# alu_exec

**src/rtl/alu_pkg.sv**
```systemverilog
// ALU control codes and execute-stage FSM state encoding.
package alu_pkg;

    localparam int unsigned ALU_CTRL_W = 4;

    localparam logic [ALU_CTRL_W-1:0] ALU_AND = 4'b0000;
    localparam logic [ALU_CTRL_W-1:0] ALU_OR  = 4'b0001;
    localparam logic [ALU_CTRL_W-1:0] ALU_ADD = 4'b0010;
    localparam logic [ALU_CTRL_W-1:0] ALU_SUB = 4'b0110;
    localparam logic [ALU_CTRL_W-1:0] ALU_SLT = 4'b1000;
    localparam logic [ALU_CTRL_W-1:0] ALU_MUL = 4'b1001;

    typedef enum logic [1:0] {
        ST_IDLE = 2'd0,
        ST_BUSY = 2'd1,
        ST_DONE = 2'd2
    } ex_state_e;

endpackage : alu_pkg

```
**src/rtl/mul_seq.sv**
```systemverilog
// Iterative shift-add multiplier producing the low XLEN bits of A*B.
// Optional build macro: MUL_EARLY_EXIT_EN (finish once the remaining multiplier bits are zero).
module mul_seq #(
    parameter int unsigned XLEN  = 32,
    parameter int unsigned CNT_W = 6
) (
    input  logic            clk,
    input  logic            rst,
    input  logic            clear_i,
    input  logic            start_i,
    input  logic            step_i,
    input  logic [XLEN-1:0] a_i,
    input  logic [XLEN-1:0] b_i,
    output logic            last_o,
    output logic [XLEN-1:0] acc_o
);

    logic [XLEN-1:0]  mcand_q, mcand_d;
    logic [XLEN-1:0]  mplier_q, mplier_d;
    logic [XLEN-1:0]  acc_q, acc_d;
    logic [CNT_W-1:0] cnt_q, cnt_d;
    logic             cnt_last;

    assign cnt_last = (cnt_q == CNT_W'(XLEN - 1));

    // Flags the iteration being performed this cycle as the final one.
`ifdef MUL_EARLY_EXIT_EN
    assign last_o = cnt_last || ((mplier_q >> 1) == '0);
`else
    assign last_o = cnt_last;
`endif

    assign acc_o = acc_q;

    // Load operands on start, otherwise perform one shift-add iteration per step.
    always_comb begin
        mcand_d  = mcand_q;
        mplier_d = mplier_q;
        acc_d    = acc_q;
        cnt_d    = cnt_q;
        if (clear_i) begin
            mcand_d  = '0;
            mplier_d = '0;
            acc_d    = '0;
            cnt_d    = '0;
        end else if (start_i) begin
            mcand_d  = a_i;
            mplier_d = b_i;
            acc_d    = '0;
            cnt_d    = '0;
        end else if (step_i) begin
            if (mplier_q[0]) begin
                acc_d = acc_q + mcand_q;
            end
            mcand_d  = mcand_q << 1;
            mplier_d = mplier_q >> 1;
            cnt_d    = cnt_q + CNT_W'(1);
        end
    end

    // Datapath registers with synchronous reset.
    always_ff @(posedge clk) begin
        if (rst) begin
            mcand_q  <= '0;
            mplier_q <= '0;
            acc_q    <= '0;
            cnt_q    <= '0;
        end else begin
            mcand_q  <= mcand_d;
            mplier_q <= mplier_d;
            acc_q    <= acc_d;
            cnt_q    <= cnt_d;
        end
    end

endmodule : mul_seq

```
**src/rtl/alu_exec.sv**
```systemverilog
// Execute-stage ALU: single-cycle logic/arith ops, multi-cycle MUL with pipeline stall.
// Optional build macro: MUL_EARLY_EXIT_EN (passed through to mul_seq).
module alu_exec
    import alu_pkg::*;
#(
    parameter int unsigned XLEN  = 32,
    parameter int unsigned CNT_W = 6
) (
    input  logic                  clk,
    input  logic                  rst,
    input  logic                  valid_i,
    input  logic                  flush_i,
    input  logic [ALU_CTRL_W-1:0] alu_ctrl_i,
    input  logic [XLEN-1:0]       src_a_i,
    input  logic [XLEN-1:0]       src_b_i,
    output logic [XLEN-1:0]       result_o,
    output logic                  zero_o,
    output logic                  stall_o
);

    ex_state_e       state_q, state_d;
    logic [XLEN-1:0] comb_res;
    logic [XLEN-1:0] mul_acc;
    logic            mul_last;
    logic            mul_start;
    logic            mul_step;
    logic            is_mul;

    assign is_mul = (alu_ctrl_i == ALU_MUL);

    // Single-cycle operations; MUL and unknown codes give 0 here.
    always_comb begin
        comb_res = '0;
        case (alu_ctrl_i)
            ALU_AND: comb_res = src_a_i & src_b_i;
            ALU_OR:  comb_res = src_a_i | src_b_i;
            ALU_ADD: comb_res = src_a_i + src_b_i;
            ALU_SUB: comb_res = src_a_i - src_b_i;
            ALU_SLT: comb_res = XLEN'($signed(src_a_i) < $signed(src_b_i));
            default: comb_res = '0;
        endcase
    end

    mul_seq #(
        .XLEN  (XLEN),
        .CNT_W (CNT_W)
    ) u_mul_seq (
        .clk     (clk),
        .rst     (rst),
        .clear_i (flush_i),
        .start_i (mul_start),
        .step_i  (mul_step),
        .a_i     (src_a_i),
        .b_i     (src_b_i),
        .last_o  (mul_last),
        .acc_o   (mul_acc)
    );

    // Next-state, stall and result selection; reset and flush override everything.
    always_comb begin
        state_d   = state_q;
        stall_o   = 1'b0;
        mul_start = 1'b0;
        mul_step  = 1'b0;
        result_o  = comb_res;
        case (state_q)
            ST_IDLE: begin
                if (valid_i && is_mul) begin
                    stall_o   = 1'b1;
                    mul_start = 1'b1;
                    state_d   = ST_BUSY;
                end
            end
            ST_BUSY: begin
                stall_o  = 1'b1;
                mul_step = 1'b1;
                if (mul_last) begin
                    state_d = ST_DONE;
                end
            end
            ST_DONE: begin
                result_o = mul_acc;
                state_d  = ST_IDLE;
            end
            default: state_d = ST_IDLE;
        endcase
        if (flush_i) begin
            state_d   = ST_IDLE;
            stall_o   = 1'b0;
            mul_start = 1'b0;
            mul_step  = 1'b0;
        end
        if (rst) begin
            state_d  = ST_IDLE;
            stall_o  = 1'b0;
            result_o = '0;
        end
    end

    assign zero_o = (result_o == '0);

    // State register with synchronous reset.
    always_ff @(posedge clk) begin
        if (rst) begin
            state_q <= ST_IDLE;
        end else begin
            state_q <= state_d;
        end
    end

endmodule : alu_exec

```
**config.mk**
```make
export PLATFORM = sky130hd
export DESIGN_NAME = alu_exec
export DESIGN_NICKNAME = d
export VERILOG_FILES = /design/src/rtl/alu_pkg.sv /design/src/rtl/mul_seq.sv /design/src/rtl/alu_exec.sv
export SDC_FILE = /design/constraint.sdc
export NUM_CORES = 1
export LEC_CHECK = 0
export CORE_ASPECT_RATIO = 1.25
export CORE_MARGIN = 4
export CORE_UTILIZATION = 50
export DETAILED_ROUTE_END_ITERATION = 12
export PLACE_DENSITY = 0.71
export SLEW_MARGIN = 30
export SYNTH_ARGS = -nofsm -noshare
export SYNTH_HDL_FRONTEND = slang
export SYNTH_SLANG_ARGS = --single-unit
```
**constraint.sdc**
```tcl
create_clock -name clk -period 5.7 [get_ports clk]
set_clock_uncertainty 0.1 [all_clocks]
set_input_delay 0.855 -clock clk [delete_from_list [all_inputs] [get_ports clk]]
set_output_delay 0.855 -clock clk [all_outputs]
set_load 0.05 [all_outputs]
```
Fig. 1: alu_exec, metal 3
Bar = 50 microns.
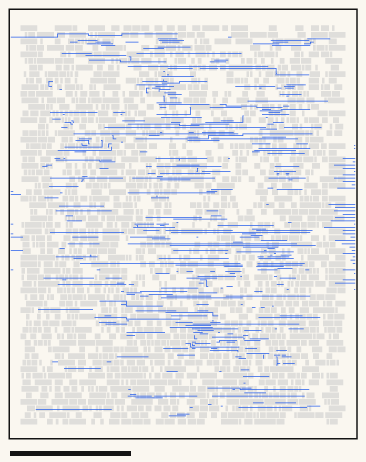
The layer carries 3,770 microns of wire. The layer holds 8.0% of the routed length. 278 nets have wire on it. The longest straight run is 69.9 microns. The wires run mostly horizontal.

Fig. 2: alu_exec, routing congestion
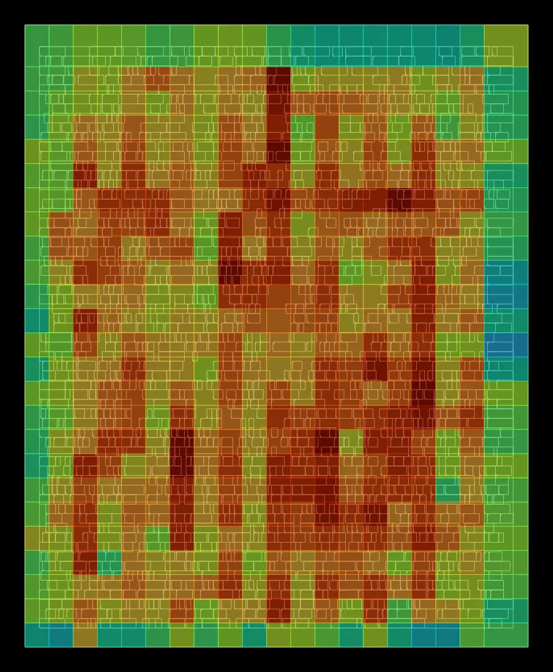
Most Crowded Layer GR: met2
met3 Use GR: 5.23%

==> GITHUB_STEP_SUMMARY <==
## Synthesis and layout report

| Metric | Value |
|---|---|
| CP bufs+invs | 4 |
| Crit path from | src_a_i[15] |
| Worst R2R Setup Slack | 1.91 ns |
| Dpl cells | 2,097 |
| Most used cell, CP | nor4_4 |
| Xor+xnor area frac | 3.43% |
| Pre-antenna DRT Iters | 7 |
| Flops after synth | 104 |
| Clk sinks | 104 |
| CP max stage delay | 0.57 ns |
| Status | finished clean |
| PnR worst setup slack | 0.0746 ns |
| Commonest flop | dfxtp_1 |
| Root Buffer | clkbuf_16 |
| # fillers | 1,934 |
| Post-synthesis cell count | 1,560 |
| Largest net degree at the start of global routing | 68 |
| Global-route wire length before repair | 70,800 microns |
| Hold Path Sink | u_mul_seq.acc_o[22]$_SDFFE_PP0P_ |
| Post-synth top area cell | dfxtp_1 |
| Count leader, synth | nor2_1 |
| Fin crit share | 98.7% |
| Port bufs | 105 |
| Hpwl dp | 36,400 microns |
| WP data required | 4.74 ns |
| Seq/total area | 13.1% |
| Nets | 2,045 |
| Synth unique cells | 85 |
| Leak Pwr | 6.96 nW |
| Reg2reg path depth | 12 |
Fig. 3: alu_exec, close-up of the layout
Bar = 10 microns. Region (88, 24) to (128, 64) microns. Cells in grey, sequential cells in the stronger grey; small squares are vias.
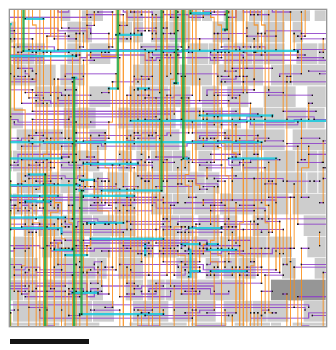
Key: M2 = orange; M4 = green; M3 = cyan; M1 = purple
163 logic cells have their middle in the window. Sequential cells in the window: 1. Most frequent: buf_4 (43), nor2_1 (13). Netlist names of flops here include u_mul_seq.mplier_q (1).

power by group:
part / switching (mW) / internal [mW]
clock: 0.358 / 0.315
sequential: 0.00194 / 0.728
combinational: 0.563 / 0.459
metal layers:
| layer | GRT usage (%) | up-vias |
|---|---|---|
| met3 | 5.23 | 101 |
| met4 | 12.0 | 0 |
| li1 | - | 6205 |
| met2 | 58.6 | 684 |
| met5 | 0 | - |
| met1 | 47.2 | 6400 |
registers in the layout, summed over array words and instances, names as in the netlist:
register / count
state_q: 2
u_mul_seq.mplier_q: 32
u_mul_seq.cnt_q: 6
u_mul_seq.acc_o: 32
u_mul_seq.mcand_q: 32

# m68k_bus_target

Fig. 4: m68k_bus_target, metal 3
Bar = 50 microns.
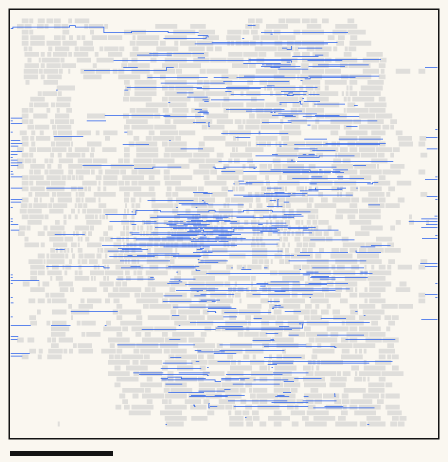
Fig. 5: m68k_bus_target, logic cells by family
Bar = 50 microns.
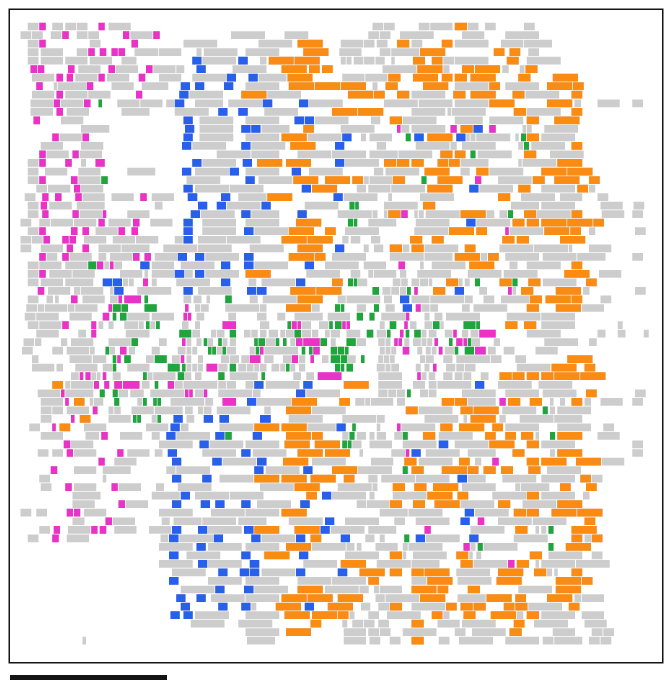
==> config.mk <==
export PLATFORM = sky130hd
export DESIGN_NAME = m68k_bus_target
export DESIGN_NICKNAME = d
export VERILOG_FILES = /design/src/rtl/m68k_bus_target.sv
export SDC_FILE = /design/constraint.sdc
export NUM_CORES = 1
export LEC_CHECK = 0
export CORE_MARGIN = 3
export CORE_UTILIZATION = 49
export DETAILED_ROUTE_END_ITERATION = 12
export GPL_ROUTABILITY_DRIVEN = 0
export PLACE_DENSITY = 0.69
export SKIP_LAST_GASP = 1
export SLEW_MARGIN = 20
export SYNTH_ARGS = -nofsm -noshare
export SYNTH_HDL_FRONTEND = slang
export SYNTH_SLANG_ARGS = --single-unit
export TNS_END_PERCENT = 5
==> constraint.sdc <==
create_clock -name sys_clk -period 3.3 [get_ports sys_clk]
set_input_delay 0.66 -clock sys_clk [delete_from_list [all_inputs] [get_ports sys_clk]]
set_output_delay 0.66 -clock sys_clk [all_outputs]
set_load 0.01 [all_outputs]
==> src/rtl/m68k_bus_target.sv <==
`timescale 1ns/1ps
`default_nettype none
// +----------------------------------------------------------------------------+
// | m68k_bus_target                                                            |
// | 68000-bus responder serving a 16-bit word bank inside a fixed window and   |
// | terminating cycles with nDTACK (or nBERR when M68K_TARGET_BERR_EN is set). |
// | Rev 1.0 - initial release                                                  |
// +----------------------------------------------------------------------------+
module m68k_bus_target #(
  parameter logic [23:0] BASE_ADDR   = 24'hE90000,
  parameter int          WIN_AW      = 4,
  parameter int          WAIT_STATES = 2
) (
  input  logic              sys_clk,
  input  logic              sys_rst,
  input  logic              nAS_IN,
  input  logic              nUDS_IN,
  input  logic              nLDS_IN,
  input  logic              RnW_IN,
  input  logic [2:0]        FC_IN,
  input  logic [23:1]       A_IN,
  input  logic [15:0]       D_IN,
  output logic [15:0]       D_OUT,
  output logic              D_OE,
  output logic              nDTACK_OE,
  output logic              nBERR_OE,
  input  logic [WIN_AW-1:0] lcl_addr,
  input  logic              lcl_wr,
  input  logic [15:0]       lcl_wdata,
  output logic [15:0]       lcl_rdata,
  output logic              bus_wr_evt,
  output logic [WIN_AW-1:0] bus_wr_word
);

  localparam int c_WORDS = 2 ** WIN_AW;

  typedef enum logic [2:0] {
    S_IDLE    = 3'd0,
    S_DECODE  = 3'd1,
    S_WAIT_DS = 3'd2,
    S_WAIT    = 3'd3,
    S_ACK     = 3'd4,
    S_HOLD    = 3'd5
  } state_t;

  state_t r_state, w_state_nx;

  logic [1:0]        r_as_sync, r_uds_sync, r_lds_sync, r_rnw_sync;
  logic [23:1]       r_a_s1, r_a_s2;
  logic [15:0]       r_d_s1, r_d_s2;
  logic [15:0]       r_bank [c_WORDS];
  logic [WIN_AW-1:0] r_idx;
  logic [3:0]        r_cnt;
  logic              r_uds_l, r_lds_l, r_rnw_l;
  logic              r_doe, r_dtack, r_berr, r_wr_evt;
  logic [15:0]       r_dout, r_lcl_rdata;
  logic [WIN_AW-1:0] r_wr_word;

  logic w_as_n, w_ds_any, w_hit, w_user, w_commit;
  logic w_decode, w_latch_ds, w_to_ack, w_release, w_cnt_dec;

`ifdef M68K_TARGET_BERR_EN
  logic [1:0] r_fc2_sync;
  logic       r_user;
  wire        w_unused_fc = ^FC_IN[1:0];
  assign w_user = r_user;
`else
  wire        w_unused_fc = ^FC_IN;
  assign w_user = 1'b0;
`endif

  assign w_as_n   = r_as_sync[1];
  assign w_ds_any = ~r_uds_sync[1] | ~r_lds_sync[1];
  assign w_hit    = (r_a_s2[23:WIN_AW+1] == BASE_ADDR[23:WIN_AW+1]);
  assign w_commit = w_to_ack & ~r_rnw_l & ~w_user;

  // Two-flop synchronizers; strobes reset to their negated (high) level.
  always_ff @(posedge sys_clk) begin
    if (sys_rst) begin
      r_as_sync  <= 2'b11;
      r_uds_sync <= 2'b11;
      r_lds_sync <= 2'b11;
      r_rnw_sync <= 2'b11;
      r_a_s1     <= '0;
      r_a_s2     <= '0;
      r_d_s1     <= '0;
      r_d_s2     <= '0;
    end else begin
      r_as_sync  <= {r_as_sync[0], nAS_IN};
      r_uds_sync <= {r_uds_sync[0], nUDS_IN};
      r_lds_sync <= {r_lds_sync[0], nLDS_IN};
      r_rnw_sync <= {r_rnw_sync[0], RnW_IN};
      r_a_s1     <= A_IN;
      r_a_s2     <= r_a_s1;
      r_d_s1     <= D_IN;
      r_d_s2     <= r_d_s1;
    end
  end

  always_ff @(posedge sys_clk) begin
    if (sys_rst) r_state <= S_IDLE;
    else         r_state <= w_state_nx;
  end

  always_comb begin
    w_state_nx = r_state;
    w_decode   = 1'b0;
    w_latch_ds = 1'b0;
    w_to_ack   = 1'b0;
    w_release  = 1'b0;
    w_cnt_dec  = 1'b0;
    case (r_state)
      S_IDLE: begin
        if (!w_as_n) w_state_nx = S_DECODE;
      end
      S_DECODE: begin
        if (w_as_n) begin
          w_release  = 1'b1;
          w_state_nx = S_IDLE;
        end else begin
          w_decode   = 1'b1;
          w_state_nx = w_hit ? S_WAIT_DS : S_HOLD;
        end
      end
      S_WAIT_DS: begin
        if (w_as_n) begin
          w_release  = 1'b1;
          w_state_nx = S_IDLE;
        end else if (w_ds_any) begin
          w_latch_ds = 1'b1;
          w_state_nx = S_WAIT;
        end
      end
      S_WAIT: begin
        if (w_as_n) begin
          w_release  = 1'b1;
          w_state_nx = S_IDLE;
        end else if (r_cnt == 4'd0) begin
          w_to_ack   = 1'b1;
          w_state_nx = S_ACK;
        end else begin
          w_cnt_dec  = 1'b1;
        end
      end
      S_ACK: begin
        w_state_nx = S_HOLD;
      end
      S_HOLD: begin
        if (w_as_n) begin
          w_release  = 1'b1;
          w_state_nx = S_IDLE;
        end
      end
      default: begin
        w_release  = 1'b1;
        w_state_nx = S_IDLE;
      end
    endcase
  end

  always_ff @(posedge sys_clk) begin
    if (sys_rst) begin
      r_idx     <= '0;
      r_cnt     <= '0;
      r_uds_l   <= 1'b0;
      r_lds_l   <= 1'b0;
      r_rnw_l   <= 1'b1;
      r_doe     <= 1'b0;
      r_dtack   <= 1'b0;
      r_berr    <= 1'b0;
      r_dout    <= '0;
      r_wr_evt  <= 1'b0;
      r_wr_word <= '0;
`ifdef M68K_TARGET_BERR_EN
      r_fc2_sync <= 2'b00;
      r_user     <= 1'b0;
`endif
    end else begin
`ifdef M68K_TARGET_BERR_EN
      r_fc2_sync <= {r_fc2_sync[0], FC_IN[2]};
      if (w_decode) r_user <= ~r_fc2_sync[1];
`endif
      r_wr_evt <= w_commit;
      if (w_latch_ds) begin
        r_uds_l <= ~r_uds_sync[1];
        r_lds_l <= ~r_lds_sync[1];
        r_rnw_l <= r_rnw_sync[1];
        r_idx   <= r_a_s2[WIN_AW:1];
        r_cnt   <= 4'(WAIT_STATES);
        // Read data is frozen here; later bank writes do not disturb this cycle.
        if (r_rnw_sync[1] && !w_user) begin
          r_dout <= r_bank[r_a_s2[WIN_AW:1]];
          r_doe  <= 1'b1;
        end
      end
      if (w_cnt_dec) r_cnt <= r_cnt - 4'd1;
      if (w_to_ack) begin
        if (w_user) r_berr  <= 1'b1;
        else        r_dtack <= 1'b1;
      end
      if (w_commit) r_wr_word <= r_idx;
      if (w_release) begin
        r_doe   <= 1'b0;
        r_dtack <= 1'b0;
        r_berr  <= 1'b0;
      end
    end
  end

  // Bus commit takes the strobed lanes; any unstrobed lane of the same word
  // still accepts a coincident local write.
  always_ff @(posedge sys_clk) begin
    if (sys_rst) begin
      for (int i = 0; i < c_WORDS; i++) r_bank[i] <= '0;
      r_lcl_rdata <= '0;
    end else begin
      r_lcl_rdata <= r_bank[lcl_addr];
      for (int i = 0; i < c_WORDS; i++) begin
        if (w_commit && (r_idx == WIN_AW'(i))) begin
          if (r_uds_l)
            r_bank[i][15:8] <= r_d_s2[15:8];
          else if (lcl_wr && (lcl_addr == WIN_AW'(i)))
            r_bank[i][15:8] <= lcl_wdata[15:8];
          if (r_lds_l)
            r_bank[i][7:0] <= r_d_s2[7:0];
          else if (lcl_wr && (lcl_addr == WIN_AW'(i)))
            r_bank[i][7:0] <= lcl_wdata[7:0];
        end else if (lcl_wr && (lcl_addr == WIN_AW'(i))) begin
          r_bank[i] <= lcl_wdata;
        end
      end
    end
  end

  assign D_OUT       = r_dout;
  assign D_OE        = r_doe;
  assign nDTACK_OE   = r_dtack;
`ifdef M68K_TARGET_BERR_EN
  assign nBERR_OE    = r_berr;
`else
  assign nBERR_OE    = 1'b0;
  wire   w_unused_berr = r_berr;
`endif
  assign lcl_rdata   = r_lcl_rdata;
  assign bus_wr_evt  = r_wr_evt;
  assign bus_wr_word = r_wr_word;

endmodule
`default_nettype wire
==> GITHUB_STEP_SUMMARY <==
## Synthesis and layout report

| Metric | Value |
|---|---|
| Total number of vias | 13,760 |
| Post-CTS sizing | 0 |
| Final Hold Vio Count | 0 |
| Syn Area/Cell | 13.6 sq um |
| Chip width | 208 microns |
| CTS tree | built |
| Number of CTS-inserted buffers | 42 |
| Number of enable flip-flop cells | 256 |
| Max Freq | 0.347 GHz |
| Clk slew on worst S/H paths | 0.06 ns |
| Global-route wire length before repair | 84,000 microns |
| CP bufs+invs | 2 |
| Simple Share, Synth | 9.35% |
| Yosys top cell area share | 38.5% |
| Worst R2R Setup Slack | 0.42 ns |
| CP Data Arrival Time | 3.10 ns |
| Compound Share, Synth | 11.7% |
| Adder Share, Synth | 0.125% |
| Crit path max fanout | 14 |
| Leak Pwr | 8.15 nW |
| CP Cell Sequence | inv_1 -> ha_1 -> nor3b_1 -> buf_4 -> nand4_1 -> nor4_2 -> nand2b_1 |
| Status | finished clean |
| Count leader, synth | edfxtp_1 |
| Stage-log warning count | 30 |
| Dpl cells | 2,053 |
| Hold path startpoint | r_lds_sync[0]$_SDFF_PP1_ |
| Worst rel slew slack | 39.5% |
| Die Y | 208 microns |
About Fig. 4:
The wires run mostly horizontal. The longest straight run is 86.9 microns. The layer holds 11% of the routed length. The layer carries 6,080 microns of wire. 293 nets have wire on it.

About Fig. 5:
Key: nor cells = magenta [cells 162]; nand cells = green [cells 112]; non-inverting ao/oa cells = blue [cells 143]; mux cells = orange [cells 292]

power by group:
group	switching [mW]	internal, mW	total (mW)
sequential	0.146	5.51	5.65
clock	1.97	2.81	4.79
combinational	0.540	0.521	1.06
total	2.66	8.84	11.5
per-layer routing:
| layer | GRT usage [%] | wire (microns) |
|---|---|---|
| met1 | 35.4 | 22300 |
| met2 | 39.2 | 25300 |
| met3 | 5.84 | 6080 |
| met4 | 7.91 | 1540 |
| met5 | 0 | 0 |

# gpu_host_cmd_submitter

Fig. 6: gpu_host_cmd_submitter, met1 routing
Bar = 200 microns. Supply wires on this layer in grey.
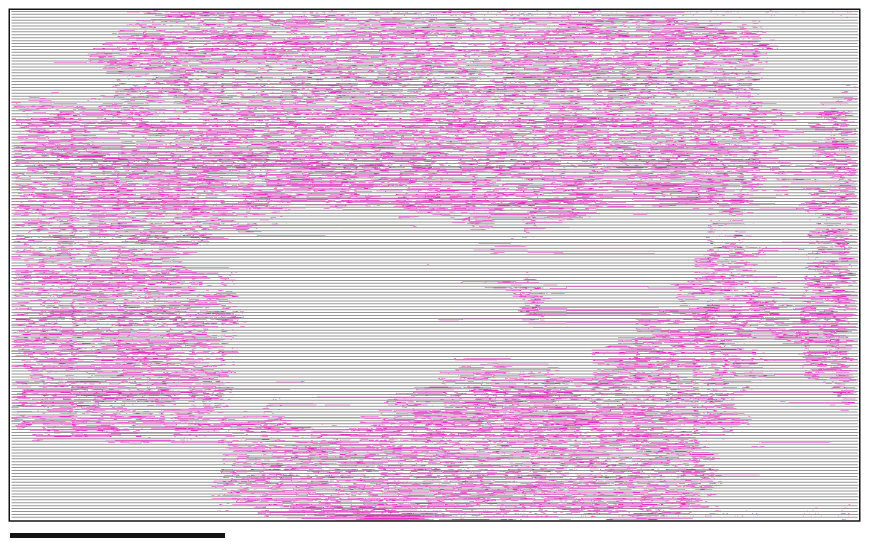
`src/rtl/gpu_krypton_pkg.sv`:
```
// Shared types for the Krypton GPU host register/command bus.
//   host_op_t     : request opcode carried on the CPU-side queue
//   host_state_t  : submitter FSM states (also exported on the debug port)
//   gpu_command_t : 160-bit command packet layout written to the GPU command register
//   host_req_t    : one buffered request (opcode, register offset, payload)
//   pack_cmd()    : builds a command packet with the unused bits [31:4] cleared
package gpu_krypton_pkg;

  localparam logic [11:0] CMD_ADDR_DEFAULT = 12'h100;
  localparam int          REQ_DATA_W       = 160;

  typedef enum logic [1:0] {
    REG_WR = 2'd0,
    REG_RD = 2'd1,
    CMD    = 2'd2,
    RSVD   = 2'd3
  } host_op_t;

  typedef enum logic [1:0] {
    IDLE    = 2'd0,
    ISSUE   = 2'd1,
    RECOVER = 2'd2
  } host_state_t;

  typedef struct packed {
    logic [31:0] p4;
    logic [31:0] p3;
    logic [31:0] p2;
    logic [31:0] p1;
    logic [27:0] pad;
    logic [3:0]  cmd;
  } gpu_command_t;

  typedef struct packed {
    host_op_t              op;
    logic [11:0]           addr;
    logic [REQ_DATA_W-1:0] data;
  } host_req_t;

  function automatic logic [REQ_DATA_W-1:0] pack_cmd(
    input logic [3:0]  cmd,
    input logic [31:0] p1,
    input logic [31:0] p2,
    input logic [31:0] p3,
    input logic [31:0] p4
  );
    gpu_command_t c;
    c.cmd = cmd;
    c.pad = '0;
    c.p1  = p1;
    c.p2  = p2;
    c.p3  = p3;
    c.p4  = p4;
    return c;
  endfunction

endpackage

```
`src/rtl/gpu_sync_fifo.sv`:
```
// Single-clock FIFO with registered pointers and a level counter.
// Ports:
//   clk_core, rst_n : clock, asynchronous active-low reset
//   push, wdata     : write strobe and data (ignored when full)
//   pop             : read strobe (ignored when empty); head advances next cycle
//   rdata           : current head entry (combinational read)
//   full, empty     : status flags derived from level
//   level           : number of stored entries, 0..DEPTH
// DEPTH must be a power of two so the pointers wrap naturally.
module gpu_sync_fifo #(
  parameter int WIDTH = 8,
  parameter int DEPTH = 16
) (
  input  logic                     clk_core,
  input  logic                     rst_n,
  input  logic                     push,
  input  logic [WIDTH-1:0]         wdata,
  input  logic                     pop,
  output logic [WIDTH-1:0]         rdata,
  output logic                     full,
  output logic                     empty,
  output logic [$clog2(DEPTH):0]   level
);

  localparam int AW = $clog2(DEPTH);
  localparam logic [AW:0] FULL_CNT = (AW+1)'(DEPTH);

  logic [WIDTH-1:0] mem [DEPTH];
  logic [AW-1:0]    wr_ptr;
  logic [AW-1:0]    rd_ptr;
  logic [AW:0]      count;
  logic             do_push;
  logic             do_pop;

  assign do_push = push && !full;
  assign do_pop  = pop && !empty;

  assign full  = (count == FULL_CNT);
  assign empty = (count == '0);
  assign level = count;
  assign rdata = mem[rd_ptr];

  // Storage carries no reset; only the pointers define validity.
  always_ff @(posedge clk_core) begin
    if (do_push) begin
      mem[wr_ptr] <= wdata;
    end
  end

  always_ff @(posedge clk_core or negedge rst_n) begin
    if (!rst_n) begin
      wr_ptr <= '0;
      rd_ptr <= '0;
      count  <= '0;
    end else begin
      if (do_push) begin
        wr_ptr <= wr_ptr + AW'(1);
      end
      if (do_pop) begin
        rd_ptr <= rd_ptr + AW'(1);
      end
      case ({do_push, do_pop})
        2'b10:   count <= count + (AW+1)'(1);
        2'b01:   count <= count - (AW+1)'(1);
        default: count <= count;
      endcase
    end
  end

endmodule

```
`src/rtl/gpu_host_cmd_submitter.sv`:
```
// Host-side initiator for the Krypton GPU host register/command bus.
// Buffers CPU requests (register write, register read, command packet) in a FIFO
// and issues each one as a single req/ack transaction on the host bus.
// Ports:
//   clk_core, rst_n        : core clock, asynchronous active-low reset
//   req_valid/req_ready    : CPU request handshake; req_op/req_addr/req_data payload
//   rsp_valid/rsp_data/rsp_error : one-cycle response (read data or error)
//   host_req/host_we/host_addr/host_wdata : host bus request, held until ack/timeout
//   host_rdata/host_ack    : host bus read data and one-cycle acknowledge
//   busy                   : requests buffered or a transaction in progress
//   cmd_sent               : wrapping count of acknowledged command packets
//   err_sticky/err_clr     : sticky error flag (set wins over clear)
//   dbg_state              : current FSM state (host_state_t encoding)
//
// Handshake: a request is accepted on every rising clk_core edge where
// req_valid && req_ready; req_ready is !full and does not depend on req_valid.
// The host side accepts exactly one outstanding transaction: host_req stays
// high with stable addr/we/wdata until host_ack is sampled 1 or the timeout expires.
module gpu_host_cmd_submitter
  import gpu_krypton_pkg::*;
#(
  parameter int          DATA_W         = 512,  // must be >= 160
  parameter int          FIFO_DEPTH     = 16,
  parameter int          TIMEOUT_CYCLES = 1024,
  parameter logic [11:0] CMD_ADDR       = CMD_ADDR_DEFAULT
) (
  input  logic              clk_core,
  input  logic              rst_n,
  input  logic              req_valid,
  output logic              req_ready,
  input  logic [1:0]        req_op,
  input  logic [11:0]       req_addr,
  input  logic [159:0]      req_data,
  output logic              rsp_valid,
  output logic [63:0]       rsp_data,
  output logic              rsp_error,
  output logic              host_req,
  output logic              host_we,
  output logic [31:0]       host_addr,
  output logic [DATA_W-1:0] host_wdata,
  input  logic [DATA_W-1:0] host_rdata,
  input  logic              host_ack,
  output logic              busy,
  output logic [31:0]       cmd_sent,
  output logic              err_sticky,
  input  logic              err_clr,
  output logic [1:0]        dbg_state
);

  localparam int TW = $clog2(TIMEOUT_CYCLES);
  localparam int LW = $clog2(FIFO_DEPTH) + 1;
  localparam logic [TW-1:0] TIMER_LAST = TW'(TIMEOUT_CYCLES - 1);

  host_state_t          state;
  host_state_t          state_nxt;
  host_req_t            req_in;
  host_req_t            head;
  logic                 fifo_full;
  logic                 fifo_empty;
  logic [LW-1:0]        fifo_level;
  logic                 fifo_pop;
  logic                 launch;
  logic                 drop_rsvd;
  logic                 ack_done;
  logic                 timed_out;
  logic [TW-1:0]        timer;
  host_op_t             cur_op;
  logic [REQ_DATA_W-1:0] launch_payload;
  logic [31:0]          launch_addr;
  logic                 unused_rdata;

  assign unused_rdata = ^host_rdata[DATA_W-1:64];

  assign req_in.op   = host_op_t'(req_op);
  assign req_in.addr = req_addr;
  assign req_in.data = req_data;

  assign req_ready = !fifo_full;

  gpu_sync_fifo #(
    .WIDTH ($bits(host_req_t)),
    .DEPTH (FIFO_DEPTH)
  ) u_fifo (
    .clk_core (clk_core),
    .rst_n    (rst_n),
    .push     (req_valid && !fifo_full),
    .wdata    (req_in),
    .pop      (fifo_pop),
    .rdata    (head),
    .full     (fifo_full),
    .empty    (fifo_empty),
    .level    (fifo_level)
  );

  assign busy      = (fifo_level != '0) || (state != IDLE);
  assign dbg_state = state;

  // Commands always go to the GPU command register with the unused
  // low-word bits cleared; register ops pass the payload through.
  always_comb begin
    launch_payload = head.data;
    launch_addr    = {20'h0, head.addr};
    if (head.op == CMD) begin
      launch_payload = pack_cmd(head.data[3:0], head.data[63:32], head.data[95:64],
                                head.data[127:96], head.data[159:128]);
      launch_addr    = {20'h0, CMD_ADDR};
    end
  end

  always_ff @(posedge clk_core or negedge rst_n) begin
    if (!rst_n) begin
      state <= IDLE;
    end else begin
      state <= state_nxt;
    end
  end

  // RECOVER behaves like IDLE once host_ack is low: the GPU re-acks a held
  // request, so a new request must not rise while ack is still high.
  always_comb begin
    state_nxt = state;
    fifo_pop  = 1'b0;
    launch    = 1'b0;
    drop_rsvd = 1'b0;
    ack_done  = 1'b0;
    timed_out = 1'b0;
    case (state)
      IDLE, RECOVER: begin
        if (state == RECOVER && host_ack) begin
          state_nxt = RECOVER;
        end else if (!fifo_empty) begin
          fifo_pop = 1'b1;
          if (head.op == RSVD) begin
            drop_rsvd = 1'b1;
            state_nxt = IDLE;
          end else begin
            launch    = 1'b1;
            state_nxt = ISSUE;
          end
        end else begin
          state_nxt = IDLE;
        end
      end
      ISSUE: begin
        if (host_ack) begin
          ack_done  = 1'b1;
          state_nxt = RECOVER;
        end else if (timer == TIMER_LAST) begin
          timed_out = 1'b1;
          state_nxt = RECOVER;
        end
      end
      default: state_nxt = IDLE;
    endcase
  end

  always_ff @(posedge clk_core or negedge rst_n) begin
    if (!rst_n) begin
      host_req   <= 1'b0;
      host_we    <= 1'b0;
      host_addr  <= '0;
      host_wdata <= '0;
      cur_op     <= REG_WR;
      timer      <= '0;
      rsp_valid  <= 1'b0;
      rsp_error  <= 1'b0;
      rsp_data   <= '0;
      cmd_sent   <= '0;
      err_sticky <= 1'b0;
    end else begin
      rsp_valid <= 1'b0;
      rsp_error <= 1'b0;

      if (launch) begin
        host_req   <= 1'b1;
        host_we    <= (head.op != REG_RD);
        host_addr  <= launch_addr;
        host_wdata <= DATA_W'(launch_payload);
        cur_op     <= head.op;
        timer      <= '0;
      end else if (state == ISSUE && !ack_done && !timed_out) begin
        timer <= timer + TW'(1);
      end

      if (ack_done) begin
        host_req <= 1'b0;
        if (cur_op == REG_RD) begin
          rsp_valid <= 1'b1;
          rsp_data  <= host_rdata[63:0];
        end
        if (cur_op == CMD) begin
          cmd_sent <= cmd_sent + 32'd1;
        end
      end

      if (timed_out) begin
        host_req  <= 1'b0;
        rsp_valid <= 1'b1;
        rsp_error <= 1'b1;
        rsp_data  <= '0;
      end

      if (drop_rsvd) begin
        rsp_valid <= 1'b1;
        rsp_error <= 1'b1;
        rsp_data  <= '0;
      end

      if (timed_out || drop_rsvd) begin
        err_sticky <= 1'b1;
      end else if (err_clr) begin
        err_sticky <= 1'b0;
      end
    end
  end

endmodule

```
`config.mk`:
```
export PLATFORM = sky130hd
export DESIGN_NAME = gpu_host_cmd_submitter
export DESIGN_NICKNAME = d
export VERILOG_FILES = /design/src/rtl/gpu_krypton_pkg.sv /design/src/rtl/gpu_sync_fifo.sv /design/src/rtl/gpu_host_cmd_submitter.sv
export SDC_FILE = /design/constraint.sdc
export NUM_CORES = 2
export LEC_CHECK = 0
export CAP_MARGIN = 0
export CELL_PAD_IN_SITES_DETAIL_PLACEMENT = 1
export CELL_PAD_IN_SITES_GLOBAL_PLACEMENT = 2
export CORE_ASPECT_RATIO = 0.6
export CORE_MARGIN = 1
export CORE_UTILIZATION = 32
export DETAILED_ROUTE_END_ITERATION = 12
export PLACE_DENSITY = 0.64
export SLEW_MARGIN = 20
export SYNTH_ARGS = -nofsm -noshare
export SYNTH_HDL_FRONTEND = slang
export SYNTH_SLANG_ARGS = --single-unit
```
`constraint.sdc`:
```
create_clock -name clk_core -period 19.69 [get_ports clk_core]
set_input_delay 5.907 -clock clk_core [delete_from_list [all_inputs] [get_ports clk_core]]
set_output_delay 5.907 -clock clk_core [all_outputs]
set_load 0.02 [all_outputs]
```
==> GITHUB_STEP_SUMMARY <==
## Synthesis and layout report

| Metric | Value |
|---|---|
| Xor+xnor area frac | 0.368% |
| Initial antenna violation count | 64 |
| Failing checks | design-rule violations |
| VDD IR max | 0.000198 V |
| DRT antenna net count | 0 |
| Crit path from | host_ack |
| Initial Utilization | 32.2% |
| DR top layer | met5 |
| Yosys warns | 0 |
| Worst-margin pin slew | 1.14 ns |
| Post-CTS sizing | 0 |
| DRC errors left | 356 |
| Fin crit share | 50.9% |
| Total power | 20.9 mW |
| Mux cell area share | 18.3% |
| Status | finished, violations left |
| CTS tree | built |
| Most frequent cells in the layout | edfxtp_1, mux4_2, clkdlybuf4s50_1 |
| Reg area | 0.0911 sq mm |
| Slew Limit Fails | 0 |
| Most used cell, CP | buf_4 |
| CP Data Arrival Time | 10.76 ns |
| Number of enable flip-flop cells | 2,784 |
| Hpwl dp | 160,000 microns |
| Hold Path Sink | cmd_sent[31]$_DFFE_PN0P_ |
Notes on Fig. 6 above:
The layer carries 137 mm of wire. The layer holds 44% of the routed length. 5,688 nets have wire on it.

==> power breakdown <==
group	internal (mW)	switching [mW]
Combinational	3.06	3.41
Sequential	8.01	0.381
Clock	3.46	2.56
Total	14.5	6.35
==> cell type report <==
type | instances | area share, %
antenna | 15 | 0.0269
inverter | 8 | 0.0215
timing repair buffer | 632 | 4.49
multi-input combinational | 1799 | 18.4
sequential | 3084 | 65.3
clock buffer | 408 | 6.17
tap | 4987 | 4.47
clock inverter | 149 | 1.15

# instr_sequencer_fsm

Fig. 7: instr_sequencer_fsm, routing congestion
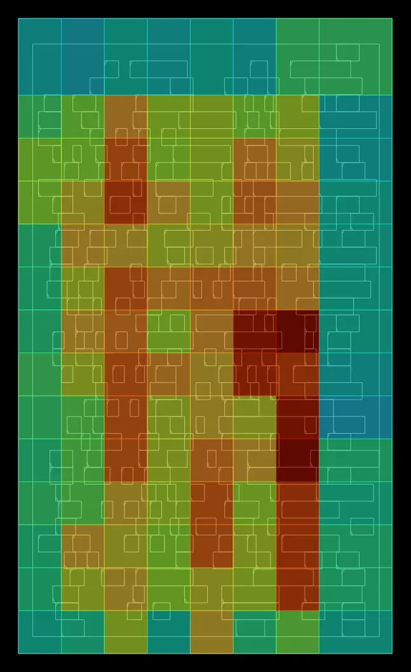
==> config.mk <==
export PLATFORM = sky130hd
export DESIGN_NAME = instr_sequencer_fsm
export DESIGN_NICKNAME = d
export VERILOG_FILES = /design/src/rtl/instr_sequencer_fsm.sv
export SDC_FILE = /design/constraint.sdc
export NUM_CORES = 1
export LEC_CHECK = 0
export CELL_PAD_IN_SITES_DETAIL_PLACEMENT = 2
export CELL_PAD_IN_SITES_GLOBAL_PLACEMENT = 2
export CORE_ASPECT_RATIO = 1.75
export CORE_MARGIN = 2
export CORE_UTILIZATION = 34
export CTS_CLUSTER_SIZE = 40
export DETAILED_ROUTE_END_ITERATION = 6
export PLACE_DENSITY_LB_ADDON = 0.1
export SLEW_MARGIN = 25
export SYNTH_ARGS = -nofsm -noshare
export SYNTH_HDL_FRONTEND = slang
export SYNTH_SLANG_ARGS = --single-unit
==> constraint.sdc <==
create_clock -name clk -period 3.5 [get_ports clk]
set_input_delay 0.525 -clock clk [delete_from_list [all_inputs] [get_ports clk]]
set_output_delay 0.525 -clock clk [all_outputs]
set_load 0.02 [all_outputs]
==> src/rtl/instr_sequencer_fsm.sv <==
// ---------------------------------------------------------------------------
// instr_sequencer_fsm
// Moore control FSM for the Simple RISC Machine datapath, with branch support.
// Each instruction is fetched into the IR and the PC is incremented. The FSM
// then dispatches on opcode/op/cond and runs one microstep per cycle until
// HALT. Every output is a registered decode of the state that is being
// entered, so the outputs always match the current state register.
//
// Ports
//   clk, reset_n          clock, asynchronous active-low reset
//   opcode/op/cond        instruction fields from the IR decoder
//   Z, N, V               status flags, sampled in DEC for branches
//   nsel                  one-hot register field select (001 Rm, 010 Rd, 100 Rn)
//   vsel                  write-back source (00 C, 01 sximm8, 10 PC, 11 mdata)
//   write                 register-file write enable
//   loada/loadb/loadc     A/B/C pipeline register loads
//   loads                 status register load
//   asel, bsel            ALU operand selects (A forced to 0 / B = sximm5)
//   load_ir               IR load
//   load_pc, reset_pc     PC load and PC-to-zero select
//   pc_sel                PC next source (00 PC+1, 01 PC+sximm8, 10 C)
//   addr_sel, load_addr   memory address source and data-address reg load
//   mem_cmd               MNONE / MREAD / MWRITE
//   halted                high in HALT
// ---------------------------------------------------------------------------
module instr_sequencer_fsm #(
    parameter int         MEM_WAIT = 1,
    parameter logic [1:0] MNONE    = 2'b00,
    parameter logic [1:0] MREAD    = 2'b01,
    parameter logic [1:0] MWRITE   = 2'b10
) (
    input  logic       clk,
    input  logic       reset_n,
    input  logic [2:0] opcode,
    input  logic [1:0] op,
    input  logic [2:0] cond,
    input  logic       Z,
    input  logic       N,
    input  logic       V,
    output logic [2:0] nsel,
    output logic [1:0] vsel,
    output logic       write,
    output logic       loada,
    output logic       loadb,
    output logic       loadc,
    output logic       loads,
    output logic       asel,
    output logic       bsel,
    output logic       load_ir,
    output logic       load_pc,
    output logic       reset_pc,
    output logic [1:0] pc_sel,
    output logic       addr_sel,
    output logic       load_addr,
    output logic [1:0] mem_cmd,
    output logic       halted
);

    // EXEC comes in flavours so that every strobe is a function of state only:
    // EXEC plain ALU, EXEC_S also loads status (CMP), EXEC_I uses sximm5
    // (LDR/STR address), PASS forces A to 0 (MOV Rd,Rm / MVN / STR data / BX).
    typedef enum logic [4:0] {
        S_RST, S_IF1, S_IF2, S_UPC, S_DEC, S_WIMM, S_GETA, S_GETB,
        S_EXEC, S_EXEC_S, S_EXEC_I, S_PASS, S_WRD, S_LADR, S_MRD, S_WMEM,
        S_GETD, S_MWR, S_BRL, S_LNK, S_BRC, S_HALT
    } state_t;

    typedef struct packed {
        logic [2:0] nsel;
        logic [1:0] vsel;
        logic       write;
        logic       loada;
        logic       loadb;
        logic       loadc;
        logic       loads;
        logic       asel;
        logic       bsel;
        logic       load_ir;
        logic       load_pc;
        logic       reset_pc;
        logic [1:0] pc_sel;
        logic       addr_sel;
        logic       load_addr;
        logic [1:0] mem_cmd;
        logic       halted;
    } ctrl_t;

    localparam logic [1:0] WAIT_LAST = 2'(MEM_WAIT);

    state_t     state;
    state_t     state_next;
    logic [1:0] wait_cnt;
    ctrl_t      ctrl;

    function automatic ctrl_t decode(input state_t s);
        ctrl_t c;
        c         = '0;
        c.mem_cmd = MNONE;
        case (s)
            S_RST:    begin c.reset_pc = 1'b1; c.load_pc = 1'b1; end
            S_IF1:    begin c.addr_sel = 1'b1; c.mem_cmd = MREAD; end
            S_IF2:    begin c.addr_sel = 1'b1; c.mem_cmd = MREAD; c.load_ir = 1'b1; end
            S_UPC:    begin c.load_pc = 1'b1; c.pc_sel = 2'b00; end
            S_WIMM:   begin c.nsel = 3'b100; c.vsel = 2'b01; c.write = 1'b1; end
            S_GETA:   begin c.nsel = 3'b100; c.loada = 1'b1; end
            S_GETB:   begin c.nsel = 3'b001; c.loadb = 1'b1; end
            S_EXEC:   c.loadc = 1'b1;
            S_EXEC_S: begin c.loadc = 1'b1; c.loads = 1'b1; end
            S_EXEC_I: begin c.loadc = 1'b1; c.bsel = 1'b1; end
            S_PASS:   begin c.loadc = 1'b1; c.asel = 1'b1; end
            S_WRD:    begin c.nsel = 3'b010; c.vsel = 2'b00; c.write = 1'b1; end
            S_LADR:   c.load_addr = 1'b1;
            S_MRD:    begin c.addr_sel = 1'b0; c.mem_cmd = MREAD; end
            S_WMEM:   begin c.nsel = 3'b010; c.vsel = 2'b11; c.write = 1'b1; end
            S_GETD:   begin c.nsel = 3'b010; c.loadb = 1'b1; end
            S_MWR:    begin c.addr_sel = 1'b0; c.mem_cmd = MWRITE; end
            S_BRL:    begin c.load_pc = 1'b1; c.pc_sel = 2'b01; end
            // Rn is 3'b111 for BL/BLX, so nsel=Rn addresses the link register R7.
            S_LNK:    begin c.nsel = 3'b100; c.vsel = 2'b10; c.write = 1'b1; end
            S_BRC:    begin c.load_pc = 1'b1; c.pc_sel = 2'b10; end
            S_HALT:   c.halted = 1'b1;
            default:  ;
        endcase
        return c;
    endfunction

    function automatic logic branch_taken(input logic [2:0] cd, input logic z,
                                          input logic n, input logic v);
        case (cd)
            3'b000:  return 1'b1;
            3'b001:  return z;
            3'b010:  return !z;
            3'b011:  return n ^ v;
            3'b100:  return (n ^ v) | z;
            default: return 1'b0;
        endcase
    endfunction

    // NOTE: every variable driven here gets a default first so no latch is inferred.
    always_comb begin
        state_next = state;
        case (state)
            S_RST:  state_next = S_IF1;
            S_IF1:  state_next = (wait_cnt == WAIT_LAST) ? S_IF2 : S_IF1;
            S_IF2:  state_next = S_UPC;
            S_UPC:  state_next = S_DEC;
            S_DEC: begin
                case (opcode)
                    3'b110:  state_next = (op == 2'b10) ? S_WIMM :
                                          (op == 2'b00) ? S_GETB : S_HALT;
                    3'b101:  state_next = S_GETA;
                    3'b011,
                    3'b100:  state_next = (op == 2'b00) ? S_GETA : S_HALT;
                    3'b001:  state_next = branch_taken(cond, Z, N, V) ? S_BRL : S_IF1;
                    3'b010: begin
                        case (op)
                            2'b11,
                            2'b10:   state_next = S_LNK;
                            2'b00:   state_next = S_GETD;
                            default: state_next = S_HALT;
                        endcase
                    end
                    default: state_next = S_HALT;
                endcase
            end
            S_WIMM: state_next = S_IF1;
            S_GETA: state_next = (opcode == 3'b101) ? S_GETB : S_EXEC_I;
            S_GETB: begin
                if (opcode == 3'b110 || op == 2'b11) state_next = S_PASS;
                else if (op == 2'b01)                state_next = S_EXEC_S;
                else                                 state_next = S_EXEC;
            end
            S_EXEC:   state_next = S_WRD;
            S_EXEC_S: state_next = S_IF1;
            S_EXEC_I: state_next = S_LADR;
            S_PASS: begin
                case (opcode)
                    3'b100:  state_next = S_MWR;
                    3'b010:  state_next = S_BRC;
                    default: state_next = S_WRD;
                endcase
            end
            S_WRD:  state_next = S_IF1;
            S_LADR: state_next = (opcode == 3'b011) ? S_MRD : S_GETD;
            S_MRD:  state_next = (wait_cnt == WAIT_LAST) ? S_WMEM : S_MRD;
            S_WMEM: state_next = S_IF1;
            S_GETD: state_next = S_PASS;
            S_MWR:  state_next = S_IF1;
            S_LNK:  state_next = (op == 2'b11) ? S_BRL : S_GETD;
            S_BRL:  state_next = S_IF1;
            S_BRC:  state_next = S_IF1;
            S_HALT: state_next = S_HALT;
            default: state_next = S_RST;
        endcase
    end

    // NOTE: sequential state uses non-blocking assignments only; outputs are
    // registered from the decode of state_next so they line up with state.
    always_ff @(posedge clk or negedge reset_n) begin
        if (!reset_n) begin
            state    <= S_RST;
            wait_cnt <= '0;
            ctrl     <= decode(S_RST);
        end else begin
            state <= state_next;
            ctrl  <= decode(state_next);
            // Counts cycles spent in a memory-read wait state; clears on any exit.
            if ((state == S_IF1 || state == S_MRD) && state_next == state)
                wait_cnt <= wait_cnt + 2'd1;
            else
                wait_cnt <= '0;
        end
    end

    assign nsel      = ctrl.nsel;
    assign vsel      = ctrl.vsel;
    assign write     = ctrl.write;
    assign loada     = ctrl.loada;
    assign loadb     = ctrl.loadb;
    assign loadc     = ctrl.loadc;
    assign loads     = ctrl.loads;
    assign asel      = ctrl.asel;
    assign bsel      = ctrl.bsel;
    assign load_ir   = ctrl.load_ir;
    assign load_pc   = ctrl.load_pc;
    assign reset_pc  = ctrl.reset_pc;
    assign pc_sel    = ctrl.pc_sel;
    assign addr_sel  = ctrl.addr_sel;
    assign load_addr = ctrl.load_addr;
    assign mem_cmd   = ctrl.mem_cmd;
    assign halted    = ctrl.halted;

endmodule
==> GITHUB_STEP_SUMMARY <==
## Synthesis and layout report

| Metric | Value |
|---|---|
| Port bufs | 34 |
| Core area | 0.00530 sq mm |
| Synth Seq Share | 39.0% |
| Top comb family, area | simple AND/OR/NAND/NOR gates |
| Die Y | 102 microns |
| Status | finished clean |
| Hold_ws | 0.485 ns |
| Buffering overhead | 15.8% |
| Nets at Floorplan | 217 |
| # Post-CTS Setup Buffers | 0 |
| Crit end category | flop |
| Number of enable flip-flop cells | 0 |
| Mux cell area share | 1.74% |
| Share of layout cells above drive strength 1 | 14.8% |
| Xor+xnor area frac | 1.41% |
| Largest net degree at the start of global routing | 30 |
| Startpoint types | input pin |
| Metal2 WL | 3740 microns |
| Clk slew on worst S/H paths | 0.07 ns |
| Most frequent cells in the layout | clkdlybuf4s50_1, dfrtp_1, nand2_1 |
| Reg-to-reg critical path endpoint | wait_cnt[1]$_DFF_PN0_ |
| Flops after synth | 29 |
| Final instance area | 0.00238 sq mm |
| Synth unique cells | 62 |
| Max-cap violations | 0 |
| Diode count | 0 |
| GRT overflow | 0 |
| Clk sinks | 29 |
| Met3 Use GR | 2.53% |
| Total number of vias | 1,686 |
| Adder Share, Synth | 0.670% |
| Dominant logic cell type in the layout | clkdlybuf4s50_1 |
| Ys cells | 203 |
| Comb gates | 153 |
| Vias/cell | 5.42 |
| Hold_buf cts | 0 |
| Combinational gate area | 0.00101 sq mm |
## Picture notes: Fig. 7
drt wl/cell: 20.0 microns
final design utilization: 45.0%
Most Crowded Layer GR: met2
met2 Use GR: 45.0%
met1 GRT Util: 20.1%

-- flip-flops by register name, indices dropped and copies added, names as in the netlist, 2 cells and up --
register,flops
state,5
nsel,3
mem_cmd,2
pc_sel,2
vsel,2
wait_cnt,2
-- critical path, cell delays in order --
cell and delay, ns:
clkdlybuf4s50_1 0.79, nor2b_1 0.40, a21oi_1 0.07, o21ai_1 0.18, nand4_2 0.21, nor3_1 0.63
and4_1 0.31, a311o_1 0.13
-- power by group --
group	switching, mW	total [mW]	internal (mW)
registers	0.114	0.532	0.418
clock network	0.134	0.417	0.283
logic	0.556	0.925	0.369

# truth_table_sweeper

Fig. 8: truth_table_sweeper, met1 routing
Bar = 10 microns. Supply wires on this layer in grey.
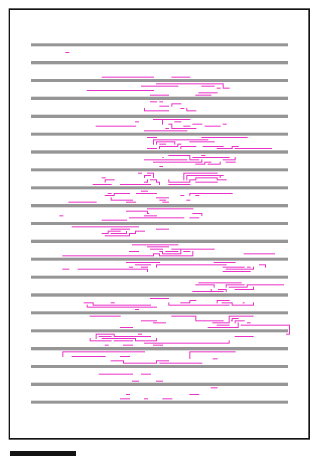
Fig. 9: truth_table_sweeper, metal 3
Bar = 10 microns.
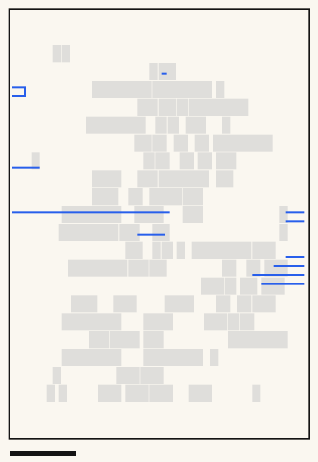
$ cat config.mk
export PLATFORM = sky130hd
export DESIGN_NAME = truth_table_sweeper
export DESIGN_NICKNAME = d
export VERILOG_FILES = /design/src/rtl/truth_table_sweeper.sv
export SDC_FILE = /design/constraint.sdc
export NUM_CORES = 1
export LEC_CHECK = 0
export CORE_ASPECT_RATIO = 1.5
export CORE_MARGIN = 3
export CORE_UTILIZATION = 35
export CTS_CLUSTER_SIZE = 10
export DETAILED_ROUTE_END_ITERATION = 7
export MAX_ROUTING_LAYER = met4
export PLACE_DENSITY = 0.6
export REMOVE_ABC_BUFFERS = 1
export SLEW_MARGIN = 0
export SYNTH_ARGS = -nofsm -noshare
export SYNTH_HDL_FRONTEND = slang
export SYNTH_SLANG_ARGS = --single-unit
$ cat constraint.sdc
create_clock -name clk -period 2.5 [get_ports clk]
set_input_delay 0.25 -clock clk [delete_from_list [all_inputs] [get_ports clk]]
set_output_delay 0.25 -clock clk [all_outputs]
set_load 0.01 [all_outputs]
$ cat src/rtl/truth_table_sweeper.sv
// Stimulus sequencer for the 3-input truth-table stage: sweeps {A,B,C} 000..111 with a
// programmable dwell per combination. Define TT_CAPTURE_EN to capture y_in and compare it to EXPECT.
module truth_table_sweeper #(
    parameter int unsigned DWELL  = 4,
    parameter logic [7:0]  EXPECT = 8'hC5
) (
    input  logic       clk,
    input  logic       rst,
    input  logic       start,
    input  logic       abort,
    input  logic       y_in,
    output logic       A,
    output logic       B,
    output logic       C,
    output logic [2:0] idx,
    output logic       busy,
    output logic       done,
    output logic [7:0] table_out,
    output logic       pass
);

    // state    | meaning
    // ST_IDLE  | stimulus parked at 000, waiting for start
    // ST_DRIVE | presenting combination idx, counting its dwell
    // ST_DONE  | sweep finished, stimulus held at 111, results held
    typedef enum logic [1:0] {
        ST_IDLE  = 2'd0,
        ST_DRIVE = 2'd1,
        ST_DONE  = 2'd2
    } state_t;

    localparam logic [7:0] CNT_LAST = 8'(DWELL - 1);

    state_t     state_q, state_d;
    logic [2:0] idx_q, idx_d;
    logic [7:0] cnt_q, cnt_d;
    logic       capture;
    logic       clear_tbl;

    always_ff @(posedge clk or posedge rst) begin
        if (rst) begin
            state_q <= ST_IDLE;
            idx_q   <= 3'd0;
            cnt_q   <= 8'd0;
        end else begin
            state_q <= state_d;
            idx_q   <= idx_d;
            cnt_q   <= cnt_d;
        end
    end

    always_comb begin
        state_d   = state_q;
        idx_d     = idx_q;
        cnt_d     = cnt_q;
        capture   = 1'b0;
        clear_tbl = 1'b0;
        if (abort) begin
            state_d = ST_IDLE;
            idx_d   = 3'd0;
            cnt_d   = 8'd0;
        end else begin
            unique case (state_q)
                ST_IDLE, ST_DONE: begin
                    if (start) begin
                        state_d   = ST_DRIVE;
                        idx_d     = 3'd0;
                        cnt_d     = 8'd0;
                        clear_tbl = 1'b1;
                    end
                end
                ST_DRIVE: begin
                    if (cnt_q == CNT_LAST) begin
                        capture = 1'b1;
                        if (idx_q == 3'd7) begin
                            state_d = ST_DONE;
                        end else begin
                            idx_d = idx_q + 3'd1;
                            cnt_d = 8'd0;
                        end
                    end else begin
                        cnt_d = cnt_q + 8'd1;
                    end
                end
                default: begin
                    state_d = ST_IDLE;
                    idx_d   = 3'd0;
                    cnt_d   = 8'd0;
                end
            endcase
        end
    end

    // Stimulus is the index register itself, so it moves on the same edge as idx.
    assign {A, B, C} = idx_q;
    assign idx       = idx_q;
    assign busy      = (state_q == ST_DRIVE);
    assign done      = (state_q == ST_DONE);

`ifdef TT_CAPTURE_EN
    logic [7:0] table_q;

    always_ff @(posedge clk or posedge rst) begin
        if (rst) begin
            table_q <= 8'h00;
        end else if (clear_tbl) begin
            table_q <= 8'h00;
        end else if (capture) begin
            table_q[idx_q] <= y_in;
        end
    end

    assign table_out = table_q;
    assign pass      = done && (table_q == EXPECT);
`else
    logic unused_capture;
    assign unused_capture = y_in ^ capture ^ clear_tbl;
    assign table_out      = 8'h00;
    assign pass           = 1'b0;
`endif

endmodule
==> GITHUB_STEP_SUMMARY <==
## Synthesis and layout report

| Metric | Value |
|---|---|
| Top power group | registers |
| Clk slew on worst S/H paths | 0.09 ns |
| Number of flip-flops in the largest register | 8 |
| Detailed Route WL | 1430 microns |
| Metal2 WL | 701 microns |
| Dominant logic cell type in the layout | dfrtp_1 |
| Unrepaired setup endpoints after global routing | no |
| Stage-log warning count | 27 |
| Int Pwr | 0.289 mW |
| Drt wl/cell | 13.1 microns |
| Yosys warns | 0 |
| Clock power share | 33.7% |
| Setup crit end | idx[0]$_DFFE_PP0P_ |
| Share of layout cells above drive strength 1 | 12.6% |
| Die Area | 0.00296 sq mm |
| Post-CTS sizing | 0 |
| Final setup violation count | 0 |
| Largest net degree at the start of global routing | 14 |
| Clk sinks | 13 |
| HP Class | input pin to async pin |
| Synth Seq Share | 39.9% |
| Global Route Usage Sum | 11.7% |
| Slew Limit Fails | 0 |
| H-tree level count | 1 |
| Worst R2R Setup Slack | 0.44 ns |
| Comb pwr share | 11.3% |
| Status | finished clean |
| Max Freq | 0.486 GHz |
| Period minus WS final | 2.06 ns |
| Setup TNS | 0 ns |
| Most Crowded Layer GR | met2 |
| IO Count | 22 |
| Global-route wire length before repair | 2430 microns |
| Diode count | 0 |
| Final design utilization | 43.1% |
| DRC errors left | 0 |
| Reg2reg path depth | 6 |
| CP bufs+invs | 0 |
| Met3 Use GR | 3.29% |
About Fig. 8:
76 nets have wire on it. The layer holds 44% of the routed length. The layer carries 625 microns of wire.

About Fig. 9:
The layer holds 4.4% of the routed length. The layer carries 62.5 microns of wire. 9 nets have wire on it.

layout make-up:
type	instances	area [sq um]
clock buffer	3	22.5
clock inverter	1	5.00
fill	208	1210
inverter	1	3.75
multi-input combinational	58	423
sequential	13	325
tap	22	27.5
timing repair buffer	11	110
synthesized netlist by cell type, types with 2 or more instances:
library cell	instances	area (sq um)
nor2_1	4	15.0
nand4_1	3	18.8
nand2b_1	2	12.5
a21oi_1	2	10.0
nor2b_1	2	12.5
buf_4	12	90.1
xor2_1	3	26.3
ha_1	4	50.1
and3_1	3	18.8
nor3b_1	3	22.5
o21ai_0	2	10.0
dfrtp_1	13	325
a22o_1	4	35.0

# fp_accumulate

Fig. 10: fp_accumulate, routing congestion
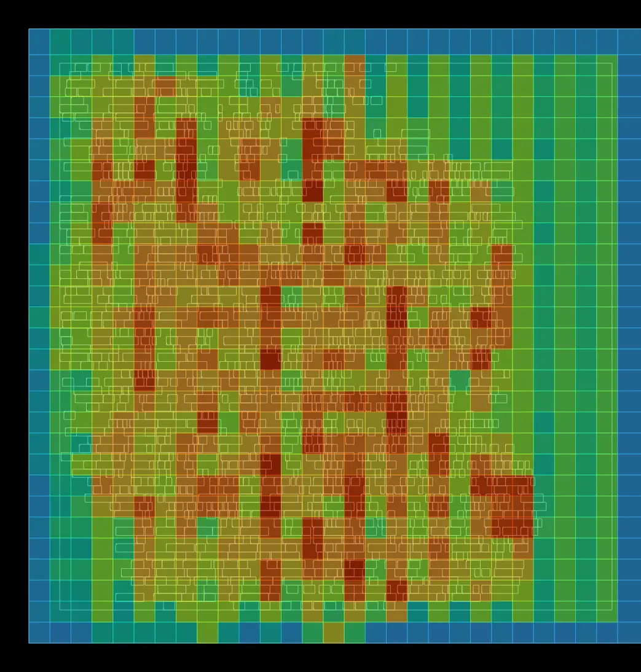
Fig. 11: fp_accumulate, logic cells by family
Bar = 50 microns.
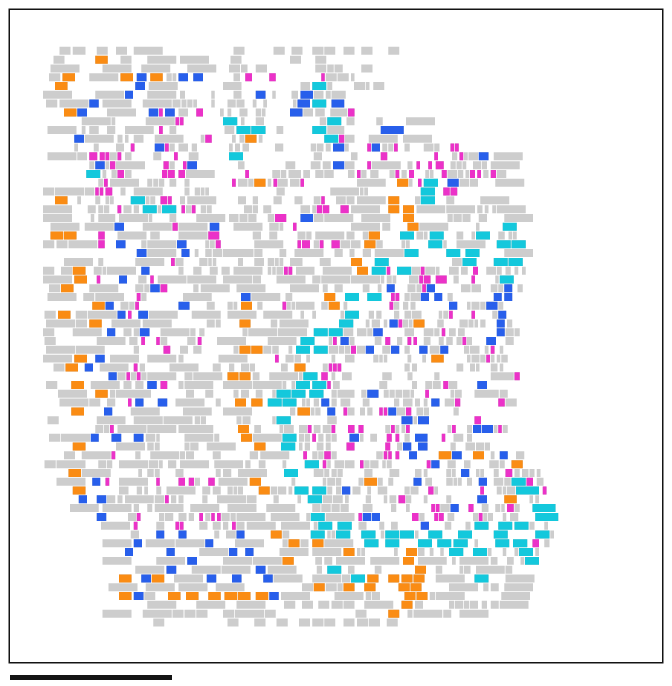
Fig. 12: fp_accumulate, metal 3
Bar = 50 microns.
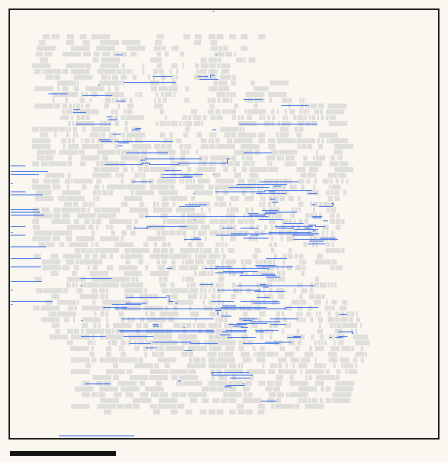
$ cat config.mk
export PLATFORM = sky130hd
export DESIGN_NAME = fp_accumulate
export DESIGN_NICKNAME = d
export VERILOG_FILES = /design/src/rtl/fp_pkg.sv /design/src/rtl/fp_unpack.sv /design/src/rtl/fp_accumulate.sv
export SDC_FILE = /design/constraint.sdc
export NUM_CORES = 1
export LEC_CHECK = 0
export CAP_MARGIN = 20
export CORE_MARGIN = 10
export CORE_UTILIZATION = 40
export CTS_BUF_LIST = sky130_fd_sc_hd__clkbuf_16
export CTS_CLUSTER_DIAMETER = 150
export DETAILED_ROUTE_END_ITERATION = 8
export PLACE_DENSITY = 0.64
export SYNTH_ARGS = -nofsm -noshare
export SYNTH_HDL_FRONTEND = slang
export SYNTH_SLANG_ARGS = --single-unit
$ cat constraint.sdc
create_clock -name clk -period 11.6 [get_ports clk]
set_clock_uncertainty 0.1 [all_clocks]
set_input_delay 2.32 -clock clk [delete_from_list [all_inputs] [get_ports clk]]
set_output_delay 2.32 -clock clk [all_outputs]
set_load 0.02 [all_outputs]
$ cat src/rtl/fp_pkg.sv
// Shared types and constants for the floating-point accumulator.
//   state_t    : accumulator FSM states
//   unpacked_t : {sign, exponent, 24-bit mantissa with hidden bit}
package fp_pkg;

  typedef enum logic [2:0] {IDLE, ALIGN, ADD, NORM, WRITE} state_t;

  localparam int          BIAS           = 127;
  localparam logic [7:0]  EXP_MAX        = 8'd254;
  localparam logic [30:0] MAX_FINITE_MAG = 31'h7F7FFFFF;

  typedef struct packed {
    logic        sign;
    logic [7:0]  exp;
    logic [23:0] mant;
  } unpacked_t;

endpackage

$ cat src/rtl/fp_unpack.sv
// Combinational single-precision unpacker.
//   word_i : packed IEEE-754 word
//   op_o   : {sign, exp, hidden bit + fraction}
//   zero_o : exponent field is 0; the word counts as zero and the caller
//            must ignore op_o.mant
module fp_unpack
  import fp_pkg::*;
(
  input  logic [31:0] word_i,
  output unpacked_t   op_o,
  output logic        zero_o
);

  assign zero_o    = (word_i[30:23] == 8'd0);
  assign op_o.sign = word_i[31];
  assign op_o.exp  = word_i[30:23];
  assign op_o.mant = {1'b1, word_i[22:0]};

endmodule

$ cat src/rtl/fp_accumulate.sv
// Sequential single-precision accumulator. Each accepted word is added to a
// running sum through an ALIGN/ADD/NORM/WRITE FSM built around one adder
// and single-bit shifters. A word flagged in_last publishes the sum on
// acc_data with a one-cycle acc_valid pulse and restarts the sum from zero.
//   clk, reset          : clock, asynchronous active-high reset
//   clear               : synchronous abort, zeroes the running sum
//   in_valid/in_ready   : input handshake; in_data/in_last travel with it
//   acc_valid, acc_data : completed-sum pulse and held result
//   busy                : FSM is not in IDLE
module fp_accumulate
  import fp_pkg::*;
#(
  parameter int MAX_SHIFT = 25
) (
  input  logic        clk,
  input  logic        reset,
  input  logic        clear,
  input  logic        in_valid,
  output logic        in_ready,
  input  logic [31:0] in_data,
  input  logic        in_last,
  output logic        acc_valid,
  output logic [31:0] acc_data,
  output logic        busy
);

  // Shift count value meaning "smaller operand is dropped entirely".
  localparam logic [7:0] DROP = 8'(MAX_SHIFT + 1);

  state_t      state_q, state_d;
  logic [31:0] acc_q, acc_d;
  logic [31:0] acc_data_q, acc_data_d;
  logic        acc_valid_q, acc_valid_d;
  logic        sl_q, sl_d, ss_q, ss_d;
  logic [7:0]  exp_q, exp_d;
  logic [23:0] ml_q, ml_d, ms_q, ms_d;
  logic [7:0]  cnt_q, cnt_d;
  logic        last_q, last_d;
  logic [24:0] res_q, res_d;
  logic        rsign_q, rsign_d;
  logic [31:0] out_q, out_d;

  unpacked_t   ua, ub, opl, ops;
  logic        za, zb, zl, zs, b_big, accept;
  logic [7:0]  diff;

  fp_unpack u_unpack_acc (.word_i(acc_q),   .op_o(ua), .zero_o(za));
  fp_unpack u_unpack_in  (.word_i(in_data), .op_o(ub), .zero_o(zb));

  assign in_ready  = (state_q == IDLE) && !clear;
  assign busy      = (state_q != IDLE);
  assign accept    = in_valid && in_ready;
  assign acc_data  = acc_data_q;
  // The pulse is registered; masking with clear keeps it off during an abort.
  assign acc_valid = acc_valid_q && !clear;

  // Operand swap: L carries the larger exponent, accumulator wins a tie.
  always_comb begin
    b_big = (ub.exp > ua.exp);
    opl   = b_big ? ub : ua;
    ops   = b_big ? ua : ub;
    zl    = b_big ? zb : za;
    zs    = b_big ? za : zb;
    diff  = opl.exp - ops.exp;
  end

  always_comb begin
    state_d     = state_q;
    acc_d       = acc_q;
    acc_data_d  = acc_data_q;
    acc_valid_d = 1'b0;
    sl_d        = sl_q;
    ss_d        = ss_q;
    exp_d       = exp_q;
    ml_d        = ml_q;
    ms_d        = ms_q;
    cnt_d       = cnt_q;
    last_d      = last_q;
    res_d       = res_q;
    rsign_d     = rsign_q;
    out_d       = out_q;
    case (state_q)
      IDLE: begin
        if (accept) begin
          sl_d    = opl.sign;
          ss_d    = ops.sign;
          exp_d   = opl.exp;
          ml_d    = zl ? 24'd0 : opl.mant;
          ms_d    = zs ? 24'd0 : ops.mant;
          cnt_d   = (diff > 8'(MAX_SHIFT)) ? DROP : diff;
          last_d  = in_last;
          state_d = ALIGN;
        end
      end
      ALIGN: begin
        if (cnt_q == 8'd0) begin
          state_d = ADD;
        end else if (cnt_q == DROP) begin
          ms_d    = 24'd0;
          state_d = ADD;
        end else begin
          ms_d  = ms_q >> 1;
          cnt_d = cnt_q - 8'd1;
        end
      end
      ADD: begin
        if (sl_q == ss_q) begin
          res_d   = {1'b0, ml_q} + {1'b0, ms_q};
          rsign_d = sl_q;
        end else if (ml_q >= ms_q) begin
          res_d   = {1'b0, ml_q} - {1'b0, ms_q};
          rsign_d = sl_q;
        end else begin
          res_d   = {1'b0, ms_q} - {1'b0, ml_q};
          rsign_d = ss_q;
        end
        state_d = NORM;
      end
      NORM: begin
        if (res_q == 25'd0) begin
          out_d   = 32'd0;
          state_d = WRITE;
        end else if (res_q[24]) begin
          // Carry out: one right shift, saturate instead of producing Inf.
          if (exp_q == EXP_MAX) out_d = {rsign_q, MAX_FINITE_MAG};
          else                  out_d = {rsign_q, exp_q + 8'd1, res_q[23:1]};
          state_d = WRITE;
        end else if (res_q[23]) begin
          out_d   = {rsign_q, exp_q, res_q[22:0]};
          state_d = WRITE;
        end else if (exp_q == 8'd1) begin
          // Would underflow into the denormal range: flush to +0.
          out_d   = 32'd0;
          state_d = WRITE;
        end else begin
          res_d = res_q << 1;
          exp_d = exp_q - 8'd1;
        end
      end
      WRITE: begin
        if (last_q) begin
          acc_data_d  = out_q;
          acc_d       = 32'd0;
          acc_valid_d = 1'b1;
        end else begin
          acc_d = out_q;
        end
        state_d = IDLE;
      end
      default: state_d = IDLE;
    endcase
    if (clear) begin
      state_d     = IDLE;
      acc_d       = 32'd0;
      acc_valid_d = 1'b0;
    end
  end

  always_ff @(posedge clk or posedge reset) begin
    if (reset) begin
      state_q     <= IDLE;
      acc_q       <= 32'd0;
      acc_data_q  <= 32'd0;
      acc_valid_q <= 1'b0;
      sl_q        <= 1'b0;
      ss_q        <= 1'b0;
      exp_q       <= 8'd0;
      ml_q        <= 24'd0;
      ms_q        <= 24'd0;
      cnt_q       <= 8'd0;
      last_q      <= 1'b0;
      res_q       <= 25'd0;
      rsign_q     <= 1'b0;
      out_q       <= 32'd0;
    end else begin
      state_q     <= state_d;
      acc_q       <= acc_d;
      acc_data_q  <= acc_data_d;
      acc_valid_q <= acc_valid_d;
      sl_q        <= sl_d;
      ss_q        <= ss_d;
      exp_q       <= exp_d;
      ml_q        <= ml_d;
      ms_q        <= ms_d;
      cnt_q       <= cnt_d;
      last_q      <= last_d;
      res_q       <= res_d;
      rsign_q     <= rsign_d;
      out_q       <= out_d;
    end
  end

endmodule

==> GITHUB_STEP_SUMMARY <==
## Synthesis and layout report

| Metric | Value |
|---|---|
| Worst R2R Setup Slack | 7.12 ns |
| Drt wl/cell | 20.0 microns |
| Yosys warns | 0 |
| # fillers | 3,179 |
| Status | finished clean |
| Worst rel slew slack | 28.0% |
| Flops after synth | 193 |
| Unrepaired setup endpoints after global routing | no |
| Count leader, synth | dfrtp_1 |
| Global-route wire length before repair | 63,100 microns |
| Core area | 0.0325 sq mm |
| Met3 Use GR | 2.20% |
| Syn-to-layout area delta | 12.7% |
| Most Crowded Layer GR | met2 |
| Post-synth ARST share | 100% |
| IO Count | 72 |
| Compound Share, Synth | 27.3% |
| Setup crit end | cnt_q[0]$_DFFE_PP0P_ |
| VDD IR max | 0.000116 V |
| Detailed Route WL | 38,800 microns |
| Pwr Density | 201 mW/mm^2 |
| Number of CTS-inserted buffers | 17 |
| Synth unique cells | 82 |
| Combinational gate area | 0.00770 sq mm |
| Final Hold Vio Count | 0 |
| Max Freq | 0.156 GHz |
| CP Cell Sequence | clkdlybuf4s50_1 -> ha_1 -> nor2b_1 -> o211ai_1 -> a21oi_1 -> o2111ai_1 -> and2_1 -> ha_1 -> o311a_1 -> a2111oi_0 -> o21bai_1 -> xnor2_1 -> and4_4 -> o221a_4 |
| Pre-antenna DRT Iters | 6 |
| Mux cell area share | 7.10% |
| Flop pwr share | 32.5% |
| Critical path depth | 14 |
| Startpoint types | input pin |
| DRT antenna net count | 0 |
| WP data required | 11.83 ns |
| Die Y | 202 microns |
| Top Family by Delay on Critical Path | AND-OR/OR-AND gates |
| Top power group | combinational logic |
| Hold_buf cts | 0 |
| Root Buffer | clkbuf_16 |
| Clock power share | 20.3% |
| Nets | 1,614 |
| Final GP Congestion | 0.915 |
| Worst-margin pin slew | 1.08 ns |
| Setup TNS | 0 ns |
About Fig. 10:
met2 Use GR: 28.3%
final design utilization: 45.7%

About Fig. 11:
Key: fa/ha/maj cells = cyan [cells 91]; mux cells = orange [cells 89]; nor cells = magenta [cells 186]; non-inverting ao/oa cells = blue [cells 120]

About Fig. 12:
The layer carries 2,110 microns of wire. 137 nets have wire on it. The layer holds 5.4% of the routed length. The longest straight run is 80.5 microns.

metrics by stage:
step	area (sq um)	total power, mW	utilization [%]	setup slack [ns]
2_1_floorplan	13200	1.94	-	3.92
3_3_place_gp	14300	2.34	43.8	4.88
3_5_place_dp	14300	2.34	43.9	4.74
4_1_cts	14900	2.96	45.7	5.20
5_1_grt	14900	3.18	45.7	4.85
6_report	14900	2.99	45.7	5.19
cell type report:
class                      instances  area share (%)
antenna                            1          0.0168
clock buffer                      17            2.86
clock inverter                    15            1.15
inverter                          84            2.17
multi-input combinational       1099            51.8
sequential                       193            32.5
tap                              442            3.72
timing repair buffer              91            5.84

# result_bcd_convert

Fig. 13: result_bcd_convert, close-up of the layout
Bar = 10 microns. Region (47, 2) to (87, 42) microns. Cells in grey, sequential cells in the stronger grey; small squares are vias.
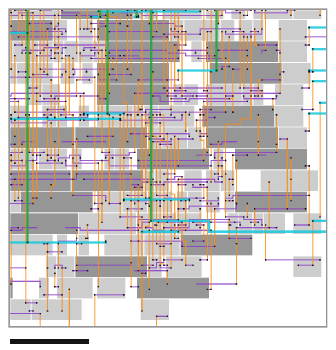
### src/rtl/result_bcd_convert.sv
// Sign + packed-BCD converter for the adder result, iterative double-dabble (one bit per clock).
// Latency WIDTH+1 clocks from accepted start to done pulse; start is ignored while busy, no queuing.
module result_bcd_convert #(
  parameter int WIDTH  = 20,
  parameter int DIGITS = 6
) (
  input  logic                  clk,
  input  logic                  rst_n,
  input  logic                  start,
  input  logic [WIDTH-1:0]      value,
  output logic                  busy,
  output logic                  done,
  output logic                  neg,
  output logic [4*DIGITS-1:0]   bcd
);

  localparam int CW = (WIDTH > 1) ? $clog2(WIDTH) : 1;
  localparam int BW = 4 * DIGITS;

  typedef enum logic [1:0] {
    S_IDLE    = 2'd0,
    S_CONVERT = 2'd1,
    S_FINISH  = 2'd2
  } state_t;

  state_t           state_q, state_d;
  logic [WIDTH-1:0] mag_q, mag_d;
  logic [BW-1:0]    acc_q, acc_d;
  logic [CW-1:0]    cnt_q, cnt_d;
  logic             sign_q, sign_d;
  logic             neg_q, neg_d;
  logic [BW-1:0]    bcd_q, bcd_d;
  logic             done_q, done_d;
  logic [BW-1:0]    acc_adj;

  // Add-3 correction on every digit that would exceed 9 after the next doubling.
  always_comb begin
    acc_adj = acc_q;
    for (int i = 0; i < DIGITS; i++) begin
      if (acc_q[4*i +: 4] >= 4'd5) begin
        acc_adj[4*i +: 4] = acc_q[4*i +: 4] + 4'd3;
      end
    end
  end

  always_comb begin
    state_d = state_q;
    mag_d   = mag_q;
    acc_d   = acc_q;
    cnt_d   = cnt_q;
    sign_d  = sign_q;
    neg_d   = neg_q;
    bcd_d   = bcd_q;
    done_d  = 1'b0;
    case (state_q)
      S_IDLE: begin
        if (start) begin
          sign_d  = value[WIDTH-1];
          // Unsigned negate: the most negative input maps to its true magnitude.
          mag_d   = value[WIDTH-1] ? (~value + WIDTH'(1)) : value;
          acc_d   = '0;
          cnt_d   = '0;
          state_d = S_CONVERT;
        end
      end
      S_CONVERT: begin
        acc_d = {acc_adj[BW-2:0], mag_q[WIDTH-1]};
        mag_d = {mag_q[WIDTH-2:0], 1'b0};
        cnt_d = cnt_q + CW'(1);
        if (cnt_q == CW'(WIDTH - 1)) begin
          state_d = S_FINISH;
        end
      end
      S_FINISH: begin
        neg_d   = sign_q;
        bcd_d   = acc_q;
        done_d  = 1'b1;
        state_d = S_IDLE;
      end
      default: begin
        state_d = S_IDLE;
      end
    endcase
  end

  always_ff @(posedge clk or negedge rst_n) begin
    if (!rst_n) begin
      state_q <= S_IDLE;
      mag_q   <= '0;
      acc_q   <= '0;
      cnt_q   <= '0;
      sign_q  <= 1'b0;
      neg_q   <= 1'b0;
      bcd_q   <= '0;
      done_q  <= 1'b0;
    end else begin
      state_q <= state_d;
      mag_q   <= mag_d;
      acc_q   <= acc_d;
      cnt_q   <= cnt_d;
      sign_q  <= sign_d;
      neg_q   <= neg_d;
      bcd_q   <= bcd_d;
      done_q  <= done_d;
    end
  end

  assign busy = (state_q != S_IDLE);
  assign done = done_q;
  assign neg  = neg_q;
  assign bcd  = bcd_q;

endmodule

### config.mk
export PLATFORM = sky130hd
export DESIGN_NAME = result_bcd_convert
export DESIGN_NICKNAME = d
export VERILOG_FILES = /design/src/rtl/result_bcd_convert.sv
export SDC_FILE = /design/constraint.sdc
export NUM_CORES = 1
export LEC_CHECK = 0
export ABC_AREA = 1
export CORE_MARGIN = 2
export CORE_UTILIZATION = 56
export CTS_BUF_LIST = sky130_fd_sc_hd__clkbuf_4 sky130_fd_sc_hd__clkbuf_8 sky130_fd_sc_hd__clkbuf_16
export CTS_CLUSTER_DIAMETER = 40
export CTS_CLUSTER_SIZE = 24
export DETAILED_ROUTE_END_ITERATION = 8
export PLACE_DENSITY = 0.91
export SLEW_MARGIN = 10
export SYNTH_ARGS = -nofsm -noshare
export SYNTH_HDL_FRONTEND = slang
export SYNTH_SLANG_ARGS = --single-unit
export TNS_END_PERCENT = 10
### constraint.sdc
create_clock -name clk -period 1.7 [get_ports clk]
set_input_delay 0.17 -clock clk [delete_from_list [all_inputs] [get_ports clk]]
set_output_delay 0.17 -clock clk [all_outputs]
set_load 0.02 [all_outputs]
==> GITHUB_STEP_SUMMARY <==
## Synthesis and layout report

| Metric | Value |
|---|---|
| Setup TNS | 0 ns |
| Post-synth top cells | nand2_1, dfrtp_1, o21ai_0 |
| Count leader, synth | nand2_1 |
| Core area | 0.00687 sq mm |
| Signal buffers | 61 |
| Final design utilization | 71.4% |
| Crit path from | acc_q[16]$_DFFE_PN0P_ |
| Syn-to-layout area delta | 21.9% |
| Worst R2R Setup Slack | 0.07 ns |
| # clk buffers | 11 |
| Synth unique cells | 33 |
| Xor+xnor area frac | 2.18% |
| Global-route wire length before repair | 14,800 microns |
| Yosys warns | 0 |
| Die Area | 0.00787 sq mm |
| Clock group | 1.55 mW |
| CP Cell Sequence | inv_1 -> ha_1 -> or2_2 -> nand2_4 -> a21oi_1 -> o21ai_0 -> o21ai_0 |
| Ys cells | 459 |
| Status | finished clean |
| WP data required | 1.92 ns |
| VDD IR max | 0.000569 V |
| Seq/total area | 39.8% |
| Dpl ws | -0.0456 ns |
| Max-cap violations | 0 |
| Top power group | combinational logic |
| Crit end category | flop |
| Yosys top cell area share | 48.6% |
| Comb pwr | 3.47 mW |
| Nets at Floorplan | 496 |
| Combinational gate area | 0.00182 sq mm |
| Core Rows | 30 |
| Int Pwr | 4.85 mW |
| Synth Seq Share | 48.6% |
| GRT overflow | 0 |
| Flop count | 78 |
| Adder Share, Synth | 4.36% |
About Fig. 13:
Key: M4 = green; M2 = orange; M3 = cyan; M1 = purple
Most frequent: dfrtp_1 (21), nand2_1 (13), o21ai_0 (13). Netlist names of flops here include acc_q (10), bcd (8). 111 logic cells have their middle in the window. Sequential cells in the window: 21.

-- critical path: cells and delay by family, from the launching register on --
family          cells  cell delay, ns
buf+inv             1            0.11
flops               1            0.43
fa+ha+maj           1            0.23
compound gates      3            0.29
simple gates        2            0.45
-- metal layers --
layer | vias to the layer above | global-route usage [%] | share of wire, %
met1 | 1630 | 30.6 | 42
met5 | - | 0 | 0
met4 | 0 | 10.9 | 2.5
met2 | 113 | 40.6 | 50
met3 | 26 | 5.13 | 5.2
li1 | 1658 | - | -

# vga_console_writer

Fig. 14: vga_console_writer, logic cells by family
Bar = 20 microns.
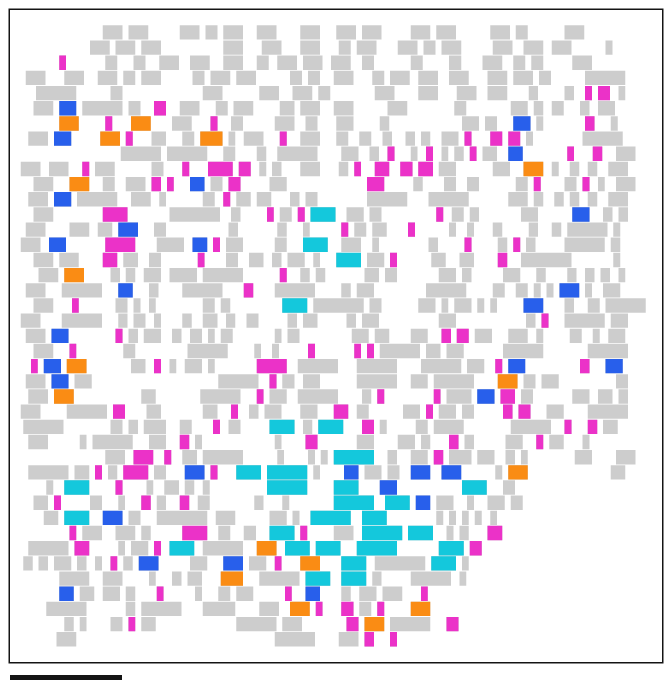
Fig. 15: vga_console_writer, close-up of the layout
Bar = 10 microns. Region (68, 9) to (108, 49) microns. Cells in grey, sequential cells in the stronger grey; small squares are vias.
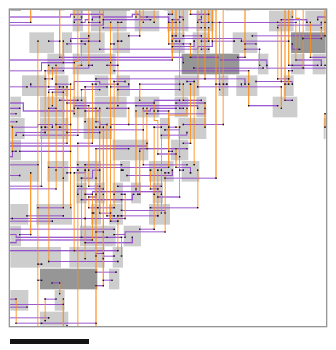
==> src/rtl/vga_console_pkg.sv <==
// Shared constants, state type and cursor command type for the VGA console writer.
// VGA_CONSOLE_CLR_ON_RST_EN adds the CLR_ALL state used for clear-on-reset.
package vga_console_pkg;

  localparam int COLS_DEF   = 70;
  localparam int ROWS_DEF   = 30;
  localparam int ADDR_W_DEF = 12;

  localparam logic [7:0] CH_LF = 8'h0A;
  localparam logic [7:0] CH_CR = 8'h0D;
  localparam logic [7:0] CH_BS = 8'h08;
  localparam logic [7:0] CH_FF = 8'h0C;
  localparam logic [7:0] CH_SP = 8'h20;

  typedef enum logic [2:0] {
    IDLE,
    PUT,
    SCR_RD,
    SCR_WR,
    CLR
`ifdef VGA_CONSOLE_CLR_ON_RST_EN
    , CLR_ALL
`endif
  } state_t;

  typedef enum logic [2:0] {
    CUR_HOLD,
    CUR_ADV,
    CUR_NL,
    CUR_CR,
    CUR_BS,
    CUR_HOME
  } cur_op_t;

  function automatic logic is_printable(input logic [7:0] c);
    return (c >= 8'h20) && (c <= 8'h7E);
  endfunction

endpackage

==> src/rtl/vga_cursor.sv <==
// Cursor position registers with advance/newline/backspace rules and the
// linear cell address row*70 + col built from shifts.
module vga_cursor
  import vga_console_pkg::*;
#(
  parameter int COLS   = COLS_DEF,
  parameter int ROWS   = ROWS_DEF,
  parameter int ADDR_W = ADDR_W_DEF
) (
  input  logic              clk,
  input  logic              rst,
  input  cur_op_t           op,
  output logic [6:0]        x,
  output logic [4:0]        y,
  output logic [ADDR_W-1:0] addr,
  output logic              at_right,
  output logic              at_bottom,
  output logic              at_origin
);

  logic [6:0]        x_nx;
  logic [4:0]        y_nx;
  logic [ADDR_W-1:0] y_ext;

  assign at_right  = (x == 7'(COLS - 1));
  assign at_bottom = (y == 5'(ROWS - 1));
  assign at_origin = (x == 7'd0) && (y == 5'd0);

  // row*70 = row*64 + row*4 + row*2
  assign y_ext = ADDR_W'(y);
  assign addr  = (y_ext << 6) + (y_ext << 2) + (y_ext << 1) + ADDR_W'(x);

  always_comb begin
    x_nx = x;
    y_nx = y;
    case (op)
      CUR_ADV: begin
        if (!at_right) begin
          x_nx = x + 7'd1;
        end else begin
          x_nx = 7'd0;
          y_nx = at_bottom ? y : (y + 5'd1);
        end
      end
      CUR_NL: begin
        x_nx = 7'd0;
        y_nx = at_bottom ? y : (y + 5'd1);
      end
      CUR_CR: x_nx = 7'd0;
      CUR_BS: begin
        if (x != 7'd0) begin
          x_nx = x - 7'd1;
        end else if (y != 5'd0) begin
          x_nx = 7'(COLS - 1);
          y_nx = y - 5'd1;
        end else begin
          x_nx = x;
        end
      end
      CUR_HOME: begin
        x_nx = 7'd0;
        y_nx = 5'd0;
      end
      default: begin
        x_nx = x;
        y_nx = y;
      end
    endcase
  end

  always_ff @(posedge clk) begin
    if (rst) begin
      x <= 7'd0;
      y <= 5'd0;
    end else begin
      x <= x_nx;
      y <= y_nx;
    end
  end

endmodule

==> src/rtl/vga_console_writer.sv <==
// Producer side of the 70x30 text buffer: byte handshake, cursor control, scroll and clear.
// Define VGA_CONSOLE_CLR_ON_RST_EN to blank every cell after reset (CLR_ALL state).
module vga_console_writer
  import vga_console_pkg::*;
#(
  parameter int COLS   = COLS_DEF,
  parameter int ROWS   = ROWS_DEF,
  parameter int ADDR_W = ADDR_W_DEF
) (
  input  logic              sys_clk,
  input  logic              rst,
  input  logic              in_valid,
  output logic              in_ready,
  input  logic [7:0]        in_char,
  output logic              buf_we,
  output logic [ADDR_W-1:0] buf_addr,
  output logic [31:0]       buf_wdata,
  input  logic [31:0]       buf_rdata,
  output logic [6:0]        cursor_x,
  output logic [4:0]        cursor_y,
  output logic              busy
);

  localparam logic [ADDR_W-1:0] LAST_CELL = ADDR_W'(ROWS * COLS - 1);
  localparam logic [ADDR_W-1:0] LAST_SRC  = ADDR_W'((ROWS - 1) * COLS - 1);
  localparam logic [ADDR_W-1:0] ROW_STEP  = ADDR_W'(COLS);

  state_t            state, state_nx;
  logic [7:0]        char_r, char_nx;
  logic [ADDR_W-1:0] ptr_r, ptr_nx;
  logic [ADDR_W-1:0] end_r, end_nx;
  logic              home_r, home_nx;
  cur_op_t           cur_op;
  logic [ADDR_W-1:0] cur_addr;
  logic              at_right, at_bottom, at_origin;

  vga_cursor #(.COLS(COLS), .ROWS(ROWS), .ADDR_W(ADDR_W)) u_cursor (
    .clk       (sys_clk),
    .rst       (rst),
    .op        (cur_op),
    .x         (cursor_x),
    .y         (cursor_y),
    .addr      (cur_addr),
    .at_right  (at_right),
    .at_bottom (at_bottom),
    .at_origin (at_origin)
  );

  assign in_ready = (state == IDLE);
  assign busy     = (state != IDLE);

  // ptr_r walks the scroll destination, then the cleared cells up to end_r
  always_comb begin
    state_nx  = state;
    char_nx   = char_r;
    ptr_nx    = ptr_r;
    end_nx    = end_r;
    home_nx   = home_r;
    cur_op    = CUR_HOLD;
    buf_we    = 1'b0;
    buf_addr  = '0;
    buf_wdata = 32'h0;
    case (state)
      IDLE: begin
        if (!in_valid) begin
          state_nx = IDLE;
        end else if (is_printable(in_char)) begin
          char_nx  = in_char;
          state_nx = PUT;
        end else begin
          case (in_char)
            CH_LF: begin
              cur_op = CUR_NL;
              if (at_bottom) begin
                ptr_nx   = '0;
                state_nx = SCR_RD;
              end else begin
                state_nx = IDLE;
              end
            end
            CH_CR: cur_op = CUR_CR;
            CH_BS: begin
              // the cell left of the cursor, wrapping to the previous row, is always addr-1
              if (!at_origin) begin
                cur_op   = CUR_BS;
                ptr_nx   = cur_addr - ADDR_W'(1);
                end_nx   = cur_addr - ADDR_W'(1);
                home_nx  = 1'b0;
                state_nx = CLR;
              end else begin
                state_nx = IDLE;
              end
            end
            CH_FF: begin
              ptr_nx   = '0;
              end_nx   = LAST_CELL;
              home_nx  = 1'b1;
              state_nx = CLR;
            end
            default: state_nx = IDLE;
          endcase
        end
      end
      PUT: begin
        buf_we    = 1'b1;
        buf_addr  = cur_addr;
        buf_wdata = {24'h0, char_r};
        cur_op    = CUR_ADV;
        if (at_right && at_bottom) begin
          ptr_nx   = '0;
          state_nx = SCR_RD;
        end else begin
          state_nx = IDLE;
        end
      end
      SCR_RD: begin
        buf_addr = ptr_r + ROW_STEP;
        state_nx = SCR_WR;
      end
      SCR_WR: begin
        buf_we    = 1'b1;
        buf_addr  = ptr_r;
        buf_wdata = buf_rdata;
        ptr_nx    = ptr_r + ADDR_W'(1);
        if (ptr_r == LAST_SRC) begin
          end_nx   = LAST_CELL;
          home_nx  = 1'b0;
          state_nx = CLR;
        end else begin
          state_nx = SCR_RD;
        end
      end
      CLR
`ifdef VGA_CONSOLE_CLR_ON_RST_EN
      , CLR_ALL
`endif
      : begin
        buf_we    = 1'b1;
        buf_addr  = ptr_r;
        buf_wdata = {24'h0, CH_SP};
        ptr_nx    = ptr_r + ADDR_W'(1);
        if (ptr_r == end_r) begin
          state_nx = IDLE;
          cur_op   = home_r ? CUR_HOME : CUR_HOLD;
        end else begin
          state_nx = state;
        end
      end
      default: state_nx = IDLE;
    endcase
  end

  always_ff @(posedge sys_clk) begin
    if (rst) begin
`ifdef VGA_CONSOLE_CLR_ON_RST_EN
      state  <= CLR_ALL;
`else
      state  <= IDLE;
`endif
      char_r <= 8'h00;
      ptr_r  <= '0;
      end_r  <= LAST_CELL;
      home_r <= 1'b1;
    end else begin
      state  <= state_nx;
      char_r <= char_nx;
      ptr_r  <= ptr_nx;
      end_r  <= end_nx;
      home_r <= home_nx;
    end
  end

endmodule

==> config.mk <==
export PLATFORM = sky130hd
export DESIGN_NAME = vga_console_writer
export DESIGN_NICKNAME = d
export VERILOG_FILES = /design/src/rtl/vga_console_pkg.sv /design/src/rtl/vga_cursor.sv /design/src/rtl/vga_console_writer.sv
export SDC_FILE = /design/constraint.sdc
export NUM_CORES = 1
export LEC_CHECK = 0
export CELL_PAD_IN_SITES_DETAIL_PLACEMENT = 1
export CELL_PAD_IN_SITES_GLOBAL_PLACEMENT = 1
export CORE_UTILIZATION = 35
export CTS_CLUSTER_SIZE = 28
export DETAILED_ROUTE_END_ITERATION = 16
export PLACE_DENSITY_LB_ADDON = 0.15
export SYNTH_ARGS = -nofsm -noshare
export SYNTH_HDL_FRONTEND = slang
export SYNTH_SLANG_ARGS = --single-unit
==> constraint.sdc <==
create_clock -name sys_clk -period 9.68 [get_ports sys_clk]
set_input_delay 1.936 -clock sys_clk [delete_from_list [all_inputs] [get_ports sys_clk]]
set_output_delay 1.936 -clock sys_clk [all_outputs]
set_load 0.03 [all_outputs]
==> GITHUB_STEP_SUMMARY <==
## Synthesis and layout report

| Metric | Value |
|---|---|
| Status | finished clean |
| IO Count | 102 |
| # clk buffers | 6 |
| Stage-log warning count | 35 |
| Top Family by Delay on Critical Path | simple AND/OR/NAND/NOR gates |
| Dpl ws | 3.88 ns |
| HP Class | flop to flop |
| CP max stage delay | 0.74 ns |
| Global Route Usage Sum | 25.4% |
| Clk slew on worst S/H paths | 0.08 ns |
| Mux cell area share | 3.74% |
| Chip width | 117 microns |
| Slew Limit Fails | 0 |
| Nets | 752 |
| Comb pwr | 0.0811 mW |
| Root Buffer | clkbuf_16 |
| Int Pwr | 0.341 mW |
| Slowest CP cell | nor3_1 |
| Die Y | 117 microns |
| Post-synth top area cell | dfxtp_1 |
| Total number of vias | 4,868 |
| Met1 GRT Util | 34.1% |
| Seq/total area | 16.4% |
| # fillers | 1,622 |
| Worst R2R Start | u_cursor.x[0]$_SDFFE_PP0P_ |
| VDD IR max | 0.0000544 V |
| Number of CTS-inserted buffers | 5 |
| WP data required | 7.74 ns |
| Vias/cell | 5.71 |
Notes on Fig. 14 above:
Key: non-inverting ao/oa cells = blue [cells 30, where all over the die]; fa/ha/maj cells = cyan [cells 30]; nor cells = magenta [cells 111, where all over the die]; mux cells = orange [cells 17, where all over the die]

Notes on Fig. 15 above:
Key: M1 = purple; M2 = orange
Sequential cells in the window: 3. 69 logic cells have their middle in the window. Most frequent: nand2_1 (8). Netlist names of flops here include end_r (2), u_cursor.y (1).

==> metrics by stage <==
stage / hold slack, ns / power, mW / utilization (%) / std cells / cell area (sq um)
after floorplan: 0.447 / 0.253 / - / 609 / 4620
after global placement: 0.463 / 0.287 / 44.8 / 844 / 5700
after detailed placement: 0.474 / 0.289 / 44.8 / 844 / 5700
after CTS: 0.492 / 0.483 / 46.0 / 852 / 5860
after global routing: 0.507 / 0.498 / 46.0 / 852 / 5860
final: 0.488 / 0.477 / 46.0 / 852 / 5860

# difficulty_select

Fig. 16: difficulty_select, metal 3
Bar = 20 microns.
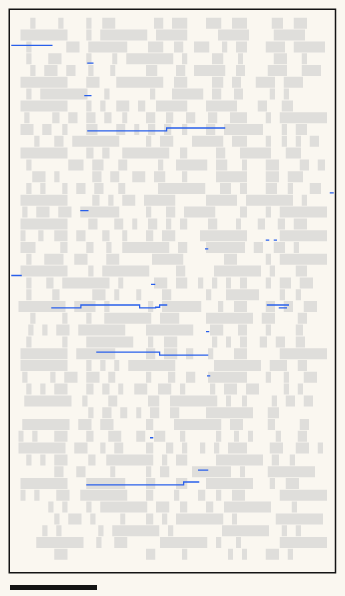
Fig. 17: difficulty_select, met1 routing
Bar = 20 microns. Supply wires on this layer in grey.
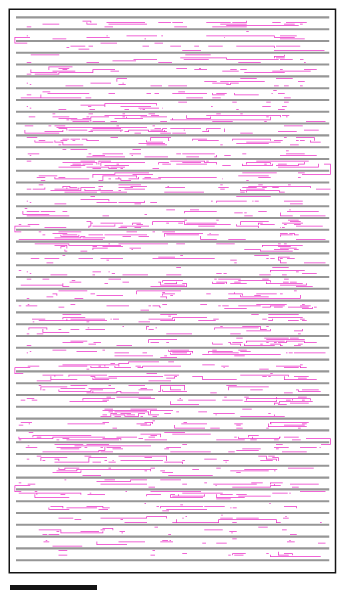
`src/rtl/difficulty_select.sv`:
```
// Button-driven difficulty chooser: sync + debounce + edge detect per button,
// then a SELECT/LOCKED FSM stepping a 2-bit level (EASY/HARD/HELL).
module difficulty_select #(
  parameter int DEBOUNCE_CYCLES = 500000,
  parameter bit WRAP            = 1'b1
) (
  input  logic       clk,
  input  logic       reset,
  input  logic       btn_up,
  input  logic       btn_down,
  input  logic       btn_confirm,
  input  logic       game_over,
  output logic [1:0] difficulty,
  output logic       start,
  output logic       locked
);

  localparam int CW = $clog2(DEBOUNCE_CYCLES);
  localparam logic [CW-1:0] CNT_MAX = CW'(DEBOUNCE_CYCLES - 1);

  localparam logic [1:0] EASY = 2'b00;
  localparam logic [1:0] HARD = 2'b01;
  localparam logic [1:0] HELL = 2'b10;

  typedef enum logic [1:0] {
    SELECT = 2'b00,
    LOCKED = 2'b01
  } state_e;

  logic [2:0]    btn_raw;
  logic [2:0]    sync1_q;
  logic [2:0]    sync2_q;
  logic [2:0]    deb_q;
  logic [2:0]    deb_dly_q;
  logic [CW-1:0] cnt_q [3];
  logic [2:0]    ev;

  assign btn_raw = {btn_confirm, btn_down, btn_up};

  // Counter only advances while the synced level disagrees with the
  // debounced level, and clears on flip, so it never exceeds CNT_MAX.
  always_ff @(posedge clk) begin
    if (reset) begin
      sync1_q   <= '0;
      sync2_q   <= '0;
      deb_q     <= '0;
      deb_dly_q <= '0;
      for (int i = 0; i < 3; i++) cnt_q[i] <= '0;
    end else begin
      sync1_q   <= btn_raw;
      sync2_q   <= sync1_q;
      deb_dly_q <= deb_q;
      for (int i = 0; i < 3; i++) begin
        if (sync2_q[i] != deb_q[i]) begin
          if (cnt_q[i] == CNT_MAX) begin
            deb_q[i] <= sync2_q[i];
            cnt_q[i] <= '0;
          end else begin
            cnt_q[i] <= cnt_q[i] + 1'b1;
          end
        end else begin
          cnt_q[i] <= '0;
        end
      end
    end
  end

  assign ev = deb_q & ~deb_dly_q;

  logic       up_ev;
  logic       dn_ev;
  logic       cf_ev;
  logic [1:0] diff_up_d;
  logic [1:0] diff_dn_d;

  assign up_ev = ev[0];
  assign dn_ev = ev[1];
  assign cf_ev = ev[2];

  always_comb begin
    diff_up_d = difficulty + 2'd1;
    if (difficulty == HELL) diff_up_d = WRAP ? EASY : HELL;
    diff_dn_d = difficulty - 2'd1;
    if (difficulty == EASY) diff_dn_d = WRAP ? HELL : EASY;
  end

  state_e state_q;

  always_ff @(posedge clk) begin
    if (reset) begin
      state_q    <= SELECT;
      difficulty <= EASY;
      start      <= 1'b0;
      locked     <= 1'b0;
    end else begin
      start <= 1'b0;
      case (state_q)
        SELECT: begin
          if (cf_ev) begin
            start   <= 1'b1;
            locked  <= 1'b1;
            state_q <= LOCKED;
          end else if (up_ev && !dn_ev) begin
            difficulty <= diff_up_d;
          end else if (dn_ev && !up_ev) begin
            difficulty <= diff_dn_d;
          end
        end
        LOCKED: begin
          if (game_over) begin
            locked  <= 1'b0;
            state_q <= SELECT;
          end
        end
        default: begin
          state_q <= SELECT;
          locked  <= 1'b0;
        end
      endcase
      if (difficulty == 2'b11) difficulty <= EASY;
    end
  end

endmodule

```
`config.mk`:
```
export PLATFORM = sky130hd
export DESIGN_NAME = difficulty_select
export DESIGN_NICKNAME = d
export VERILOG_FILES = /design/src/rtl/difficulty_select.sv
export SDC_FILE = /design/constraint.sdc
export NUM_CORES = 1
export LEC_CHECK = 0
export CAP_MARGIN = 40
export CELL_PAD_IN_SITES_DETAIL_PLACEMENT = 2
export CELL_PAD_IN_SITES_GLOBAL_PLACEMENT = 2
export CORE_ASPECT_RATIO = 1.75
export CORE_UTILIZATION = 41
export DETAILED_ROUTE_END_ITERATION = 8
export PLACE_DENSITY = 0.78
export REMOVE_ABC_BUFFERS = 1
export SLEW_MARGIN = 25
export SYNTH_ARGS = -nofsm -noshare
export SYNTH_HDL_FRONTEND = slang
export SYNTH_SLANG_ARGS = --single-unit
```
`constraint.sdc`:
```
create_clock -name clk -period 2.3 [get_ports clk]
set_input_delay 0.46 -clock clk [delete_from_list [all_inputs] [get_ports clk]]
set_output_delay 0.46 -clock clk [all_outputs]
set_load 0.1 [all_outputs]
```
==> GITHUB_STEP_SUMMARY <==
## Synthesis and layout report

| Metric | Value |
|---|---|
| Slowest CP cell | or4_1 |
| Die Area | 0.00970 sq mm |
| Final design utilization | 50.3% |
| Stage-log warning count | 28 |
| Final instance area | 0.00454 sq mm |
| Post-synthesis cell count | 364 |
| Worst-margin pin slew | 0.800 ns |
| Initial Utilization | 42.2% |
| Root Buffer | clkbuf_16 |
| Switch share | 22.3% |
| Yosys top cell area share | 44.9% |
| Number of CTS-inserted buffers | 9 |
| Synth unique cells | 42 |
| Number of enable flip-flop cells | 57 |
| Syn-to-layout area delta | 19.2% |
| CP max stage delay | 0.51 ns |
| Status | finished clean |
| Top comb family, area | simple AND/OR/NAND/NOR gates |
| Clk sinks | 73 |
| Leak Pwr | 1.53 nW |
| GRT overflow | 0 |
| Die Y | 130 microns |
Notes on Fig. 16 above:
8 nets have wire on it. The layer holds 1.5% of the routed length. The longest straight run is 22.3 microns. The layer carries 140 microns of wire. The wires run mostly horizontal.

Notes on Fig. 17 above:
The layer holds 38% of the routed length. The wires run mostly horizontal. 431 nets have wire on it. The longest straight run is 23.0 microns. The layer carries 3,570 microns of wire.

==> layout make-up <==
cell class / count / area, sq um
clock inverter: 3 / 16.3
tap: 120 / 150
clock buffer: 13 / 250
multi-input combinational: 330 / 1910
fill: 985 / 4490
timing repair buffer: 18 / 148
inverter: 9 / 33.8
sequential: 73 / 2030
==> metal layers <==
| metal | wire, microns | up-vias | track usage, % |
|---|---|---|---|
| met1 | 3570 | 1457 | 21.1 |
| met2 | 5570 | 21 | 42.1 |
| met5 | 0 | - | 0 |
| met3 | 139 | 17 | 4.35 |
| li1 | - | 1439 | - |
| met4 | 221 | 0 | 9.88 |

# fwd_hazard_unit

Fig. 18: fwd_hazard_unit, logic cells by family
Bar = 20 microns.
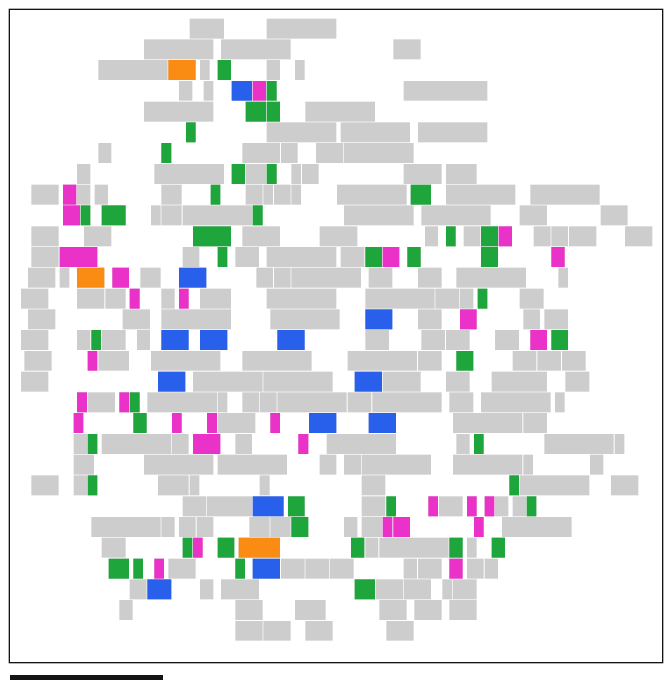
Fig. 19: fwd_hazard_unit, metal 3
Bar = 20 microns.
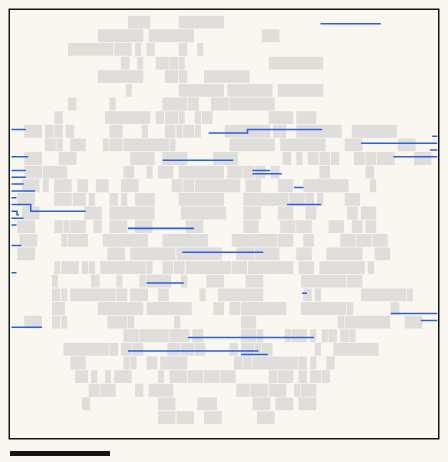
==> src/rtl/tinyrisc_pkg.sv <==
// TinyRISC ISA constants, pipeline descriptor type and decode helpers
// shared by the forwarding/hazard unit.
package tinyrisc_pkg;

   localparam int unsigned INST_W  = 32;
   localparam int unsigned OP_W    = 5;
   localparam int unsigned OP_LSB  = 27;
   localparam int unsigned IMM_BIT = 26;
   // Register fields are packed downward starting just below the I bit.
   localparam int unsigned FLD_TOP = 26;
   // Descriptor register fields are stored zero-extended to this width.
   localparam int unsigned FLD_W   = 8;

   localparam logic [OP_W-1:0] OP_ADD  = 5'd0;
   localparam logic [OP_W-1:0] OP_SUB  = 5'd1;
   localparam logic [OP_W-1:0] OP_MUL  = 5'd2;
   localparam logic [OP_W-1:0] OP_DIV  = 5'd3;
   localparam logic [OP_W-1:0] OP_MOD  = 5'd4;
   localparam logic [OP_W-1:0] OP_CMP  = 5'd5;
   localparam logic [OP_W-1:0] OP_AND  = 5'd6;
   localparam logic [OP_W-1:0] OP_OR   = 5'd7;
   localparam logic [OP_W-1:0] OP_NOT  = 5'd8;
   localparam logic [OP_W-1:0] OP_MOV  = 5'd9;
   localparam logic [OP_W-1:0] OP_LSL  = 5'd10;
   localparam logic [OP_W-1:0] OP_LSR  = 5'd11;
   localparam logic [OP_W-1:0] OP_ASR  = 5'd12;
   localparam logic [OP_W-1:0] OP_NOP  = 5'd13;
   localparam logic [OP_W-1:0] OP_LD   = 5'd14;
   localparam logic [OP_W-1:0] OP_ST   = 5'd15;
   localparam logic [OP_W-1:0] OP_BEQ  = 5'd16;
   localparam logic [OP_W-1:0] OP_BGT  = 5'd17;
   localparam logic [OP_W-1:0] OP_B    = 5'd18;
   localparam logic [OP_W-1:0] OP_CALL = 5'd19;
   localparam logic [OP_W-1:0] OP_RET  = 5'd20;

   // EX operand source encodings.
   localparam logic [1:0] FWD_LATCH = 2'b00;
   localparam logic [1:0] FWD_MA    = 2'b01;
   localparam logic [1:0] FWD_RW    = 2'b10;

   // Per-stage instruction descriptor: producer side (wr/dest) and
   // consumer side (rs1/rs2 read in EX, store data read in MA).
   typedef struct packed {
      logic             valid;
      logic             wr;
      logic [FLD_W-1:0] dest;
      logic             rd1;
      logic [FLD_W-1:0] src1;
      logic             rd2;
      logic [FLD_W-1:0] src2;
      logic             rd_st;
      logic [FLD_W-1:0] src_st;
      logic             is_load;
      logic             is_mc;
   } desc_t;

   localparam int unsigned DESC_W = $bits(desc_t);
   localparam desc_t DESC_NOP = '0;

   function automatic logic [OP_W-1:0] opcode_of(input logic [INST_W-1:0] inst);
      return inst[OP_LSB +: OP_W];
   endfunction

   // Register field idx (0=rd, 1=rs1, 2=rs2) for aw-bit register addresses.
   function automatic logic [FLD_W-1:0] field_of(input logic [INST_W-1:0] inst,
                                                 input int unsigned aw,
                                                 input int unsigned idx);
      logic [INST_W-1:0] sh;
      logic [INST_W-1:0] mask;
      sh   = inst >> (FLD_TOP - aw * (idx + 1));
      mask = (INST_W'(1) << aw) - INST_W'(1);
      return FLD_W'(sh & mask);
   endfunction

   function automatic logic is_binary(input logic [OP_W-1:0] op);
      return op inside {OP_ADD, OP_SUB, OP_MUL, OP_DIV, OP_MOD,
                        OP_AND, OP_OR, OP_LSL, OP_LSR, OP_ASR};
   endfunction

   function automatic logic writes_rd(input logic [OP_W-1:0] op);
      return is_binary(op) | (op == OP_NOT) | (op == OP_MOV) | (op == OP_LD);
   endfunction

   function automatic logic reads_rs1(input logic [OP_W-1:0] op);
      return is_binary(op) | (op == OP_CMP) | (op == OP_LD) | (op == OP_ST);
   endfunction

   function automatic logic reads_rs2(input logic [OP_W-1:0] op, input logic imm);
      return ~imm & (is_binary(op) | (op == OP_CMP) | (op == OP_NOT) | (op == OP_MOV));
   endfunction

   function automatic logic reads_rd_st(input logic [OP_W-1:0] op);
      return op == OP_ST;
   endfunction

   function automatic logic [FLD_W-1:0] dest_of(input logic [INST_W-1:0] inst,
                                                input int unsigned aw,
                                                input logic [FLD_W-1:0] ra);
      return (opcode_of(inst) == OP_CALL) ? ra : field_of(inst, aw, 0);
   endfunction

   // Full descriptor of a valid instruction; ret reads ra through the rs1 path.
   function automatic desc_t decode_desc(input logic [INST_W-1:0] inst,
                                         input int unsigned aw,
                                         input logic [FLD_W-1:0] ra);
      desc_t           d;
      logic [OP_W-1:0] op;
      op        = opcode_of(inst);
      d         = DESC_NOP;
      d.valid   = 1'b1;
      d.wr      = writes_rd(op) | (op == OP_CALL);
      d.dest    = dest_of(inst, aw, ra);
      d.rd1     = reads_rs1(op) | (op == OP_RET);
      d.src1    = (op == OP_RET) ? ra : field_of(inst, aw, 1);
      d.rd2     = reads_rs2(op, inst[IMM_BIT]);
      d.src2    = field_of(inst, aw, 2);
      d.rd_st   = reads_rd_st(op);
      d.src_st  = field_of(inst, aw, 0);
      d.is_load = (op == OP_LD);
      d.is_mc   = op inside {OP_MUL, OP_DIV, OP_MOD};
      return d;
   endfunction

endpackage

==> src/rtl/fwd_hazard_match.sv <==
// Compares N consumer register reads against one producer destination.
module fwd_hazard_match
   import tinyrisc_pkg::*;
#(
   parameter int unsigned N = 2
) (
   input  logic [N-1:0]            src_use,
   input  logic [N-1:0][FLD_W-1:0] src_reg,
   input  logic                    prod_live,
   input  logic [FLD_W-1:0]        prod_dest,
   output logic [N-1:0]            hit
);

   // One equality comparator per consumer read port.
   for (genvar g = 0; g < N; g++) begin : g_cmp
      assign hit[g] = src_use[g] & prod_live & (src_reg[g] == prod_dest);
   end

endmodule

==> src/rtl/fwd_hazard_unit.sv <==
// Stateful forwarding and hazard unit for the TinyRISC 5-stage pipeline.
// Tracks EX/MA/RW descriptors and derives bypass selects, load-use stalls,
// multi-cycle EX holds and branch squashing from them.
module fwd_hazard_unit
   import tinyrisc_pkg::*;
#(
   parameter int unsigned REG_AW   = 4,
   parameter int unsigned MDIV_LAT = 4,
   parameter int unsigned RA_REG   = 15
) (
   input  logic              clk,
   input  logic              rst_n,
   input  logic              of_valid,
   input  logic [INST_W-1:0] of_inst,
   input  logic              branch_taken,
   output logic              stall_if_of,
   output logic              bubble_ex,
   output logic              hold_ex,
   output logic              bubble_ma,
   output logic              fwd_of_rs1,
   output logic              fwd_of_rs2,
   output logic [1:0]        fwd_ex_rs1,
   output logic [1:0]        fwd_ex_rs2,
   output logic              fwd_ma_st
);

   localparam int unsigned      CNT_W     = 4;
   localparam logic [CNT_W-1:0] BUSY_LOAD = CNT_W'(MDIV_LAT - 1);
   localparam logic             MC_MULTI  = (MDIV_LAT > 1);
   localparam logic [FLD_W-1:0] RA_FLD    = FLD_W'(RA_REG);

   desc_t            ex_d, ma_d, rw_d;
   desc_t            ex_n, ma_n, rw_n;
   desc_t            of_d;
   logic [CNT_W-1:0] busy_q, busy_n;
   logic             ex_fresh_q, ex_fresh_n;
   logic             busy, flush, lu_stall;
   logic [1:0]       of_rw_hit, of_ex_hit, ex_ma_hit, ex_rw_hit;
   logic [0:0]       ma_rw_hit;
   logic             unused_rw;

   // RW is only ever a producer; its consumer fields are dead.
   assign unused_rw = ^{rw_d.rd1, rw_d.src1, rw_d.rd2, rw_d.src2,
                        rw_d.rd_st, rw_d.src_st, rw_d.is_load, rw_d.is_mc};

   // Decode the OF instruction; an empty OF latch looks like a bubble.
   always_comb begin
      of_d = DESC_NOP;
      if (of_valid) of_d = decode_desc(of_inst, REG_AW, RA_FLD);
   end

   fwd_hazard_match #(.N(2)) u_of_rw (
      .src_use   ({of_d.rd2, of_d.rd1}),
      .src_reg   ({of_d.src2, of_d.src1}),
      .prod_live (rw_d.valid & rw_d.wr),
      .prod_dest (rw_d.dest),
      .hit       (of_rw_hit)
   );

   // Only a load in EX can create a dependency OF must wait for.
   fwd_hazard_match #(.N(2)) u_of_ex (
      .src_use   ({of_d.rd2, of_d.rd1}),
      .src_reg   ({of_d.src2, of_d.src1}),
      .prod_live (ex_d.valid & ex_d.wr & ex_d.is_load),
      .prod_dest (ex_d.dest),
      .hit       (of_ex_hit)
   );

   // Load data is not available in MA, so a load there never forwards.
   fwd_hazard_match #(.N(2)) u_ex_ma (
      .src_use   ({ex_d.rd2, ex_d.rd1}),
      .src_reg   ({ex_d.src2, ex_d.src1}),
      .prod_live (ma_d.valid & ma_d.wr & ~ma_d.is_load),
      .prod_dest (ma_d.dest),
      .hit       (ex_ma_hit)
   );

   fwd_hazard_match #(.N(2)) u_ex_rw (
      .src_use   ({ex_d.rd2, ex_d.rd1}),
      .src_reg   ({ex_d.src2, ex_d.src1}),
      .prod_live (rw_d.valid & rw_d.wr),
      .prod_dest (rw_d.dest),
      .hit       (ex_rw_hit)
   );

   fwd_hazard_match #(.N(1)) u_ma_rw (
      .src_use   (ma_d.rd_st),
      .src_reg   (ma_d.src_st),
      .prod_live (rw_d.valid & rw_d.wr),
      .prod_dest (rw_d.dest),
      .hit       (ma_rw_hit)
   );

   // Hazard decisions and forwarding selects; the busy hold dominates all.
   always_comb begin
      busy        = (busy_q != '0);
      flush       = branch_taken & ~busy;
      lu_stall    = (|of_ex_hit) & ~busy & ~branch_taken;
      stall_if_of = busy | lu_stall;
      bubble_ex   = lu_stall;
      hold_ex     = busy;
      bubble_ma   = busy;
      fwd_of_rs1  = of_rw_hit[0];
      fwd_of_rs2  = of_rw_hit[1];
      fwd_ex_rs1  = FWD_LATCH;
      fwd_ex_rs2  = FWD_LATCH;
      // Operands are latched on EX entry, so held cycles read the latch.
      if (ex_fresh_q) begin
         if (ex_ma_hit[0])      fwd_ex_rs1 = FWD_MA;
         else if (ex_rw_hit[0]) fwd_ex_rs1 = FWD_RW;
         if (ex_ma_hit[1])      fwd_ex_rs2 = FWD_MA;
         else if (ex_rw_hit[1]) fwd_ex_rs2 = FWD_RW;
      end
      fwd_ma_st   = ma_rw_hit[0];
   end

   // Next descriptors: hold EX while busy, otherwise advance and admit OF.
   always_comb begin
      ex_n       = ex_d;
      ma_n       = ma_d;
      rw_n       = ma_d;
      busy_n     = busy_q;
      ex_fresh_n = 1'b1;
      if (busy) begin
         ma_n       = DESC_NOP;
         busy_n     = busy_q - CNT_W'(1);
         ex_fresh_n = 1'b0;
      end else begin
         ma_n = ex_d;
         if (of_d.valid && !lu_stall && !flush) begin
            ex_n = of_d;
            if (of_d.is_mc && MC_MULTI) busy_n = BUSY_LOAD;
         end else begin
            ex_n = DESC_NOP;
         end
      end
   end

   // Descriptor and busy-counter registers.
   always_ff @(posedge clk or negedge rst_n) begin
      if (!rst_n) begin
         ex_d       <= DESC_NOP;
         ma_d       <= DESC_NOP;
         rw_d       <= DESC_NOP;
         busy_q     <= '0;
         ex_fresh_q <= 1'b0;
      end else begin
         ex_d       <= ex_n;
         ma_d       <= ma_n;
         rw_d       <= rw_n;
         busy_q     <= busy_n;
         ex_fresh_q <= ex_fresh_n;
      end
   end

endmodule

==> config.mk <==
export PLATFORM = sky130hd
export DESIGN_NAME = fwd_hazard_unit
export DESIGN_NICKNAME = d
export VERILOG_FILES = /design/src/rtl/tinyrisc_pkg.sv /design/src/rtl/fwd_hazard_match.sv /design/src/rtl/fwd_hazard_unit.sv
export SDC_FILE = /design/constraint.sdc
export NUM_CORES = 1
export LEC_CHECK = 0
export CELL_PAD_IN_SITES_DETAIL_PLACEMENT = 0
export CELL_PAD_IN_SITES_GLOBAL_PLACEMENT = 2
export CORE_UTILIZATION = 35
export DETAILED_ROUTE_END_ITERATION = 7
export GPL_TIMING_DRIVEN = 0
export PLACE_DENSITY = 0.93
export SYNTH_ARGS = -nofsm -noshare
export SYNTH_HDL_FRONTEND = slang
export SYNTH_SLANG_ARGS = --single-unit
==> constraint.sdc <==
create_clock -name clk -period 5.7 [get_ports clk]
set_clock_uncertainty 0.1 [all_clocks]
set_input_delay 1.14 -clock clk [delete_from_list [all_inputs] [get_ports clk]]
set_output_delay 1.14 -clock clk [all_outputs]
set_load 0.005 [all_outputs]
==> GITHUB_STEP_SUMMARY <==
## Synthesis and layout report

| Metric | Value |
|---|---|
| Clk ins delay skew pair | 0.30 ns |
| Root Buffer | clkbuf_8 |
| # fillers | 671 |
| CP max stage delay | 0.62 ns |
| Reg-to-reg critical path endpoint | ex_d[31]$_DFFE_PN0P_ |
| Pre-antenna DRT Iters | 6 |
| Compound Share, Synth | 14.5% |
| Vias/cell | 5.26 |
| Met1 WL | 2790 microns |
| Worst-margin pin slew | 0.796 ns |
| Die Y | 85.4 microns |
| Nets | 321 |
| Most Crowded Layer GR | met2 |
| Period minus WS final | 5.22 ns |
| Startpoint types | input pin |
| Chip width | 85.4 microns |
| Status | finished clean |
| Reg2reg path depth | 7 |
| Slew Limit Fails | 0 |
| Max-cap violations | 0 |
| Post-CTS sizing | 0 |
| Met1 GRT Util | 23.3% |
## Picture notes: Fig. 18
Key: nor cells = magenta [cells 30]; non-inverting ao/oa cells = blue [cells 13]; nand cells = green [cells 43]; mux cells = orange [cells 3]

## Picture notes: Fig. 19
30 nets have wire on it. The wires run mostly horizontal. The layer holds 4.0% of the routed length. The longest straight run is 25.8 microns. The layer carries 241 microns of wire.

[how the worst min path moves through the flow]
stage	start	to	slack [ns]
after floorplan	ma_d[38]$_DFF_PN0_	rw_d[38]$_DFF_PN0_	0.25
after global placement	ma_d[38]$_DFF_PN0_	rw_d[38]$_DFF_PN0_	0.26
after detailed placement	ma_d[38]$_DFF_PN0_	rw_d[38]$_DFF_PN0_	0.27
after CTS	ma_d[37]$_DFF_PN0_	rw_d[37]$_DFF_PN0_	0.29
after global routing	ma_d[37]$_DFF_PN0_	rw_d[37]$_DFF_PN0_	0.30
final	ma_d[37]$_DFF_PN0_	rw_d[37]$_DFF_PN0_	0.28

# bus_mux_reg

**src/rtl/bus_mux_reg.sv**
```systemverilog
// rtl/bus_mux_reg.sv - registered priority bus multiplexer with keeper and conflict detection
// Optional feature macro: BUS_MUX_PARITY_EN (adds registered even-parity output bus_par).
// bus_valid doubles as the IDLE(0)/DRIVE(1) state; no separate state register is kept.
module bus_mux_reg #(
  parameter int WIDTH = 32,
  parameter int NSRC  = 24,
  parameter int SELW  = $clog2(NSRC),
  parameter int CNTW  = 8
) (
  input  logic                  clk,
  input  logic                  clr_n,
  input  logic [NSRC*WIDTH-1:0] src_data,
  input  logic [NSRC-1:0]       src_out,
  input  logic                  hold,
  input  logic                  conflict_clr,
  output logic [WIDTH-1:0]      bus_q,
  output logic                  bus_valid,
  output logic [SELW-1:0]       bus_src,
  output logic                  conflict,
  output logic [CNTW-1:0]       conflict_cnt
`ifdef BUS_MUX_PARITY_EN
  ,
  output logic                  bus_par
`endif
);

  logic [SELW-1:0]  winIdx;
  logic [WIDTH-1:0] winData;
  logic             anyHot;
  logic             multiHot;

  // Priority encoder: scanning downward lets the lowest set index overwrite the rest.
  always_comb begin
    winIdx  = '0;
    winData = '0;
    for (int i = NSRC - 1; i >= 0; i--) begin
      if (src_out[i]) begin
        winIdx  = SELW'(i);
        winData = src_data[i*WIDTH +: WIDTH];
      end
    end
  end

  // Clearing the lowest set bit leaves something behind only when two or more bits are set.
  assign anyHot   = |src_out;
  assign multiHot = |(src_out & (src_out - NSRC'(1)));

  // Bus register with keeper: an all-zero strobe vector keeps the last word and source index.
  always_ff @(posedge clk or negedge clr_n) begin
    if (!clr_n) begin
      bus_q     <= '0;
      bus_src   <= '0;
      bus_valid <= 1'b0;
    end else if (!hold) begin
      bus_valid <= anyHot;
      if (anyHot) begin
        bus_q   <= winData;
        bus_src <= winIdx;
      end
    end
  end

  // Conflict tracking: sticky flag plus saturating count; a clear beats a same-cycle conflict.
  always_ff @(posedge clk or negedge clr_n) begin
    if (!clr_n) begin
      conflict     <= 1'b0;
      conflict_cnt <= '0;
    end else if (!hold) begin
      if (conflict_clr) begin
        conflict     <= 1'b0;
        conflict_cnt <= '0;
      end else if (multiHot) begin
        conflict <= 1'b1;
        if (conflict_cnt != {CNTW{1'b1}}) begin
          conflict_cnt <= conflict_cnt + CNTW'(1);
        end
      end
    end
  end

`ifdef BUS_MUX_PARITY_EN
  // Parity follows bus_q exactly: loaded from the winning word, frozen by hold and the keeper.
  always_ff @(posedge clk or negedge clr_n) begin
    if (!clr_n) begin
      bus_par <= 1'b0;
    end else if (!hold && anyHot) begin
      bus_par <= ^winData;
    end
  end
`else
  // Parity disabled: no bus_par port and no parity register in this build.
`endif

endmodule

```
**config.mk**
```make
export PLATFORM = sky130hd
export DESIGN_NAME = bus_mux_reg
export DESIGN_NICKNAME = d
export VERILOG_FILES = /design/src/rtl/bus_mux_reg.sv
export SDC_FILE = /design/constraint.sdc
export NUM_CORES = 1
export LEC_CHECK = 0
export ABC_AREA = 1
export CORE_AREA = 2 2 331 333
export CTS_CLUSTER_DIAMETER = 50
export DETAILED_ROUTE_END_ITERATION = 10
export DIE_AREA = 0 0 333 335
export GPL_ROUTABILITY_DRIVEN = 0
export PLACE_DENSITY = 0.31
export SLEW_MARGIN = 20
export SYNTH_ARGS = -nofsm -noshare
export SYNTH_HDL_FRONTEND = slang
export SYNTH_SLANG_ARGS = --single-unit
```
**constraint.sdc**
```tcl
create_clock -name clk -period 1.7 [get_ports clk]
set_input_delay 0.34 -clock clk [delete_from_list [all_inputs] [get_ports clk]]
set_output_delay 0.34 -clock clk [all_outputs]
set_load 0.005 [all_outputs]
```
Fig. 20: bus_mux_reg, close-up of the layout
Bar = 10 microns. Region (230, 64) to (270, 104) microns. Cells in grey, sequential cells in the stronger grey; small squares are vias.
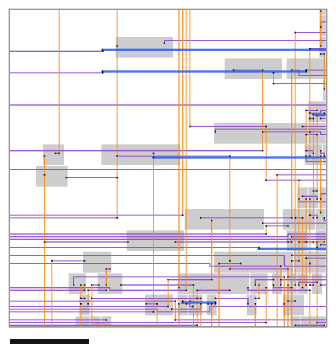
Key: M3 = blue; M1 = purple; M2 = orange
36 logic cells have their middle in the window. Most frequent: nand2_1 (8), nor2_1 (5), buf_4 (4). Sequential cells in the window: 0.

==> GITHUB_STEP_SUMMARY <==
## Synthesis and layout report

| Metric | Value |
|---|---|
| Final design utilization | 24.3% |
| Largest net degree at the start of global routing | 34 |
| Post-synth top area cell | nand2_1 |
| Final setup violation count | 46 |
| Yosys top cell area share | 29.5% |
| Flop count | 47 |
| Core area | 0.108 sq mm |
| CP Cell Sequence | buf_12 -> buf_6 -> nor2_4 -> buf_12 -> clkbuf_16 -> a21oi_4 -> nand2_1 -> nand2_1 -> nand2_2 -> nand2_2 -> nand2_2 -> nand2_2 -> nand2_2 -> nand2_2 -> nand2_4 -> nand2_4 -> nand2_4 -> nand2_4 -> nand2_2 -> nand2_2 -> nand2_1 |
| Buffering overhead | 49.0% |
| Hpwl dp | 90,000 microns |
| Int Pwr | 5.48 mW |
| Switch share | 39.5% |
| Status | finished, violations left |
| VDD IR max | 0.000336 V |
| Mux cell area share | 0% |
| Post-synthesis cell count | 1,918 |
| PnR worst setup slack | -0.289 ns |
| Fin crit share | 117% |
| DR top layer | met5 |
| Compound Share, Synth | 21.7% |
| Routed wl met3 | 6750 microns |
| Failing checks | negative setup slack |
| Number of flip-flops in the largest register | 32 |
| Seq/total area | 4.47% |
Fig. 21: bus_mux_reg, metal 3
Bar = 100 microns.
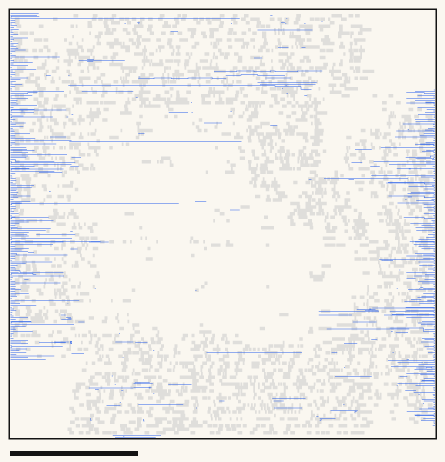
The longest straight run is 179 microns. 488 nets have wire on it. The layer holds 6.1% of the routed length. The layer carries 6,750 microns of wire.

## power groups by stage
stage	Sequential (mW)	Clock [mW]	Combinational [mW]
after CTS	1.29	1.25	6.42
after detailed placement	1.31	0	5.51
after global routing	1.30	1.29	7.05
after global placement	1.31	0	5.53
final	1.29	1.20	6.57
after floorplan	1.31	0	1.62
## repair_timing
item,in CTS,in global routing
gates resized,592,286
pin swaps,238,249
cloned,19,1
setup endpoints to repair,47,51
buffers inserted,71,21
## worst max-delay path: cells and delay by family
kind	cells	cell delay (ns)
buf+inv	4	0.53
compound gates	1	0.06
simple gates	16	1.28


==> screenshots <==
Metal 3.
Plate I
Bar = 20 microns.
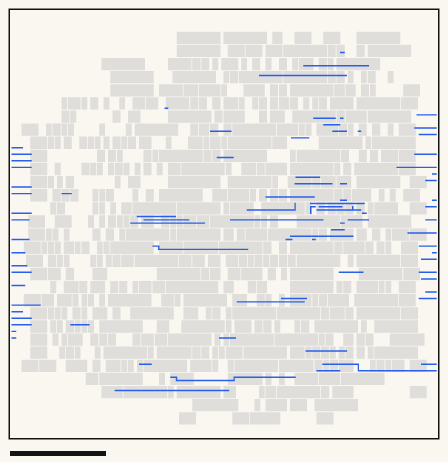
Plate II
Bar = 20 microns.
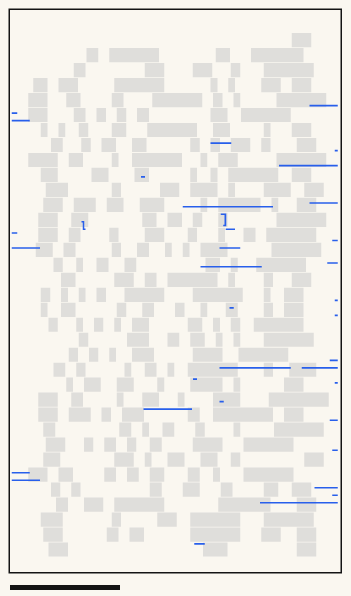
Plate III
Bar = 20 microns.
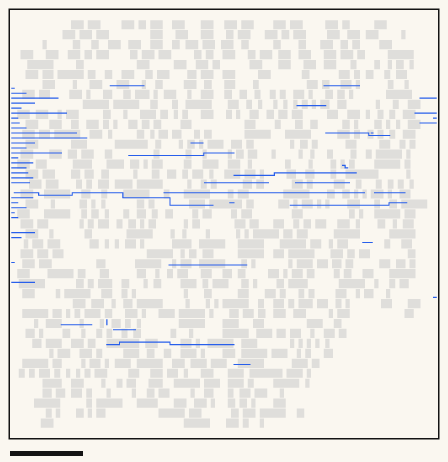
Plate IV
Bar = 200 microns.
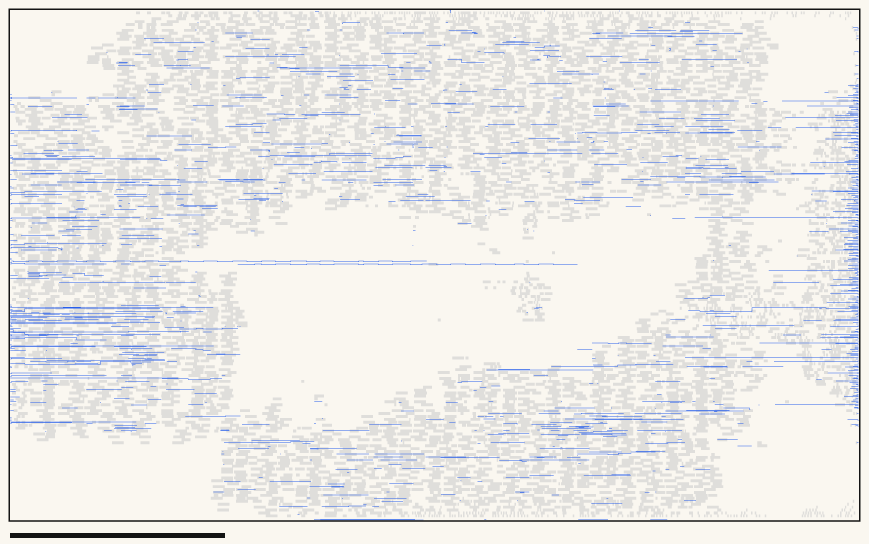
Plate II comes from instr_sequencer_fsm.
Plate III comes from vga_console_writer.
Plate I comes from result_bcd_convert.
Plate IV comes from gpu_host_cmd_submitter.

Key to Plate IV:
The layer holds 6.5% of the routed length. 585 nets have wire on it. The longest straight run is 189 microns. The wires run mostly horizontal. The layer carries 20.1 mm of wire.


## Gallery

Logic cells by family.
panel A
Bar = 100 microns.
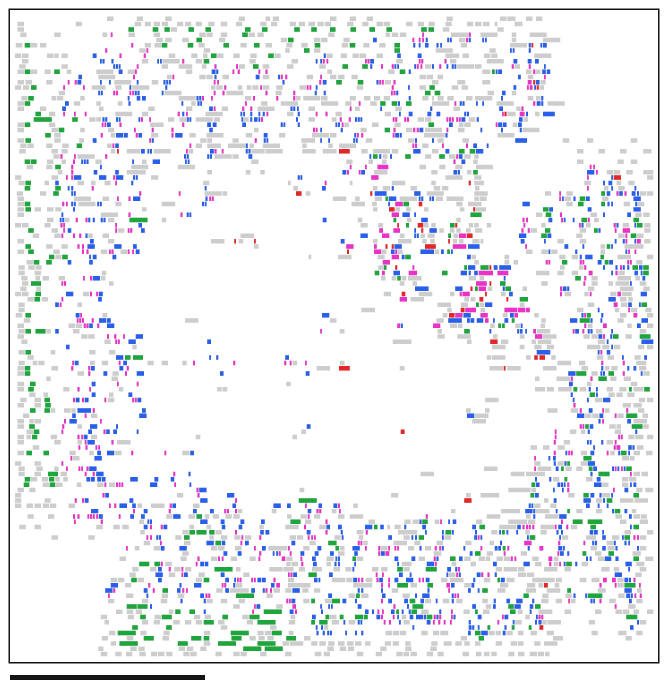
panel B
Bar = 20 microns.
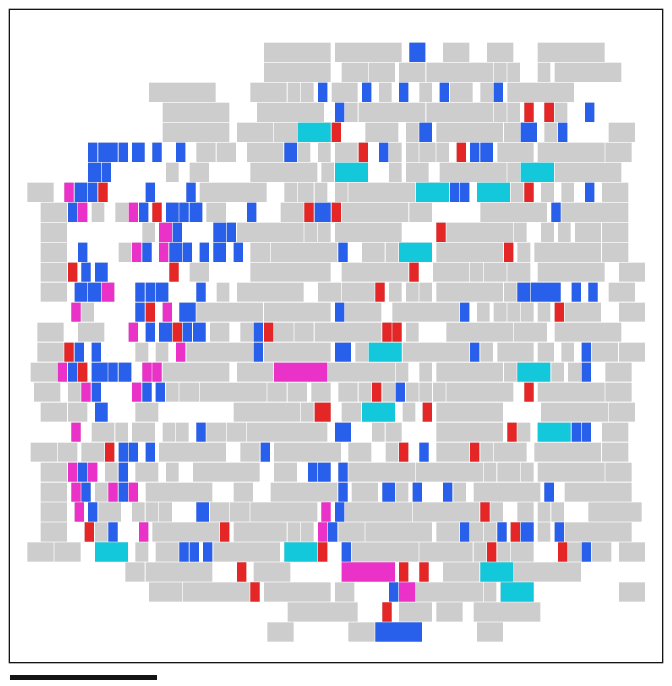
panel C
Bar = 10 microns.
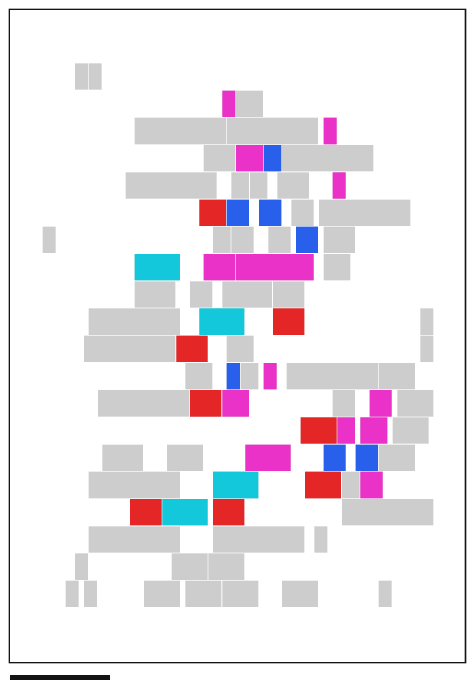
panel D
Bar = 20 microns.
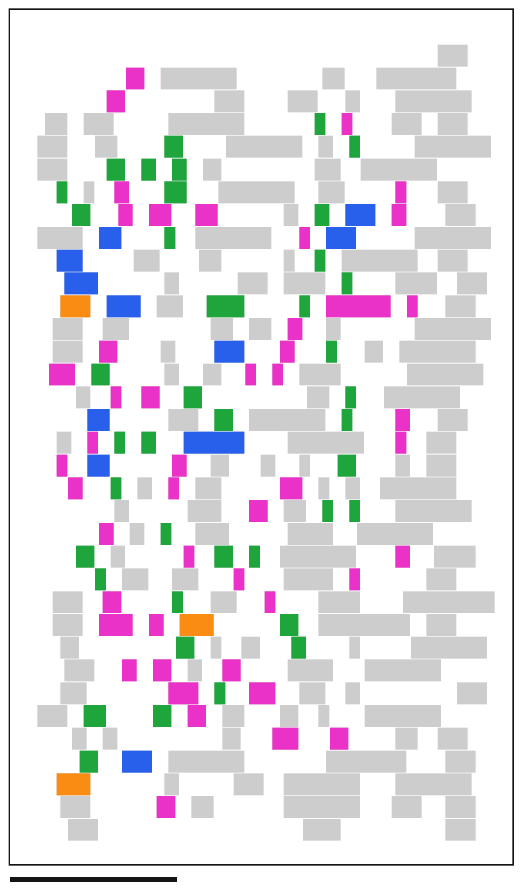
panel E
Bar = 50 microns.
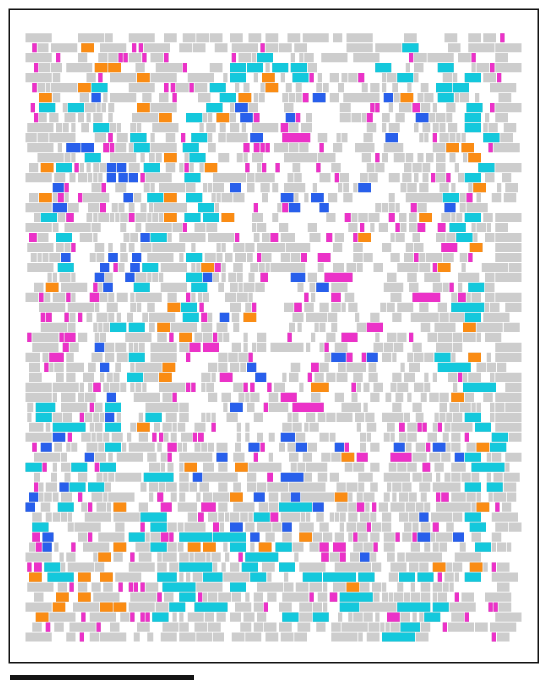
panel F
Bar = 20 microns.
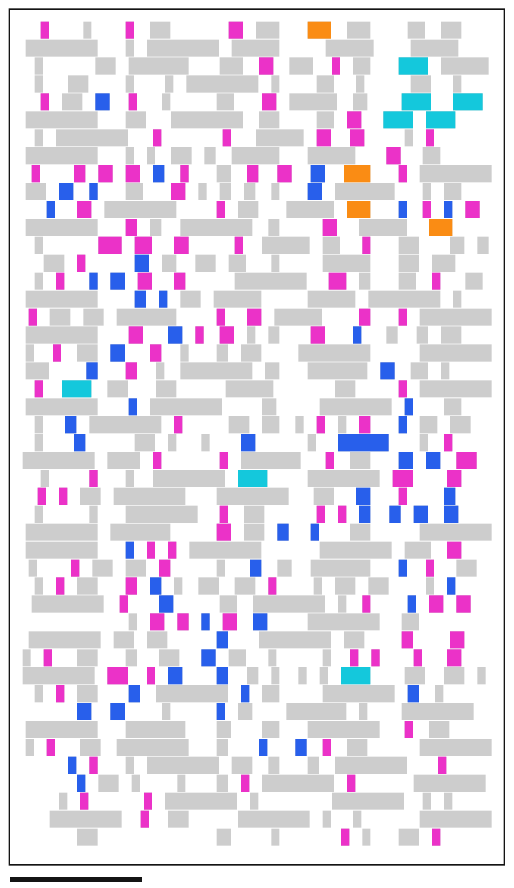
- smallest die: panel C
difficulty_select -> panel F
instr_sequencer_fsm -> panel D
alu_exec -> panel E
truth_table_sweeper -> panel C
bus_mux_reg -> panel A
result_bcd_convert -> panel B

No activity file was given, so power comes from the tool's default toggle rates.
